=== design 1 ===
design_1/detail.png
Region (30, 51) to (80, 101) um. Cells in grey, sequential cells in the stronger grey; small squares are vias.
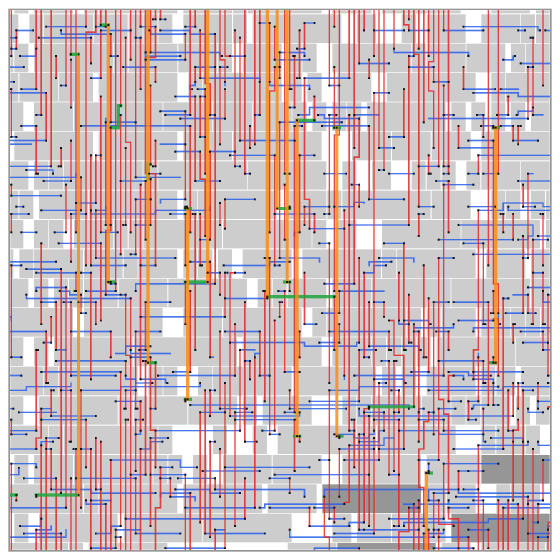

===== config.mk =====
export PLATFORM = sky130hd
export DESIGN_NAME = ball_game_sequencer
export DESIGN_NICKNAME = d
export VERILOG_FILES = /design/src/rtl/ball_game_sequencer.sv
export SDC_FILE = /design/constraint.sdc
export NUM_CORES = 1
export LEC_CHECK = 0
export CAP_MARGIN = 20
export CORE_MARGIN = 4
export CORE_UTILIZATION = 51
export DETAILED_ROUTE_END_ITERATION = 8
export PLACE_DENSITY = 0.95
export SYNTH_ARGS = -nofsm -noshare
export SYNTH_HDL_FRONTEND = slang
export SYNTH_SLANG_ARGS = --single-unit

===== constraint.sdc =====
create_clock -name iCLK -period 5.7 [get_ports iCLK]
set_input_delay 1.425 -clock iCLK [delete_from_list [all_inputs] [get_ports iCLK]]
set_output_delay 1.425 -clock iCLK [all_outputs]
set_load 0.01 [all_outputs]

===== src/rtl/ball_game_sequencer.sv =====
// Game-flow sequencer for a brick-breaker game: serve, play, pause, miss, game over and level clear.
// Every transition waits for the end-of-frame tick except the MISS exit and the soft reset.
module ball_game_sequencer #(
  parameter int LIVES        = 3,
  parameter int SERVE_FRAMES = 60,
  parameter int BRICK_TARGET = 140
) (
  input  logic         iCLK,
  input  logic         iRST_N,
  input  logic [9:0]   xpos,
  input  logic [9:0]   ypos,
  input  logic         start,
  input  logic         run,
  input  logic         game_rst,
  input  logic         Bottom_Hit,
  input  logic [139:0] flag_reg,
  output logic         ball_run,
  output logic         ball_rst,
  output logic         field_clr,
  output logic         GameOver,
  output logic         LevelClear,
  output logic [2:0]   lives,
  output logic [7:0]   bricks_cleared,
  output logic [2:0]   state
);

  typedef enum logic [2:0] {
    ST_IDLE  = 3'd0,
    ST_SERVE = 3'd1,
    ST_PLAY  = 3'd2,
    ST_PAUSE = 3'd3,
    ST_MISS  = 3'd4,
    ST_OVER  = 3'd5,
    ST_WIN   = 3'd6
  } state_t;

  state_t      state_r, state_nxt_s;
  logic [2:0]  lives_r, lives_nxt_s;
  logic [7:0]  serve_cnt_r, serve_cnt_nxt_s;
  logic [7:0]  bricks_r;
  logic        miss_pend_r;
  logic        game_rst_d_r;
  logic        ball_run_r, ball_rst_r, field_clr_r, game_over_r, level_clear_r;
  logic        ball_rst_nxt_s, field_clr_nxt_s;
  logic        frame_tick_s;

  function automatic logic [7:0] popcount140(input logic [139:0] v);
    logic [7:0] c;
    c = 8'd0;
    for (int i = 0; i < 140; i++) begin
      c = c + {7'd0, v[i]};
    end
    return c;
  endfunction

  assign frame_tick_s   = (xpos == 10'd0) && (ypos == 10'd479);
  assign ball_run       = ball_run_r;
  assign ball_rst       = ball_rst_r;
  assign field_clr      = field_clr_r;
  assign GameOver       = game_over_r;
  assign LevelClear     = level_clear_r;
  assign lives          = lives_r;
  assign bricks_cleared = bricks_r;
  assign state          = state_r;

  // Next-state, lives, serve counter and pulse requests
  always_comb begin
    state_nxt_s     = state_r;
    lives_nxt_s     = lives_r;
    serve_cnt_nxt_s = serve_cnt_r;
    ball_rst_nxt_s  = 1'b0;
    field_clr_nxt_s = 1'b0;
    if (game_rst) begin
      // A held soft reset only pulses on its first cycle
      state_nxt_s     = ST_IDLE;
      serve_cnt_nxt_s = 8'd0;
      ball_rst_nxt_s  = ~game_rst_d_r;
      field_clr_nxt_s = ~game_rst_d_r;
    end else begin
      case (state_r)
        ST_IDLE: begin
          if (frame_tick_s && start) begin
            state_nxt_s     = ST_SERVE;
            lives_nxt_s     = 3'(LIVES);
            serve_cnt_nxt_s = 8'd0;
            ball_rst_nxt_s  = 1'b1;
            field_clr_nxt_s = 1'b1;
          end else begin
            state_nxt_s = ST_IDLE;
          end
        end
        ST_SERVE: begin
          if (!frame_tick_s) begin
            state_nxt_s = ST_SERVE;
          end else if (!start) begin
            state_nxt_s = ST_IDLE;
          end else if (serve_cnt_r == 8'(SERVE_FRAMES - 1)) begin
            state_nxt_s = ST_PLAY;
          end else begin
            serve_cnt_nxt_s = serve_cnt_r + 8'd1;
          end
        end
        ST_PLAY: begin
          if (!frame_tick_s) begin
            state_nxt_s = ST_PLAY;
          end else if (!start) begin
            state_nxt_s = ST_IDLE;
          end else if (miss_pend_r) begin
            state_nxt_s = ST_MISS;
          end else if (bricks_r >= 8'(BRICK_TARGET)) begin
            state_nxt_s = ST_WIN;
          end else if (!run) begin
            state_nxt_s = ST_PAUSE;
          end else begin
            state_nxt_s = ST_PLAY;
          end
        end
        ST_PAUSE: begin
          if (!frame_tick_s) begin
            state_nxt_s = ST_PAUSE;
          end else if (!start) begin
            state_nxt_s = ST_IDLE;
          end else if (run) begin
            state_nxt_s = ST_PLAY;
          end else begin
            state_nxt_s = ST_PAUSE;
          end
        end
        ST_MISS: begin
          ball_rst_nxt_s = 1'b1;
          if (lives_r <= 3'd1) begin
            state_nxt_s = ST_OVER;
            lives_nxt_s = 3'd0;
          end else begin
            state_nxt_s     = ST_SERVE;
            lives_nxt_s     = lives_r - 3'd1;
            serve_cnt_nxt_s = 8'd0;
          end
        end
        ST_OVER, ST_WIN: begin
          if (frame_tick_s && !start) begin
            state_nxt_s = ST_IDLE;
          end else begin
            state_nxt_s = state_r;
          end
        end
        default: begin
          state_nxt_s = ST_IDLE;
        end
      endcase
    end
  end

  // State, counters and registered outputs
  always_ff @(posedge iCLK or negedge iRST_N) begin
    if (!iRST_N) begin
      state_r       <= ST_IDLE;
      lives_r       <= 3'd0;
      serve_cnt_r   <= 8'd0;
      miss_pend_r   <= 1'b0;
      game_rst_d_r  <= 1'b0;
      ball_run_r    <= 1'b0;
      ball_rst_r    <= 1'b0;
      field_clr_r   <= 1'b0;
      game_over_r   <= 1'b0;
      level_clear_r <= 1'b0;
    end else begin
      state_r       <= state_nxt_s;
      lives_r       <= lives_nxt_s;
      serve_cnt_r   <= serve_cnt_nxt_s;
      game_rst_d_r  <= game_rst;
      ball_run_r    <= (state_nxt_s == ST_PLAY);
      ball_rst_r    <= ball_rst_nxt_s;
      field_clr_r   <= field_clr_nxt_s;
      game_over_r   <= (state_nxt_s == ST_OVER);
      level_clear_r <= (state_nxt_s == ST_WIN);
      if (state_nxt_s == ST_MISS || state_nxt_s == ST_IDLE || state_nxt_s == ST_SERVE) begin
        miss_pend_r <= 1'b0;
      end else if (state_r == ST_PLAY && Bottom_Hit) begin
        miss_pend_r <= 1'b1;
      end else begin
        miss_pend_r <= miss_pend_r;
      end
    end
  end

  // Registered popcount of the cleared-brick flags
  always_ff @(posedge iCLK or negedge iRST_N) begin
    if (!iRST_N) begin
      bricks_r <= 8'd0;
    end else begin
      bricks_r <= popcount140(flag_reg);
    end
  end

endmodule


=== design 2 ===
**src/rtl/dram_burst_initiator.sv**
```systemverilog
// Burst initiator: accepts one read or write burst request at a time and
// sequences it word by word against a single-port, registered-read memory.
// Read data is buffered in a two-entry in-order FIFO so that back-pressure
// on the read stream never drops or duplicates a beat.
module dram_burst_initiator #(
    parameter int DATA = 32,
    parameter int ADDR = 32,
    parameter int LEN  = 8
) (
    input  logic            clk,
    input  logic            reset,
    // burst request
    input  logic            req_valid,
    output logic            req_ready,
    input  logic            req_wr,
    input  logic [ADDR-1:0] req_addr,
    input  logic [LEN-1:0]  req_len,
    // write data stream
    input  logic            wdata_valid,
    output logic            wdata_ready,
    input  logic [DATA-1:0] wdata,
    // read data stream
    output logic            rdata_valid,
    input  logic            rdata_ready,
    output logic [DATA-1:0] rdata,
    output logic            rdata_last,
    // completion
    output logic            done,
    // memory port
    output logic            mem_wr,
    output logic [ADDR-1:0] mem_addr,
    output logic [DATA-1:0] mem_din,
    input  logic [DATA-1:0] mem_dout
);

    typedef enum logic [1:0] {
        IDLE,
        WRITE,
        READ,
        RDRAIN
    } state_t;

    state_t          state_q, state_d;
    logic [ADDR-1:0] addr_q, addr_d;
    logic [ADDR-1:0] last_addr_q, last_addr_d;
    logic [LEN:0]    rem_q, rem_d;
    logic            inflight_q, inflight_d;
    logic            infl_last_q, infl_last_d;
    logic            done_q, done_d;

    logic [DATA-1:0] fifo_data_q [2];
    logic            fifo_last_q [2];
    logic            wr_ptr_q, rd_ptr_q;
    logic [1:0]      count_q;

    logic            push, pop, head_last, can_issue;
    logic [2:0]      occupancy;

    assign push        = inflight_q;
    assign rdata_valid = (count_q != 2'd0);
    assign pop         = rdata_valid && rdata_ready;
    assign head_last   = fifo_last_q[rd_ptr_q];
    assign rdata       = rdata_valid ? fifo_data_q[rd_ptr_q] : '0;
    assign rdata_last  = rdata_valid && head_last;
    assign done        = done_q;

    // A new read may be issued only if its data is guaranteed a FIFO slot
    // when it returns, counting the beat already in flight and any pop now.
    assign occupancy   = {1'b0, count_q} + {2'b00, inflight_q};
    assign can_issue   = (occupancy - {2'b00, pop}) < 3'd2;

    // Next-state, memory-port and handshake decode
    always_comb begin
        state_d     = state_q;
        addr_d      = addr_q;
        last_addr_d = last_addr_q;
        rem_d       = rem_q;
        inflight_d  = 1'b0;
        infl_last_d = 1'b0;
        done_d      = 1'b0;
        req_ready   = 1'b0;
        wdata_ready = 1'b0;
        mem_wr      = 1'b0;
        mem_addr    = last_addr_q;
        mem_din     = '0;
        case (state_q)
            IDLE: begin
                req_ready = (count_q == 2'd0) && !inflight_q;
                if (req_valid && req_ready) begin
                    addr_d  = req_addr;
                    rem_d   = {1'b0, req_len} + {{LEN{1'b0}}, 1'b1};
                    state_d = req_wr ? WRITE : READ;
                end
            end
            WRITE: begin
                wdata_ready = 1'b1;
                mem_addr    = addr_q;
                last_addr_d = addr_q;
                if (wdata_valid) begin
                    mem_wr  = 1'b1;
                    mem_din = wdata;
                    addr_d  = addr_q + 1'b1;
                    rem_d   = rem_q - 1'b1;
                    if (rem_q == {{LEN{1'b0}}, 1'b1}) begin
                        state_d = IDLE;
                        done_d  = 1'b1;
                    end
                end
            end
            READ: begin
                mem_addr    = addr_q;
                last_addr_d = addr_q;
                if (can_issue) begin
                    addr_d      = addr_q + 1'b1;
                    rem_d       = rem_q - 1'b1;
                    inflight_d  = 1'b1;
                    infl_last_d = (rem_q == {{LEN{1'b0}}, 1'b1});
                    if (rem_q == {{LEN{1'b0}}, 1'b1}) begin
                        state_d = RDRAIN;
                    end
                end
            end
            RDRAIN: begin
                if (pop && head_last) begin
                    state_d = IDLE;
                    done_d  = 1'b1;
                end
            end
            default: state_d = IDLE;
        endcase
    end

    // Control and address registers
    always_ff @(posedge clk) begin
        if (reset) begin
            state_q     <= IDLE;
            addr_q      <= '0;
            last_addr_q <= '0;
            rem_q       <= '0;
            inflight_q  <= 1'b0;
            infl_last_q <= 1'b0;
            done_q      <= 1'b0;
        end else begin
            state_q     <= state_d;
            addr_q      <= addr_d;
            last_addr_q <= last_addr_d;
            rem_q       <= rem_d;
            inflight_q  <= inflight_d;
            infl_last_q <= infl_last_d;
            done_q      <= done_d;
        end
    end

    // Read-data FIFO: captures memory output one cycle after each issued read
    always_ff @(posedge clk) begin
        if (reset) begin
            for (int unsigned i = 0; i < 2; i++) begin
                fifo_data_q[i] <= '0;
                fifo_last_q[i] <= 1'b0;
            end
            wr_ptr_q <= 1'b0;
            rd_ptr_q <= 1'b0;
            count_q  <= 2'd0;
        end else begin
            if (push) begin
                fifo_data_q[wr_ptr_q] <= mem_dout;
                fifo_last_q[wr_ptr_q] <= infl_last_q;
                wr_ptr_q              <= ~wr_ptr_q;
            end
            if (pop) begin
                rd_ptr_q <= ~rd_ptr_q;
            end
            count_q <= count_q + {1'b0, push} - {1'b0, pop};
        end
    end

endmodule

```
**config.mk**
```make
export PLATFORM = sky130hd
export DESIGN_NAME = dram_burst_initiator
export DESIGN_NICKNAME = d
export VERILOG_FILES = /design/src/rtl/dram_burst_initiator.sv
export SDC_FILE = /design/constraint.sdc
export NUM_CORES = 1
export LEC_CHECK = 0
export ABC_AREA = 1
export ABC_CLOCK_PERIOD_IN_PS = 7300
export CAP_MARGIN = 5
export CELL_PAD_IN_SITES_DETAIL_PLACEMENT = 0
export CELL_PAD_IN_SITES_GLOBAL_PLACEMENT = 1
export CORE_AREA = 2 2 152 154
export CTS_CLUSTER_DIAMETER = 200
export CTS_CLUSTER_SIZE = 20
export DETAILED_ROUTE_END_ITERATION = 10
export DIE_AREA = 0 0 154 156
export GPL_ROUTABILITY_DRIVEN = 0
export PLACE_DENSITY_LB_ADDON = 0.08
export SLEW_MARGIN = 0
export SYNTH_ARGS = -nofsm -noshare
export SYNTH_HDL_FRONTEND = slang
export SYNTH_SLANG_ARGS = --single-unit
```
**constraint.sdc**
```tcl
create_clock -name clk -period 7.3 [get_ports clk]
set_input_delay 1.46 -clock clk [delete_from_list [all_inputs] [get_ports clk]]
set_output_delay 1.46 -clock clk [all_outputs]
set_load 0.01 [all_outputs]
```
=== design 3 ===
**config.mk**
```make
export PLATFORM = sky130hd
export DESIGN_NAME = mem_port_arbiter
export DESIGN_NICKNAME = d
export VERILOG_FILES = /design/src/rtl/mem_port_arbiter.sv
export SDC_FILE = /design/constraint.sdc
export NUM_CORES = 1
export LEC_CHECK = 0
export CAP_MARGIN = 20
export CORE_ASPECT_RATIO = 1.25
export CORE_UTILIZATION = 37
export CTS_CLUSTER_SIZE = 28
export DETAILED_ROUTE_END_ITERATION = 8
export PLACE_DENSITY = 0.84
export SLEW_MARGIN = 20
export SYNTH_ARGS = -nofsm -noshare
export SYNTH_HDL_FRONTEND = slang
export SYNTH_SLANG_ARGS = --single-unit
```
**constraint.sdc**
```tcl
create_clock -name clock -period 1.9 [get_ports clock]
set_input_delay 0.19 -clock clock [delete_from_list [all_inputs] [get_ports clock]]
set_output_delay 0.19 -clock clock [all_outputs]
set_load 0.005 [all_outputs]
```
**src/rtl/mem_port_arbiter.sv**
```systemverilog
// Arbiter sharing one multi-cycle synchronous memory between instruction fetch (IF)
// and the memory stage (DM); DM has fixed priority, ready outputs are one-cycle pulses.
module mem_port_arbiter #(
    parameter int ADDR_W      = 32,
    parameter int DATA_W      = 32,
    parameter int MEM_LATENCY = 2,
    parameter int CNT_W       = 16
) (
    input  logic              clock,
    input  logic              reset,
    input  logic              if_req,
    input  logic [ADDR_W-1:0] if_addr,
    output logic [DATA_W-1:0] if_rdata,
    output logic              if_ready,
    input  logic              dm_read,
    input  logic              dm_write,
    input  logic [ADDR_W-1:0] dm_addr,
    input  logic [DATA_W-1:0] dm_wdata,
    output logic [DATA_W-1:0] dm_rdata,
    output logic              dm_ready,
    output logic              mem_en,
    output logic              mem_we,
    output logic [ADDR_W-1:0] mem_addr,
    output logic [DATA_W-1:0] mem_wdata,
    input  logic [DATA_W-1:0] mem_rdata,
    output logic              stall_if,
    output logic              stall_mem,
    output logic [CNT_W-1:0]  conflict_count
);

    localparam int LAT_W = $clog2(MEM_LATENCY + 1);
    localparam logic [LAT_W-1:0] LAT_LAST = LAT_W'(MEM_LATENCY);

    typedef enum logic [1:0] {IDLE, BUSY_IF, BUSY_DM} state_t;

    state_t            state_q, state_d;
    logic [LAT_W-1:0]  cnt_q, cnt_d;
    logic              mem_en_q, mem_en_d;
    logic              mem_we_q, mem_we_d;
    logic [ADDR_W-1:0] mem_addr_q, mem_addr_d;
    logic [DATA_W-1:0] mem_wdata_q, mem_wdata_d;
    logic [DATA_W-1:0] if_rdata_q, if_rdata_d;
    logic [DATA_W-1:0] dm_rdata_q, dm_rdata_d;
    logic              if_ready_q, if_ready_d;
    logic              dm_ready_q, dm_ready_d;
    logic [CNT_W-1:0]  conflict_q, conflict_d;
    logic              dm_valid, if_valid, if_blocked;

    always_comb begin
        state_d     = state_q;
        cnt_d       = cnt_q;
        mem_en_d    = 1'b0;
        mem_we_d    = mem_we_q;
        mem_addr_d  = mem_addr_q;
        mem_wdata_d = mem_wdata_q;
        if_rdata_d  = if_rdata_q;
        dm_rdata_d  = dm_rdata_q;
        if_ready_d  = 1'b0;
        dm_ready_d  = 1'b0;
        conflict_d  = conflict_q;
        if_blocked  = 1'b0;
        // A requester whose ready is high is still showing the access just completed.
        dm_valid    = (dm_read | dm_write) & ~dm_ready_q;
        if_valid    = if_req & ~if_ready_q;

        case (state_q)
            IDLE: begin
                if (dm_valid) begin
                    state_d     = BUSY_DM;
                    cnt_d       = '0;
                    mem_en_d    = 1'b1;
                    mem_we_d    = dm_write;
                    mem_addr_d  = dm_addr;
                    mem_wdata_d = dm_wdata;
                    if_blocked  = if_valid;
                end else if (if_valid) begin
                    state_d    = BUSY_IF;
                    cnt_d      = '0;
                    mem_en_d   = 1'b1;
                    mem_we_d   = 1'b0;
                    mem_addr_d = if_addr;
                end
            end
            BUSY_IF, BUSY_DM: begin
                if_blocked = (state_q == BUSY_DM) & if_valid;
                if (cnt_q == LAT_LAST) begin
                    if (state_q == BUSY_IF) begin
                        if_rdata_d = mem_rdata;
                        if_ready_d = 1'b1;
                    end else begin
                        if (!mem_we_q) dm_rdata_d = mem_rdata;
                        dm_ready_d = 1'b1;
                    end
                    mem_we_d = 1'b0;
                    state_d  = IDLE;
                end else begin
                    cnt_d = cnt_q + LAT_W'(1);
                end
            end
            default: state_d = IDLE;
        endcase

        if (if_blocked && conflict_q != '1) conflict_d = conflict_q + CNT_W'(1);
    end

    always_ff @(posedge clock) begin
        if (reset) begin
            state_q     <= IDLE;
            cnt_q       <= '0;
            mem_en_q    <= 1'b0;
            mem_we_q    <= 1'b0;
            mem_addr_q  <= '0;
            mem_wdata_q <= '0;
            if_rdata_q  <= '0;
            dm_rdata_q  <= '0;
            if_ready_q  <= 1'b0;
            dm_ready_q  <= 1'b0;
            conflict_q  <= '0;
        end else begin
            state_q     <= state_d;
            cnt_q       <= cnt_d;
            mem_en_q    <= mem_en_d;
            mem_we_q    <= mem_we_d;
            mem_addr_q  <= mem_addr_d;
            mem_wdata_q <= mem_wdata_d;
            if_rdata_q  <= if_rdata_d;
            dm_rdata_q  <= dm_rdata_d;
            if_ready_q  <= if_ready_d;
            dm_ready_q  <= dm_ready_d;
            conflict_q  <= conflict_d;
        end
    end

    assign mem_en         = mem_en_q;
    assign mem_we         = mem_we_q;
    assign mem_addr       = mem_addr_q;
    assign mem_wdata      = mem_wdata_q;
    assign if_rdata       = if_rdata_q;
    assign dm_rdata       = dm_rdata_q;
    assign if_ready       = if_ready_q;
    assign dm_ready       = dm_ready_q;
    assign conflict_count = conflict_q;
    assign stall_if       = if_req & ~if_ready_q;
    assign stall_mem      = (dm_read | dm_write) & ~dm_ready_q;

endmodule

```

## Gallery

Signal metal coverage by tile.
shot_01.png
(2 px per um) The die is cut into 23 by 29 equal tiles; dark purple is low, yellow is high, scaled to the fullest tile. Values are wire area over tile area, all layers added.
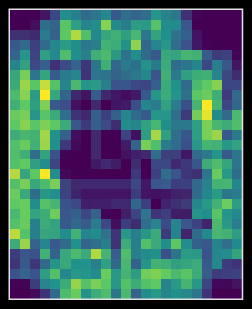
shot_02.png
(2 px per um) The die is cut into 31 by 31 equal tiles; dark purple is low, yellow is high, scaled to the fullest tile. Values are wire area over tile area, all layers added.
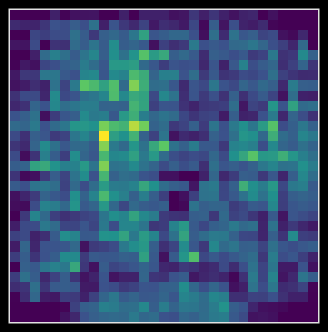
shot_03.png
(3 px per um) The die is cut into 22 by 22 equal tiles; dark purple is low, yellow is high, scaled to the fullest tile. Values are wire area over tile area, all layers added.
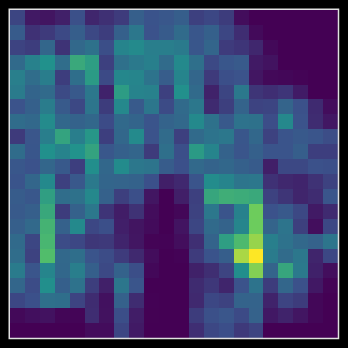
The one with the smallest die is shot_03.png.
The one with the largest die is shot_02.png.
- shot_01.png = design 3
- shot_02.png = design 2
- shot_03.png = design 1

Key to shot_03.png:
fullest tile: 0.77
emptiest ninth of the die: north-east
tiles over half the peak: 5.6%
nearly empty tiles: 13%

design_3/detail.png
Region (33, 76) to (83, 126) um. Cells in grey, sequential cells in the stronger grey; small squares are vias.
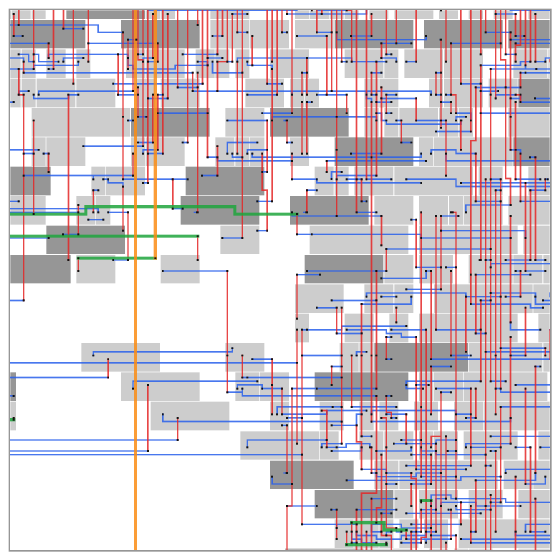
legend:
  green:
    layer: metal 3
  blue:
    layer: metal 1
  orange:
    layer: metal 4
  red:
    layer: metal 2
sequential cells in the window: 19
most frequent: clkdlybuf4s50_1 (25), nand2_1 (23)
cells with their middle in the window: 140
netlist names of flops here include: mem_wdata (13), state_q (2)

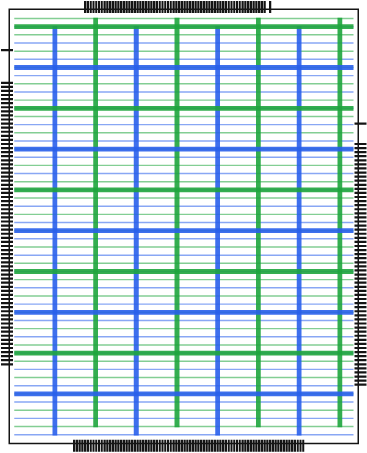
design_3/power_grid.png
(3 px per um) Pins as bars on the die edge.
legend:
  blue:
    net: VSS
  green:
    net: VDD
met1 rails: 52
met4 straps: 8
signal pins: 283
rows: 51
Die W: 116 um
Die Ht: 144 um
core footprint: 15700 sq um

==> deck_impl_summary.md, design 3 <==
Run Summary

Global route
  • Grt met2 use: 40.6%
  • Total GRT Usage: between 20 and 25%

Routing
  • DR WL/cell: ~16 um
  • Via/cell ratio: ~5.0
  • Wl on met1: between 7 and 8 mm

CTS
  • Hold_buf cts: 0
  • Total CTS buffers: 17

Finish
  • Leading cell kind: non-clock buffers
  • Comb. cell area: 2810 sq um
  • Comb gates: roughly 540
  • Clk cell area share: 5.84%

Synthesis
  • Yosys warning count: 0
  • Top cell area share: 50.8%
  • And+or+nand+nor area frac: 25.3%
  • Floorplan Nets: 889

Setup path
  • Worst-case reg-to-reg path depth: 7
  • Worst setup endpoint: conflict_count[11]
  • Max stage delay on crit path: 0.51 ns
  • Flop2flop setup slack: 0.04 ns
  • WP depth: 7
  • Slowest-stage cell, CP: or4_4

Min path
  • HP Start: reset
  • Worst hold path depth: 2

Outcome
  • Run status: finished clean

Final timing
  • Achievable frequency: around 540 MHz

Floorplanning
  • Tapcell Cnt: 212

Place
  • Port Buffers: 282
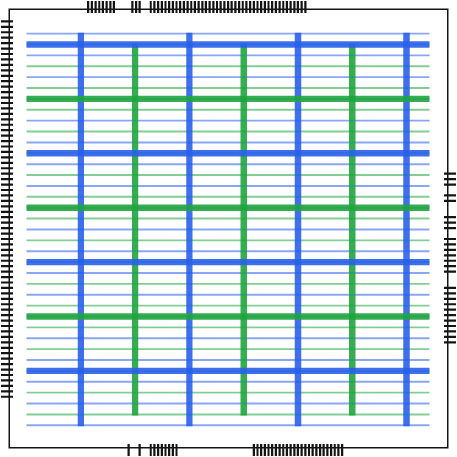
design_1/power_grid.png
(4 px per um) Pins as bars on the die edge.
legend:
  green:
    net: VDD
  blue:
    net: VSS
met4 straps: 7
met1 rails: 37
core footprint: 9860 sq um
Die Ht: 109 um

Notes on design_1/detail.png above:
legend:
  blue:
    layer: metal 1
  orange:
    layer: metal 4
  green:
    layer: metal 3
  red:
    layer: metal 2
cells with their middle in the window: 223
sequential cells in the window: 3
netlist names of flops here include: bricks_cleared (2), serve_cnt_r (1)
most frequent: inv_1 (72), fa_1 (40), clkdlybuf4s50_1 (28)

==> deck_impl_summary.md, design 1 <==
Run Summary

Routing
  • Routed wl met2: 7.97 mm

Setup path
  • Flop2flop setup slack: between 3 and 4 ns
  • Max stage delay on crit path: about 0.57 ns
  • CP Launch Type: input pin
  • Worst-case reg-to-reg path depth: 6
  • Critical Path AT: around 8.2 ns

Outcome
  • Run status: finished with violations
  • Violated checks: negative setup slack

Finish
  • Fraction of area in multi-input gates: roughly half
  • Comb. cell area: 3780 sq um

Synthesis
  • Top cells by count, synth: inv_1 (220), fa_1 (127), dfrtp_1 (29)

Final timing
  • Final WS setup: -2.30 ns
  • Final Cycle Share: 140%
  • Final setup violating endpoints: 8
  • Max-slew violations: 0

Place
  • Port Buffers: 184

Global route
  • Most Crowded Layer GR: met2
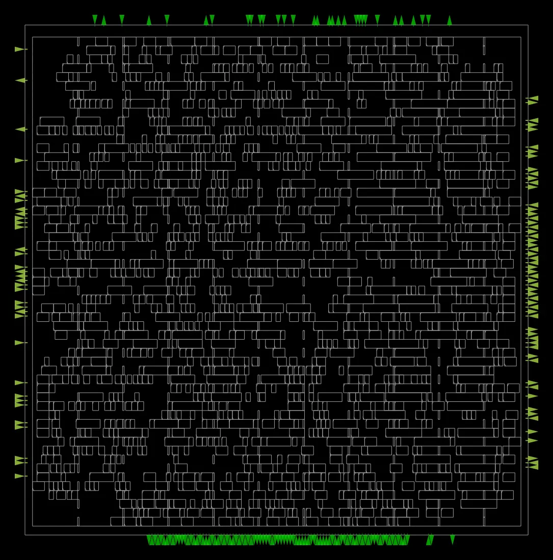
design_2/placement.png
Final Util: 49.7%
number of flip-flops and latches: 149
# fillers: 2251
Non-Filler Instances: 1681

==> deck_impl_summary.md, design 2 <==
Run Summary

Outcome
  • Run status: finished clean

Routing
  • Via/cell ratio: 4.63
  • Antenna viol nets, final: 0

Finish
  • Post-route design area: 11100 sq um
  • Comb gates: 825

Final timing
  • Max-slew violations: 0
  • Final setup violating endpoints: 0
  • Worst hold slack: 0.460 ns
  • Clk_skew: ~0.014 ns

Synthesis
  • Main logic family: simple AND/OR/NAND/NOR gates
  • Synthesized area: 8150 sq um
  • Ys flop type: dfxtp_1

Global route
  • Vias in the first global route: 7533

Setup path
  • Worst Setup SP: state_q[0]

CTS
  • Root buffer cell: clkbuf_16

Floorplanning
  • Chip Area: 24000 sq um

=== design 4 ===
<file path="config.mk">
export PLATFORM = sky130hd
export DESIGN_NAME = fetch_unit
export DESIGN_NICKNAME = d
export VERILOG_FILES = /design/src/rtl/mips_pkg.sv /design/src/rtl/fetch_queue.sv /design/src/rtl/fetch_unit.sv
export SDC_FILE = /design/constraint.sdc
export NUM_CORES = 1
export LEC_CHECK = 0
export ABC_CLOCK_PERIOD_IN_PS = 7300
export CAP_MARGIN = 20
export CORE_UTILIZATION = 51
export DETAILED_ROUTE_END_ITERATION = 10
export PLACE_DENSITY = 0.76
export SLEW_MARGIN = 30
export SYNTH_ARGS = -nofsm -noshare
export SYNTH_HDL_FRONTEND = slang
export SYNTH_SLANG_ARGS = --single-unit
</file>
<file path="constraint.sdc">
create_clock -name clock -period 7.3 [get_ports clock]
set_clock_uncertainty 0.1 [all_clocks]
set_input_delay 1.46 -clock clock [delete_from_list [all_inputs] [get_ports clock]]
set_output_delay 1.46 -clock clock [all_outputs]
set_load 0.02 [all_outputs]
</file>
<file path="src/rtl/mips_pkg.sv">
// Shared widths, reset PC and the {pc, inst} entry type for the fetch stage.
// Pure type/constant package; no logic, no latency.
package mips_pkg;

  localparam int INST_W = 32;
  localparam int ADDR_W = 32;
  localparam logic [ADDR_W-1:0] PC_STEP = 32'd4;
  localparam logic [ADDR_W-1:0] DEFAULT_RESET_PC = 32'h0000_0000;

  typedef struct packed {
    logic [ADDR_W-1:0] pc;
    logic [INST_W-1:0] inst;
  } fetch_entry_t;

  function automatic logic [ADDR_W-1:0] word_align(input logic [ADDR_W-1:0] addr);
    return {addr[ADDR_W-1:2], 2'b00};
  endfunction

endpackage

</file>
<file path="src/rtl/fetch_queue.sv">
// Synchronous FIFO of {pc, inst}; head presented straight from storage registers, push visible next cycle.
// Flush wins over push/pop; pushes when full and pops when empty are ignored (caller owns flow control).
module fetch_queue
  import mips_pkg::*;
#(
  parameter int DEPTH = 4,
  localparam int PW = $clog2(DEPTH),
  localparam int CW = $clog2(DEPTH + 1)
) (
  input  logic         clock,
  input  logic         reset_n,
  input  logic         push,
  input  fetch_entry_t push_dat,
  input  logic         pop,
  input  logic         flush,
  output fetch_entry_t head,
  output logic         head_vld,
  output logic [CW-1:0] count
);

  fetch_entry_t   mem [DEPTH];
  logic [PW-1:0]  rd_ptr;
  logic [PW-1:0]  wr_ptr;
  logic           do_push;
  logic           do_pop;

  assign do_push  = push & ~flush & (count != CW'(DEPTH));
  assign do_pop   = pop & ~flush & (count != '0);
  assign head     = mem[rd_ptr];
  assign head_vld = (count != '0);

  // Storage is cleared on reset so the head reads as zero out of reset.
  always_ff @(posedge clock) begin
    if (!reset_n) begin
      rd_ptr <= '0;
      wr_ptr <= '0;
      count  <= '0;
      for (int i = 0; i < DEPTH; i++) begin
        mem[i] <= '0;
      end
    end else if (flush) begin
      rd_ptr <= '0;
      wr_ptr <= '0;
      count  <= '0;
    end else begin
      if (do_push) begin
        mem[wr_ptr] <= push_dat;
        wr_ptr      <= wr_ptr + PW'(1);
      end
      if (do_pop) begin
        rd_ptr <= rd_ptr + PW'(1);
      end
      case ({do_push, do_pop})
        2'b10:   count <= count + CW'(1);
        2'b01:   count <= count - CW'(1);
        default: count <= count;
      endcase
    end
  end

endmodule

</file>
<file path="src/rtl/fetch_unit.sv">
// Instruction fetch: in-order requests to variable-latency imem, words queued with their PCs for decode.
// Response to inst_valid is one cycle; requests stall when queued + outstanding reaches QDEPTH.
module fetch_unit
  import mips_pkg::*;
#(
  parameter int QDEPTH = 4,
  parameter logic [ADDR_W-1:0] RESET_PC = DEFAULT_RESET_PC
) (
  input  logic              clock,
  input  logic              reset_n,
  output logic              imem_req,
  output logic [ADDR_W-1:0] imem_addr,
  input  logic              imem_ready,
  input  logic              imem_rvalid,
  input  logic [INST_W-1:0] imem_rdata,
  input  logic              redirect_valid,
  input  logic [ADDR_W-1:0] redirect_pc,
  output logic              inst_valid,
  output logic [INST_W-1:0] inst,
  output logic [ADDR_W-1:0] inst_pc,
  input  logic              inst_ready
);

  localparam int CW = $clog2(QDEPTH + 1);

  logic [ADDR_W-1:0] fetch_pc;
  logic [ADDR_W-1:0] resp_pc;
  logic [ADDR_W-1:0] target_pc;
  logic [CW-1:0]     outstanding;
  logic [CW-1:0]     outstanding_nxt;
  logic [CW-1:0]     drop;
  logic [CW-1:0]     occupancy;
  logic [CW:0]       inflight;
  logic              credit_ok;
  logic              accept;
  logic              resp;
  logic              resp_drop;
  logic              enq;
  logic              deq;
  fetch_entry_t      push_dat;
  fetch_entry_t      head;

  assign inflight  = {1'b0, occupancy} + {1'b0, outstanding};
  assign credit_ok = (inflight < (CW+1)'(QDEPTH));
  assign imem_req  = reset_n & ~redirect_valid & credit_ok;
  assign imem_addr = fetch_pc;
  assign target_pc = word_align(redirect_pc);

  assign accept    = imem_req & imem_ready;
  // An rvalid with nothing outstanding is a protocol error and is ignored.
  assign resp      = imem_rvalid & (outstanding != '0);
  assign resp_drop = resp & (drop != '0);
  assign enq       = resp & ~resp_drop & ~redirect_valid;
  assign deq       = inst_valid & inst_ready;
  assign push_dat  = '{pc: resp_pc, inst: imem_rdata};

  always_comb begin
    outstanding_nxt = outstanding;
    if (accept && !resp) begin
      outstanding_nxt = outstanding + CW'(1);
    end else if (!accept && resp) begin
      outstanding_nxt = outstanding - CW'(1);
    end
  end

  // On redirect everything still in flight after this cycle becomes stale and must be discarded.
  always_ff @(posedge clock) begin
    if (!reset_n) begin
      fetch_pc    <= RESET_PC;
      resp_pc     <= RESET_PC;
      outstanding <= '0;
      drop        <= '0;
    end else begin
      outstanding <= outstanding_nxt;
      if (redirect_valid) begin
        fetch_pc <= target_pc;
        resp_pc  <= target_pc;
        drop     <= outstanding_nxt;
      end else begin
        if (accept) begin
          fetch_pc <= fetch_pc + PC_STEP;
        end
        if (enq) begin
          resp_pc <= resp_pc + PC_STEP;
        end
        if (resp_drop) begin
          drop <= drop - CW'(1);
        end
      end
    end
  end

  fetch_queue #(
    .DEPTH (QDEPTH)
  ) u_queue (
    .clock    (clock),
    .reset_n  (reset_n),
    .push     (enq),
    .push_dat (push_dat),
    .pop      (deq),
    .flush    (redirect_valid),
    .head     (head),
    .head_vld (inst_valid),
    .count    (occupancy)
  );

  assign inst    = head.inst;
  assign inst_pc = head.pc;

endmodule

</file>
=== design 5 ===
==> config.mk <==
export PLATFORM = sky130hd
export DESIGN_NAME = seven_segment_scan_ctrl
export DESIGN_NICKNAME = d
export VERILOG_FILES = /design/src/rtl/seven_segment_pkg.sv /design/src/rtl/scan_slot_timer.sv /design/src/rtl/seven_segment_scan_ctrl.sv
export SDC_FILE = /design/constraint.sdc
export NUM_CORES = 1
export LEC_CHECK = 0
export CELL_PAD_IN_SITES_DETAIL_PLACEMENT = 2
export CELL_PAD_IN_SITES_GLOBAL_PLACEMENT = 2
export CORE_MARGIN = 1
export CORE_UTILIZATION = 31
export DETAILED_ROUTE_END_ITERATION = 12
export PLACE_DENSITY_LB_ADDON = 0.1
export SLEW_MARGIN = 20
export SYNTH_ARGS = -nofsm -noshare
export SYNTH_HDL_FRONTEND = slang
export SYNTH_SLANG_ARGS = --single-unit
export TNS_END_PERCENT = 1
==> constraint.sdc <==
create_clock -name i_Clk -period 1.8 [get_ports i_Clk]
set_input_delay 0.18 -clock i_Clk [delete_from_list [all_inputs] [get_ports i_Clk]]
set_output_delay 0.18 -clock i_Clk [all_outputs]
set_load 0.05 [all_outputs]
==> src/rtl/seven_segment_pkg.sv <==
// Shared types and constants for the multiplexed seven-segment scan controller.
package seven_segment_pkg;

    localparam int         DIGIT_WIDTH = 4;
    localparam logic [3:0] BCD_MAX     = 4'd9;

    typedef enum logic [1:0] {
        ST_IDLE,
        ST_BLANK,
        ST_SHOW
    } scan_state_e;

    // Any nibble above 9 cannot be driven as a decimal digit.
    function automatic logic is_invalid_bcd(input logic [DIGIT_WIDTH-1:0] nibble);
        return nibble > BCD_MAX;
    endfunction

endpackage

==> src/rtl/scan_slot_timer.sv <==
// Loadable down-counter that times both the BLANK and SHOW slots of the scanner.
module scan_slot_timer #(
    parameter int CNT_W = 2
) (
    input  logic             i_Clk,
    input  logic             i_Reset,
    input  logic             i_Load,
    input  logic [CNT_W-1:0] i_Load_Value,
    input  logic             i_Run,
    output logic             o_Done
);

    logic [CNT_W-1:0] cnt_q;

    // Saturates at zero so an idle timer never wraps.
    always_ff @(posedge i_Clk) begin
        if (i_Reset) begin
            cnt_q <= '0;
        end else if (i_Load) begin
            cnt_q <= i_Load_Value;
        end else if (i_Run && (cnt_q != '0)) begin
            cnt_q <= cnt_q - 1'b1;
        end
    end

    assign o_Done = (cnt_q == '0);

endmodule

==> src/rtl/seven_segment_scan_ctrl.sv <==
// Time-multiplexed scan of NUM_DIGITS display digits through one shared registered
// decoder, with per-digit blanking for decoder settling and leading-zero suppression.
module seven_segment_scan_ctrl
    import seven_segment_pkg::*;
#(
    parameter int NUM_DIGITS   = 2,
    parameter int SCAN_DIV     = 25000,
    parameter int BLANK_CYCLES = 2
) (
    input  logic                              i_Clk,
    input  logic                              i_Reset,
    input  logic                              i_Enable,
    input  logic [DIGIT_WIDTH*NUM_DIGITS-1:0] i_Digits,
    input  logic                              i_Suppress_Zeros,
    output logic [DIGIT_WIDTH-1:0]            o_Decoder_Binary,
    output logic [NUM_DIGITS-1:0]             o_Digit_Select,
    output logic                              o_Frame_Start,
    output logic                              o_Invalid_Digit
);

    localparam int CNT_MAX = (SCAN_DIV > BLANK_CYCLES) ? SCAN_DIV : BLANK_CYCLES;
    localparam int CNT_W   = $clog2(CNT_MAX);
    localparam int IDX_W   = $clog2(NUM_DIGITS);

    localparam logic [CNT_W-1:0] BLANK_LOAD = CNT_W'(BLANK_CYCLES - 1);
    localparam logic [CNT_W-1:0] SHOW_LOAD  = CNT_W'(SCAN_DIV - 1);
    localparam logic [IDX_W-1:0] LAST_IDX   = IDX_W'(NUM_DIGITS - 1);

    scan_state_e                            state_q;
    logic [IDX_W-1:0]                       idx_q;
    logic [NUM_DIGITS-1:0][DIGIT_WIDTH-1:0] snap_q;
    logic                                   supp_q;
    logic [DIGIT_WIDTH-1:0]                 dec_q;
    logic [NUM_DIGITS-1:0]                  sel_q;
    logic                                   frame_q;
    logic                                   inv_q;

    logic [NUM_DIGITS-1:0][DIGIT_WIDTH-1:0] digits_in;
    logic [NUM_DIGITS-1:0]                  lead_zero;
    logic [NUM_DIGITS-1:0]                  onehot_d;
    logic [IDX_W-1:0]                       idx_d;
    logic                                   masked_d;
    logic                                   tmr_load_d;
    logic [CNT_W-1:0]                       tmr_val_d;
    logic                                   tmr_done;

    assign digits_in = i_Digits;

    always_comb begin
        // lead_zero[i]: nibbles i..top of the snapshot are all zero.
        lead_zero = '0;
        lead_zero[NUM_DIGITS-1] = (snap_q[NUM_DIGITS-1] == '0);
        for (int i = NUM_DIGITS - 2; i >= 0; i--) begin
            lead_zero[i] = (snap_q[i] == '0) && lead_zero[i+1];
        end

        onehot_d        = '0;
        onehot_d[idx_q] = 1'b1;

        idx_d    = (idx_q == LAST_IDX) ? '0 : idx_q + 1'b1;
        masked_d = is_invalid_bcd(snap_q[idx_q]) ||
                   (supp_q && (idx_q != '0) && lead_zero[idx_q]);
    end

    // Timer reloads coincide exactly with the FSM's slot transitions below.
    always_comb begin
        tmr_load_d = 1'b0;
        tmr_val_d  = BLANK_LOAD;
        if (i_Enable) begin
            case (state_q)
                ST_IDLE: begin
                    tmr_load_d = 1'b1;
                    tmr_val_d  = BLANK_LOAD;
                end
                ST_BLANK: begin
                    tmr_load_d = tmr_done;
                    tmr_val_d  = SHOW_LOAD;
                end
                ST_SHOW: begin
                    tmr_load_d = tmr_done;
                    tmr_val_d  = BLANK_LOAD;
                end
                default: begin
                    tmr_load_d = 1'b0;
                    tmr_val_d  = BLANK_LOAD;
                end
            endcase
        end
    end

    scan_slot_timer #(
        .CNT_W (CNT_W)
    ) u_slot_timer (
        .i_Clk        (i_Clk),
        .i_Reset      (i_Reset),
        .i_Load       (tmr_load_d),
        .i_Load_Value (tmr_val_d),
        .i_Run        (state_q != ST_IDLE),
        .o_Done       (tmr_done)
    );

    always_ff @(posedge i_Clk) begin
        if (i_Reset) begin
            state_q <= ST_IDLE;
            idx_q   <= '0;
            snap_q  <= '0;
            supp_q  <= 1'b0;
            dec_q   <= '0;
            sel_q   <= '0;
            frame_q <= 1'b0;
            inv_q   <= 1'b0;
        end else begin
            frame_q <= 1'b0;
            inv_q   <= 1'b0;
            if (!i_Enable) begin
                // Decoder code is left as-is; only the selects go dark.
                state_q <= ST_IDLE;
                sel_q   <= '0;
            end else begin
                case (state_q)
                    ST_IDLE: begin
                        state_q <= ST_BLANK;
                        idx_q   <= '0;
                        snap_q  <= digits_in;
                        supp_q  <= i_Suppress_Zeros;
                        dec_q   <= digits_in[0];
                        sel_q   <= '0;
                        frame_q <= 1'b1;
                    end
                    ST_BLANK: begin
                        if (tmr_done) begin
                            state_q <= ST_SHOW;
                            sel_q   <= masked_d ? '0 : onehot_d;
                            inv_q   <= is_invalid_bcd(snap_q[idx_q]);
                        end
                    end
                    ST_SHOW: begin
                        if (tmr_done) begin
                            state_q <= ST_BLANK;
                            sel_q   <= '0;
                            idx_q   <= idx_d;
                            if (idx_d == '0) begin
                                // New frame: take a fresh, tear-free snapshot.
                                snap_q  <= digits_in;
                                supp_q  <= i_Suppress_Zeros;
                                dec_q   <= digits_in[0];
                                frame_q <= 1'b1;
                            end else begin
                                dec_q <= snap_q[idx_d];
                            end
                        end
                    end
                    default: begin
                        state_q <= ST_IDLE;
                        sel_q   <= '0;
                    end
                endcase
            end
        end
    end

    assign o_Decoder_Binary = dec_q;
    assign o_Digit_Select   = sel_q;
    assign o_Frame_Start    = frame_q;
    assign o_Invalid_Digit  = inv_q;

endmodule
=== design 6 ===
File: src/rtl/ahb_interconnect_n.sv
// AHB-Lite single-master interconnect: region decoder, registered data-phase response mux and
// built-in default slave that answers unmapped transfers. Optional error counter: AHB_IC_ERRCNT_EN.
module ahb_interconnect_n #(
  parameter int NUM_SLAVES = 4,
  parameter int ADDR_W     = 32,
  parameter int DATA_W     = 32,
  parameter int REGION_LSB = 28
) (
  input  logic                         clk,
  input  logic                         hreset,
  input  logic [ADDR_W-1:0]            haddr,
  input  logic [1:0]                   htrans,
  output logic [NUM_SLAVES-1:0]        hsel_s,
  output logic                         hready,
  output logic                         hresp,
  output logic [DATA_W-1:0]            hrdata,
  input  logic [NUM_SLAVES-1:0]        hreadyout_s,
  input  logic [NUM_SLAVES-1:0]        hresp_s,
  input  logic [NUM_SLAVES*DATA_W-1:0] hrdata_s
`ifdef AHB_IC_ERRCNT_EN
  ,
  output logic [15:0]                  err_count
`endif
);

  localparam int IDX_W = ADDR_W - REGION_LSB;
  localparam int TGT_W = $clog2(NUM_SLAVES + 1);
  localparam logic [TGT_W-1:0] DFLT = TGT_W'(NUM_SLAVES);

  typedef enum logic [1:0] {D_OK, D_ERR1, D_ERR2} dstate_e;

  logic [IDX_W-1:0] idx;
  logic [TGT_W-1:0] tgt;
  logic [TGT_W-1:0] dsel_d, dsel_q;
  logic             accept;
  dstate_e          dstate_q;
  logic             dflt_ready_q, dflt_resp_q;
  logic             unused_bits;

  assign idx         = haddr[ADDR_W-1:REGION_LSB];
  assign unused_bits = ^{haddr[REGION_LSB-1:0], htrans[0]};

  // NOTE: every combinational output gets a default before the loop, so no latch is inferred.
  always_comb begin
    hsel_s = '0;
    tgt    = DFLT;
    for (int i = 0; i < NUM_SLAVES; i++) begin
      if (int'(idx) == i) begin
        hsel_s[i] = 1'b1;
        tgt       = TGT_W'(i);
      end
    end
  end

  // The data-phase owner only advances when the current data phase completes.
  assign dsel_d = hready ? tgt : dsel_q;

  always_comb begin
    hready = dflt_ready_q;
    hresp  = dflt_resp_q;
    hrdata = '0;
    for (int i = 0; i < NUM_SLAVES; i++) begin
      if (dsel_q == TGT_W'(i)) begin
        hready = hreadyout_s[i];
        hresp  = hresp_s[i];
        hrdata = hrdata_s[i*DATA_W +: DATA_W];
      end
    end
  end

  assign accept = hready && htrans[1] && (tgt == DFLT);

  // NOTE: sequential state uses non-blocking assignments so every register samples pre-edge values.
  always_ff @(posedge clk) begin
    if (hreset) dsel_q <= DFLT;
    else        dsel_q <= dsel_d;
  end

  // Default slave: Moore FSM, outputs registered alongside the state.
  always_ff @(posedge clk) begin
    if (hreset) begin
      dstate_q     <= D_OK;
      dflt_ready_q <= 1'b1;
      dflt_resp_q  <= 1'b0;
    end else begin
      case (dstate_q)
        D_OK: begin
          if (accept) begin
            dstate_q     <= D_ERR1;
            dflt_ready_q <= 1'b0;
            dflt_resp_q  <= 1'b1;
          end
        end
        D_ERR1: begin
          dstate_q     <= D_ERR2;
          dflt_ready_q <= 1'b1;
          dflt_resp_q  <= 1'b1;
        end
        D_ERR2: begin
          if (accept) begin
            dstate_q     <= D_ERR1;
            dflt_ready_q <= 1'b0;
            dflt_resp_q  <= 1'b1;
          end else begin
            dstate_q     <= D_OK;
            dflt_ready_q <= 1'b1;
            dflt_resp_q  <= 1'b0;
          end
        end
        default: begin
          dstate_q     <= D_OK;
          dflt_ready_q <= 1'b1;
          dflt_resp_q  <= 1'b0;
        end
      endcase
    end
  end

`ifdef AHB_IC_ERRCNT_EN
  logic [15:0] err_cnt_q;

  always_ff @(posedge clk) begin
    if (hreset) begin
      err_cnt_q <= '0;
    end else if (accept && (dstate_q != D_ERR1) && (err_cnt_q != 16'hFFFF)) begin
      err_cnt_q <= err_cnt_q + 16'd1;
    end
  end

  assign err_count = err_cnt_q;
`endif

endmodule

File: config.mk
export PLATFORM = sky130hd
export DESIGN_NAME = ahb_interconnect_n
export DESIGN_NICKNAME = d
export VERILOG_FILES = /design/src/rtl/ahb_interconnect_n.sv
export SDC_FILE = /design/constraint.sdc
export NUM_CORES = 1
export LEC_CHECK = 0
export CAP_MARGIN = 20
export CORE_AREA = 2 2 81 83
export CTS_BUF_LIST = sky130_fd_sc_hd__clkbuf_4
export CTS_CLUSTER_DIAMETER = 30
export DETAILED_ROUTE_END_ITERATION = 7
export DIE_AREA = 0 0 83 85
export PLACE_DENSITY = 0.76
export SYNTH_ARGS = -nofsm -noshare
export SYNTH_HDL_FRONTEND = slang
export SYNTH_SLANG_ARGS = --single-unit
export TNS_END_PERCENT = 50
File: constraint.sdc
create_clock -name clk -period 4.54 [get_ports clk]
set_clock_uncertainty 0.05 [all_clocks]
set_input_delay 0.454 -clock clk [delete_from_list [all_inputs] [get_ports clk]]
set_output_delay 0.454 -clock clk [all_outputs]
set_load 0.03 [all_outputs]
=== design 7 ===
[config.mk]
export PLATFORM = sky130hd
export DESIGN_NAME = iir_sequencer
export DESIGN_NICKNAME = d
export VERILOG_FILES = /design/src/rtl/iir_sequencer.sv
export SDC_FILE = /design/constraint.sdc
export NUM_CORES = 2
export LEC_CHECK = 0
export CORE_UTILIZATION = 35
export CTS_CLUSTER_DIAMETER = 40
export CTS_CLUSTER_SIZE = 16
export DETAILED_ROUTE_END_ITERATION = 10
export SYNTH_ARGS = -nofsm -noshare
export SYNTH_HDL_FRONTEND = slang
export SYNTH_SLANG_ARGS = --single-unit
[constraint.sdc]
create_clock -name clk -period 7.7 [get_ports clk]
set_input_delay 1.925 -clock clk [delete_from_list [all_inputs] [get_ports clk]]
set_output_delay 1.925 -clock clk [all_outputs]
set_load 0.02 [all_outputs]
[src/rtl/iir_sequencer.sv]
// -----------------------------------------------------------------------------
// iir_sequencer
//
// Control and arithmetic core of a second-order direct-form-II IIR filter.
// On each accepted sample strobe it runs a five-step multiply-accumulate
// schedule (M1..M5). Each step drives the select lines of an external
// coefficient/operand multiplexer and consumes the three operands it returns.
//
//   f[k] = u[k] + a1*f[k-1] + a2*f[k-2]
//   y[k] = b0*f[k] + b1*f[k-1] + b2*f[k-2]
//
// Parameters
//   W  data word width (legacy name "ancho"), signed two's-complement
//   F  fractional bits, shared by coefficients and data
//
// Ports
//   clk        system clock, rising edge
//   reset      asynchronous, active-high; clears every register
//   start      sample strobe, only looked at in IDLE
//   u_in       new input sample, captured together with start
//   operando1  coefficient from the mux
//   operando2  state operand from the mux (fk/fk1/fk2)
//   operando3  addend from the mux (Uk/acum/0)
//   bar1       coefficient select: 0=a1 1=a2 2=b0 3=b1 4=b2 5=zero
//   bar2       state select:       0=fk 1=fk1 2=fk2 3=zero
//   bar3       addend select:      0=Uk 1=acum 2=zero
//   fk,fk1,fk2 filter state registers
//   acum       accumulator register
//   Uk         latched input sample
//   yk         filter output, held until the next sample completes
//   busy       high while a schedule is running
//   done       one-cycle pulse in the cycle after yk is updated
// -----------------------------------------------------------------------------
module iir_sequencer #(
    parameter int W = 32,
    parameter int F = 16
) (
    input  logic         clk,
    input  logic         reset,
    input  logic         start,
    input  logic [W-1:0] u_in,
    input  logic [W-1:0] operando1,
    input  logic [W-1:0] operando2,
    input  logic [W-1:0] operando3,
    output logic [2:0]   bar1,
    output logic [1:0]   bar2,
    output logic [1:0]   bar3,
    output logic [W-1:0] fk,
    output logic [W-1:0] fk1,
    output logic [W-1:0] fk2,
    output logic [W-1:0] acum,
    output logic [W-1:0] Uk,
    output logic [W-1:0] yk,
    output logic         busy,
    output logic         done
);

    localparam logic [2:0] S_IDLE = 3'd0;
    localparam logic [2:0] S_M1   = 3'd1;
    localparam logic [2:0] S_M2   = 3'd2;
    localparam logic [2:0] S_M3   = 3'd3;
    localparam logic [2:0] S_M4   = 3'd4;
    localparam logic [2:0] S_M5   = 3'd5;

    logic [2:0]   state_q, state_d;
    logic [W-1:0] fk_q,   fk_d;
    logic [W-1:0] fk1_q,  fk1_d;
    logic [W-1:0] fk2_q,  fk2_d;
    logic [W-1:0] acum_q, acum_d;
    logic [W-1:0] uk_q,   uk_d;
    logic [W-1:0] yk_q,   yk_d;
    logic         busy_q, busy_d;
    logic         done_q, done_d;

    logic signed [2*W-1:0] prod_s;
    logic signed [2*W-1:0] quot_s;
    logic signed [2*W:0]   sum_s;
    logic        [W-1:0]   mac_s;

    // Clamp a (2W+1)-bit signed sum into the signed W-bit range. The value
    // fits only when every bit from the sign down to bit W-1 agrees.
    function automatic logic [W-1:0] sat_fn(input logic signed [2*W:0] v);
        logic [W+1:0] top;
        top = v[2*W:W-1];
        if ((top == {(W+2){1'b0}}) || (top == {(W+2){1'b1}})) begin
            return v[W-1:0];
        end else if (v[2*W]) begin
            return {1'b1, {(W-1){1'b0}}};
        end else begin
            return {1'b0, {(W-1){1'b1}}};
        end
    endfunction

    // Shared MAC datapath: signed product, floor shift by F, add, saturate.
    always_comb begin
        prod_s = $signed({{W{operando1[W-1]}}, operando1})
               * $signed({{W{operando2[W-1]}}, operando2});
        quot_s = prod_s >>> F;
        sum_s  = $signed({quot_s[2*W-1], quot_s})
               + $signed({{(W+1){operando3[W-1]}}, operando3});
        mac_s  = sat_fn(sum_s);
    end

    // Moore decode of the mux selects from the state register.
    always_comb begin
        case (state_q)
            S_M1:    begin bar1 = 3'd0; bar2 = 2'd1; bar3 = 2'd0; end
            S_M2:    begin bar1 = 3'd1; bar2 = 2'd2; bar3 = 2'd1; end
            S_M3:    begin bar1 = 3'd2; bar2 = 2'd0; bar3 = 2'd2; end
            S_M4:    begin bar1 = 3'd3; bar2 = 2'd1; bar3 = 2'd1; end
            S_M5:    begin bar1 = 3'd4; bar2 = 2'd2; bar3 = 2'd1; end
            default: begin bar1 = 3'd5; bar2 = 2'd3; bar3 = 2'd2; end
        endcase
    end

    // Next-state and register-update selection for each schedule step.
    always_comb begin
        state_d = state_q;
        fk_d    = fk_q;
        fk1_d   = fk1_q;
        fk2_d   = fk2_q;
        acum_d  = acum_q;
        uk_d    = uk_q;
        yk_d    = yk_q;
        done_d  = 1'b0;
        case (state_q)
            S_IDLE: begin
                if (start) begin
                    uk_d    = u_in;
                    state_d = S_M1;
                end else begin
                    state_d = S_IDLE;
                end
            end
            S_M1: begin
                acum_d  = mac_s;
                state_d = S_M2;
            end
            S_M2: begin
                acum_d  = mac_s;
                fk_d    = mac_s;
                state_d = S_M3;
            end
            S_M3: begin
                // addend select is zero here, so the MAC yields b0*fk alone
                acum_d  = mac_s;
                state_d = S_M4;
            end
            S_M4: begin
                acum_d  = mac_s;
                state_d = S_M5;
            end
            S_M5: begin
                // the delay-line shift is committed only on this edge, so an
                // aborted schedule never leaves a partial shift behind
                acum_d  = mac_s;
                yk_d    = mac_s;
                fk2_d   = fk1_q;
                fk1_d   = fk_q;
                done_d  = 1'b1;
                state_d = S_IDLE;
            end
            default: begin
                state_d = S_IDLE;
            end
        endcase
        busy_d = (state_d != S_IDLE);
    end

    // State and datapath registers with asynchronous clear.
    always_ff @(posedge clk or posedge reset) begin
        if (reset) begin
            state_q <= S_IDLE;
            fk_q    <= {W{1'b0}};
            fk1_q   <= {W{1'b0}};
            fk2_q   <= {W{1'b0}};
            acum_q  <= {W{1'b0}};
            uk_q    <= {W{1'b0}};
            yk_q    <= {W{1'b0}};
            busy_q  <= 1'b0;
            done_q  <= 1'b0;
        end else begin
            state_q <= state_d;
            fk_q    <= fk_d;
            fk1_q   <= fk1_d;
            fk2_q   <= fk2_d;
            acum_q  <= acum_d;
            uk_q    <= uk_d;
            yk_q    <= yk_d;
            busy_q  <= busy_d;
            done_q  <= done_d;
        end
    end

    assign fk   = fk_q;
    assign fk1  = fk1_q;
    assign fk2  = fk2_q;
    assign acum = acum_q;
    assign Uk   = uk_q;
    assign yk   = yk_q;
    assign busy = busy_q;
    assign done = done_q;

endmodule

design_6/placement.png
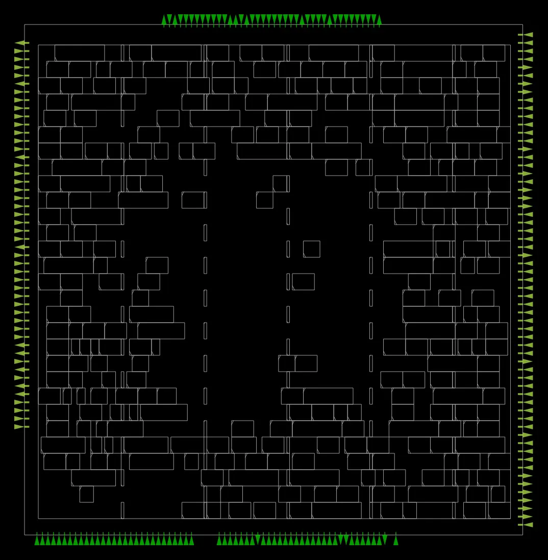
core footprint: 6200 sq um
number of flip-flops and latches: 7

==> deck_impl_summary.md, design 6 <==
Run Summary

Min path
  • HP Start: dstate_q[0]

Finish
  • Max FFs per register: 3
  • Bufs w/o clock: around 180
  • Non-clock inverter count: 2

CTS
  • Post-CTS Setup Repair Bufs: 0
  • Worst-Skew Late Latency: 0.24 ns

Place
  • Pre-CTS setup slack: 1.48 ns

Routing
  • Routed WL: 5.84 mm
  • Antenna viol nets, final: 0

Floorplanning
  • Die Ht: 85 um
  • Die W: 83 um

Synthesis
  • Yosys cell count: 117
  • Top cell area share: 53.9%

Setup path
  • Reg2reg end: dsel_q[1]

Global route
  • Grt met2 use: a little under a third

Outcome
  • Run status: finished clean
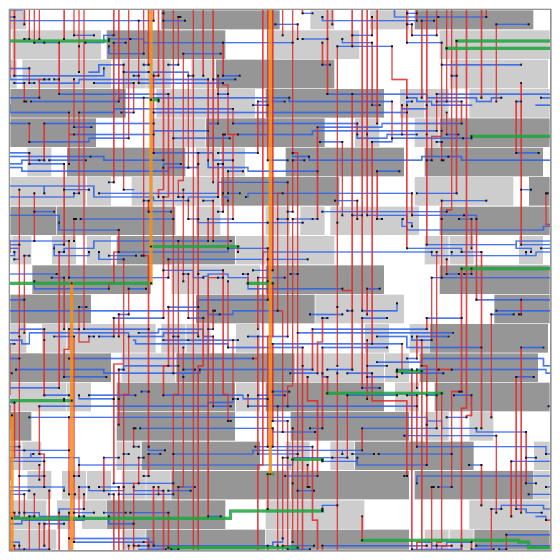
design_4/detail.png
Region (61, 96) to (111, 146) um. Cells in grey, sequential cells in the stronger grey; small squares are vias.
legend:
  orange:
    layer: metal 4
  green:
    layer: metal 3
  red:
    layer: metal 2
  blue:
    layer: metal 1
most frequent: and2_1 (45), edfxtp_1 (39), mux4_2 (11)
sequential cells in the window: 40
cells with their middle in the window: 116
netlist names of flops here include: u_queue.mem (39), resp_pc (1)

==> deck_impl_summary.md, design 4 <==
Run Summary

Place
  • Port Buffers: between 150 and 200
  • Placed Instances: 1600
  • Final GP Congestion: 0.868

Synthesis
  • Compound Share, Synth: 5.09%
  • Main logic family: simple AND/OR/NAND/NOR gates
  • Adder-Cell Fraction of Synth Area: 0.976%
  • Ys flop type: edfxtp_1

CTS
  • CTS resizes: 0
  • Number of H-tree levels: 2
  • Longest Clk Path Bufs: 3
  • Hold_buf cts: 0

Setup path
  • Reg2reg end: u_queue.mem[0][54]
  • Worst setup endpoint: imem_req
  • Critical Path RT: around 5.7 ns

Finish
  • P&R area growth vs syn: 21.5%
  • Comb gates: 693
  • Non-clock inverter count: 25
  • Flop area: 8950 sq um

Routing
  • Via/cell ratio: 5.62
  • DR top layer: met4

Global route
  • Grt met2 use: 37.3%
  • Vias in the first global route: 9408

Final timing
  • Setup TNS: 0 ns

Flow run
  • Log Warnings: 30

Outcome
  • Run status: finished clean
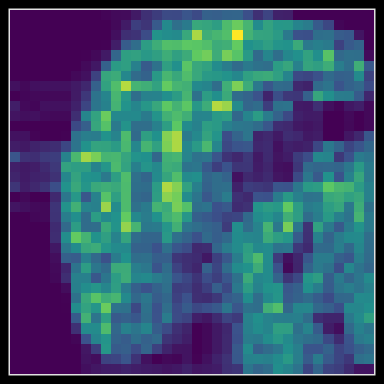
design_7/metal_density.png
(1 px per um) The die is cut into 36 by 36 equal tiles; dark purple is low, yellow is high, scaled to the fullest tile. Values are wire area over tile area, all layers added.
tiles over half the peak: 22%
nearly empty tiles: 15%
densest ninth of the die: north
emptiest ninth of the die: north-west
Routed WL: 147 mm
Total GRT Usage: 22.4%

==> deck_impl_summary.md, design 7 <==
Run Summary

Setup path
  • CP Launch Type: input pin
  • Worst-case reg-to-reg path depth: 6
  • Crit end category: flop
  • Slowest-stage cell, CP: fa_1

CTS
  • Longest Clk Path Bufs: 2
  • CTS resizes: about 470

Final timing
  • Final WS setup: -4.03 ns
  • Worst slew margin: 28.0%
  • Final setup violating endpoints: 96

Global route
  • M3 GR Usage: 3.04%
  • Vias in the first global route: around 40000

Min path
  • Worst Hold Class: reg -> reg
  • Worst hold path depth: 2

Synthesis
  • Floorplan Nets: 6264
  • Yosys cell count: 4820

Routing
  • Met3 WL: 9.43 mm

Finish
  • Non-clock inverter count: slightly below 1000
  • Clk cell area share: 0.994%
  • Number of flip-flops and latches: 197
  • Fin nets: 7225

Outcome
  • Run status: finished with violations
  • Violated checks: negative setup slack
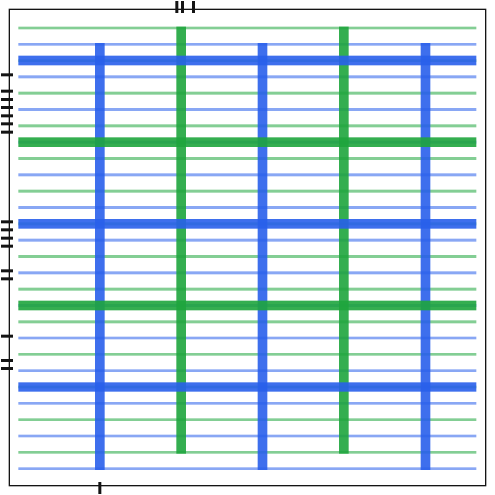
design_5/power_grid.png
(6 px per um) Pins as bars on the die edge.
legend:
  green:
    net: VDD
  blue:
    net: VSS
rows: 27
met4 straps: 5
signal pins: 20
core footprint: 5610 sq um
Die W: 79.2 um
Die Ht: 79.2 um

==> deck_impl_summary.md, design 5 <==
Run Summary

Outcome
  • Run status: finished with violations
  • Violated checks: negative setup slack

Global route
  • M3 GR Usage: under 10%
  • Most Crowded Layer GR: met2
  • Vias in the first global route: between 2000 and 2500

Setup path
  • R2r startpoint: u_slot_timer.cnt_q[10]
  • Max stage delay on crit path: 0.35 ns

Synthesis
  • Adder-Cell Fraction of Synth Area: 3.39%
  • Compound Share, Synth: 24.1%
  • Main area contributors: dfxtp_1 (37%), nand2b_1 (6.4%), mux2i_1 (4.3%)

Final timing
  • Final setup violating endpoints: 6
  • Clk_skew: 0.0121 ns
  • Final WS setup: -0.0281 ns

Finish
  • P&R area growth vs syn: 47.7%
  • Comb. cell area: 1240 sq um
  • Most common logic cell in the routed design: buf_4

Min path
  • Worst hold path depth: 1


==> layout pictures side by side <==
Power grid.
image #1
(3 px per um) Pins as bars on the die edge.
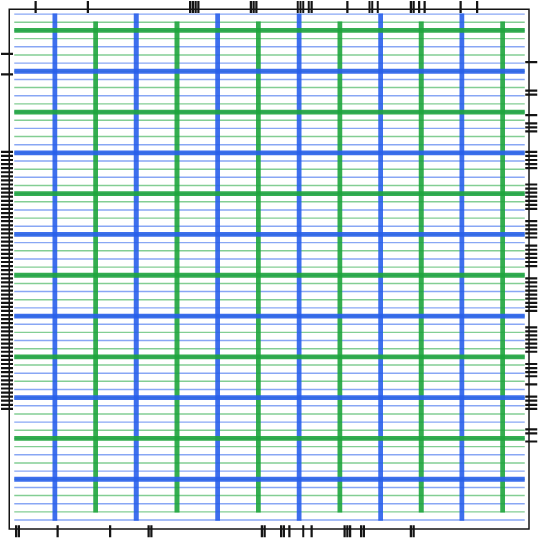
image #2
(3 px per um) Pins as bars on the die edge.
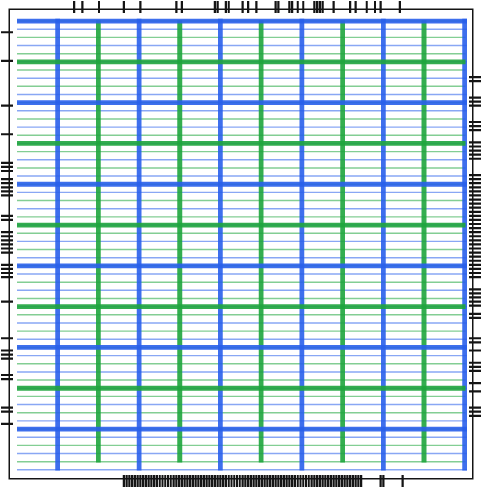
image #3
(6 px per um) Pins as bars on the die edge.
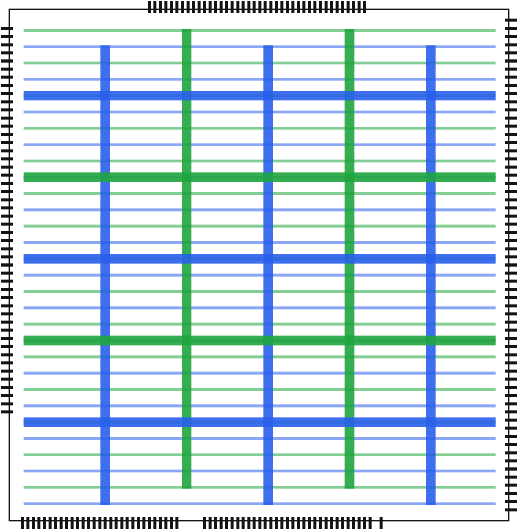
image #4
(1 px per um) Pins as bars on the die edge.
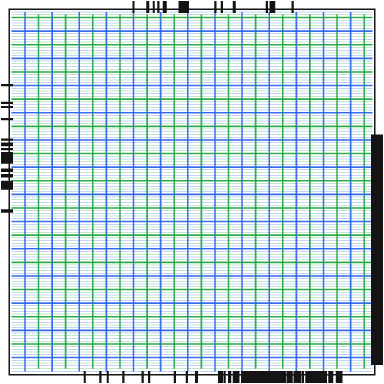
| from | picture |
|---|---|
| design 4 | image #1 |
| design 7 | image #4 |
| design 6 | image #3 |
| design 2 | image #2 |


==> layout pictures side by side <==
Placed standard cells.
picture 1
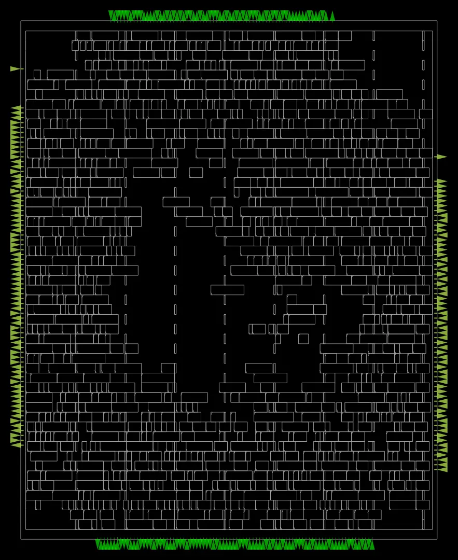
picture 2
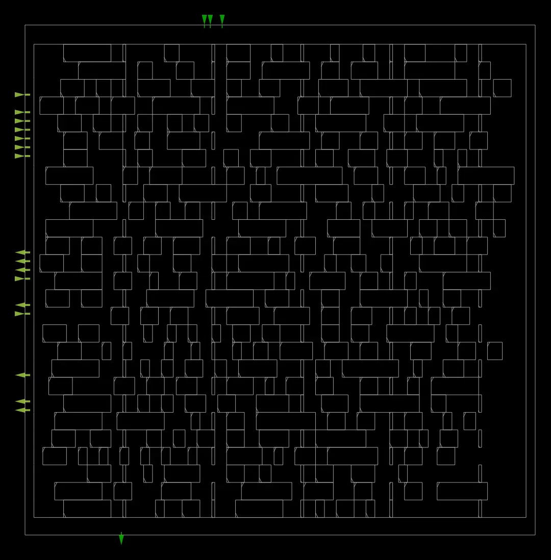
picture 3
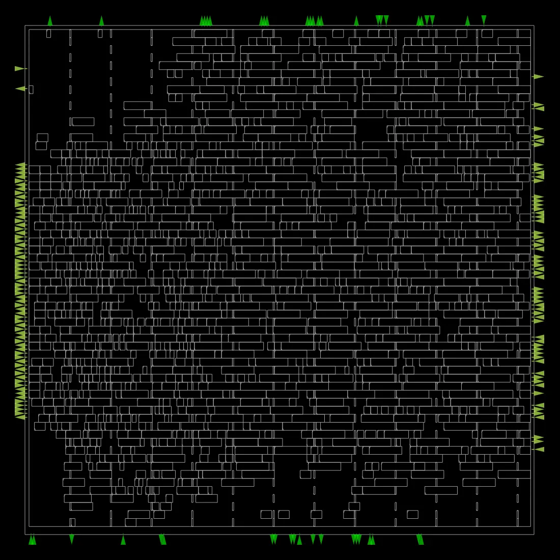
picture 4
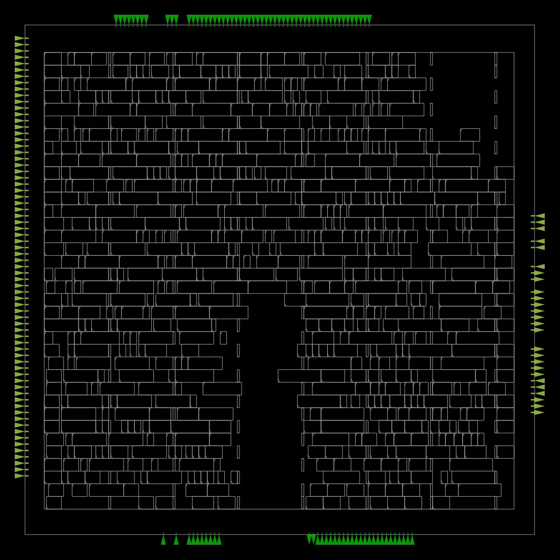
picture 5
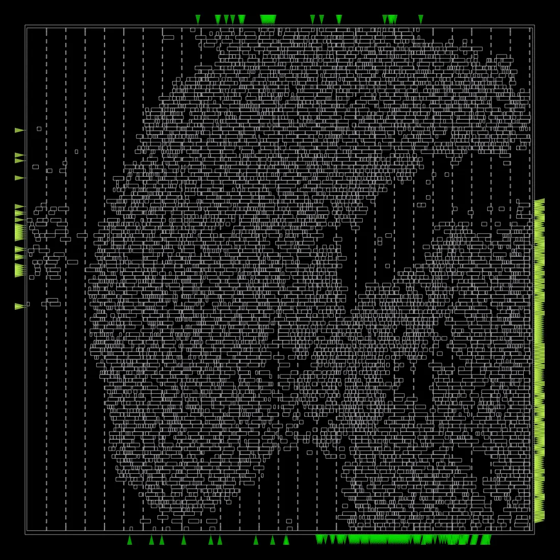
- design 4 = picture 3
- design 1 = picture 4
- design 7 = picture 5
- design 5 = picture 2
- design 3 = picture 1
- highest utilization: picture 4
- most cells: picture 5

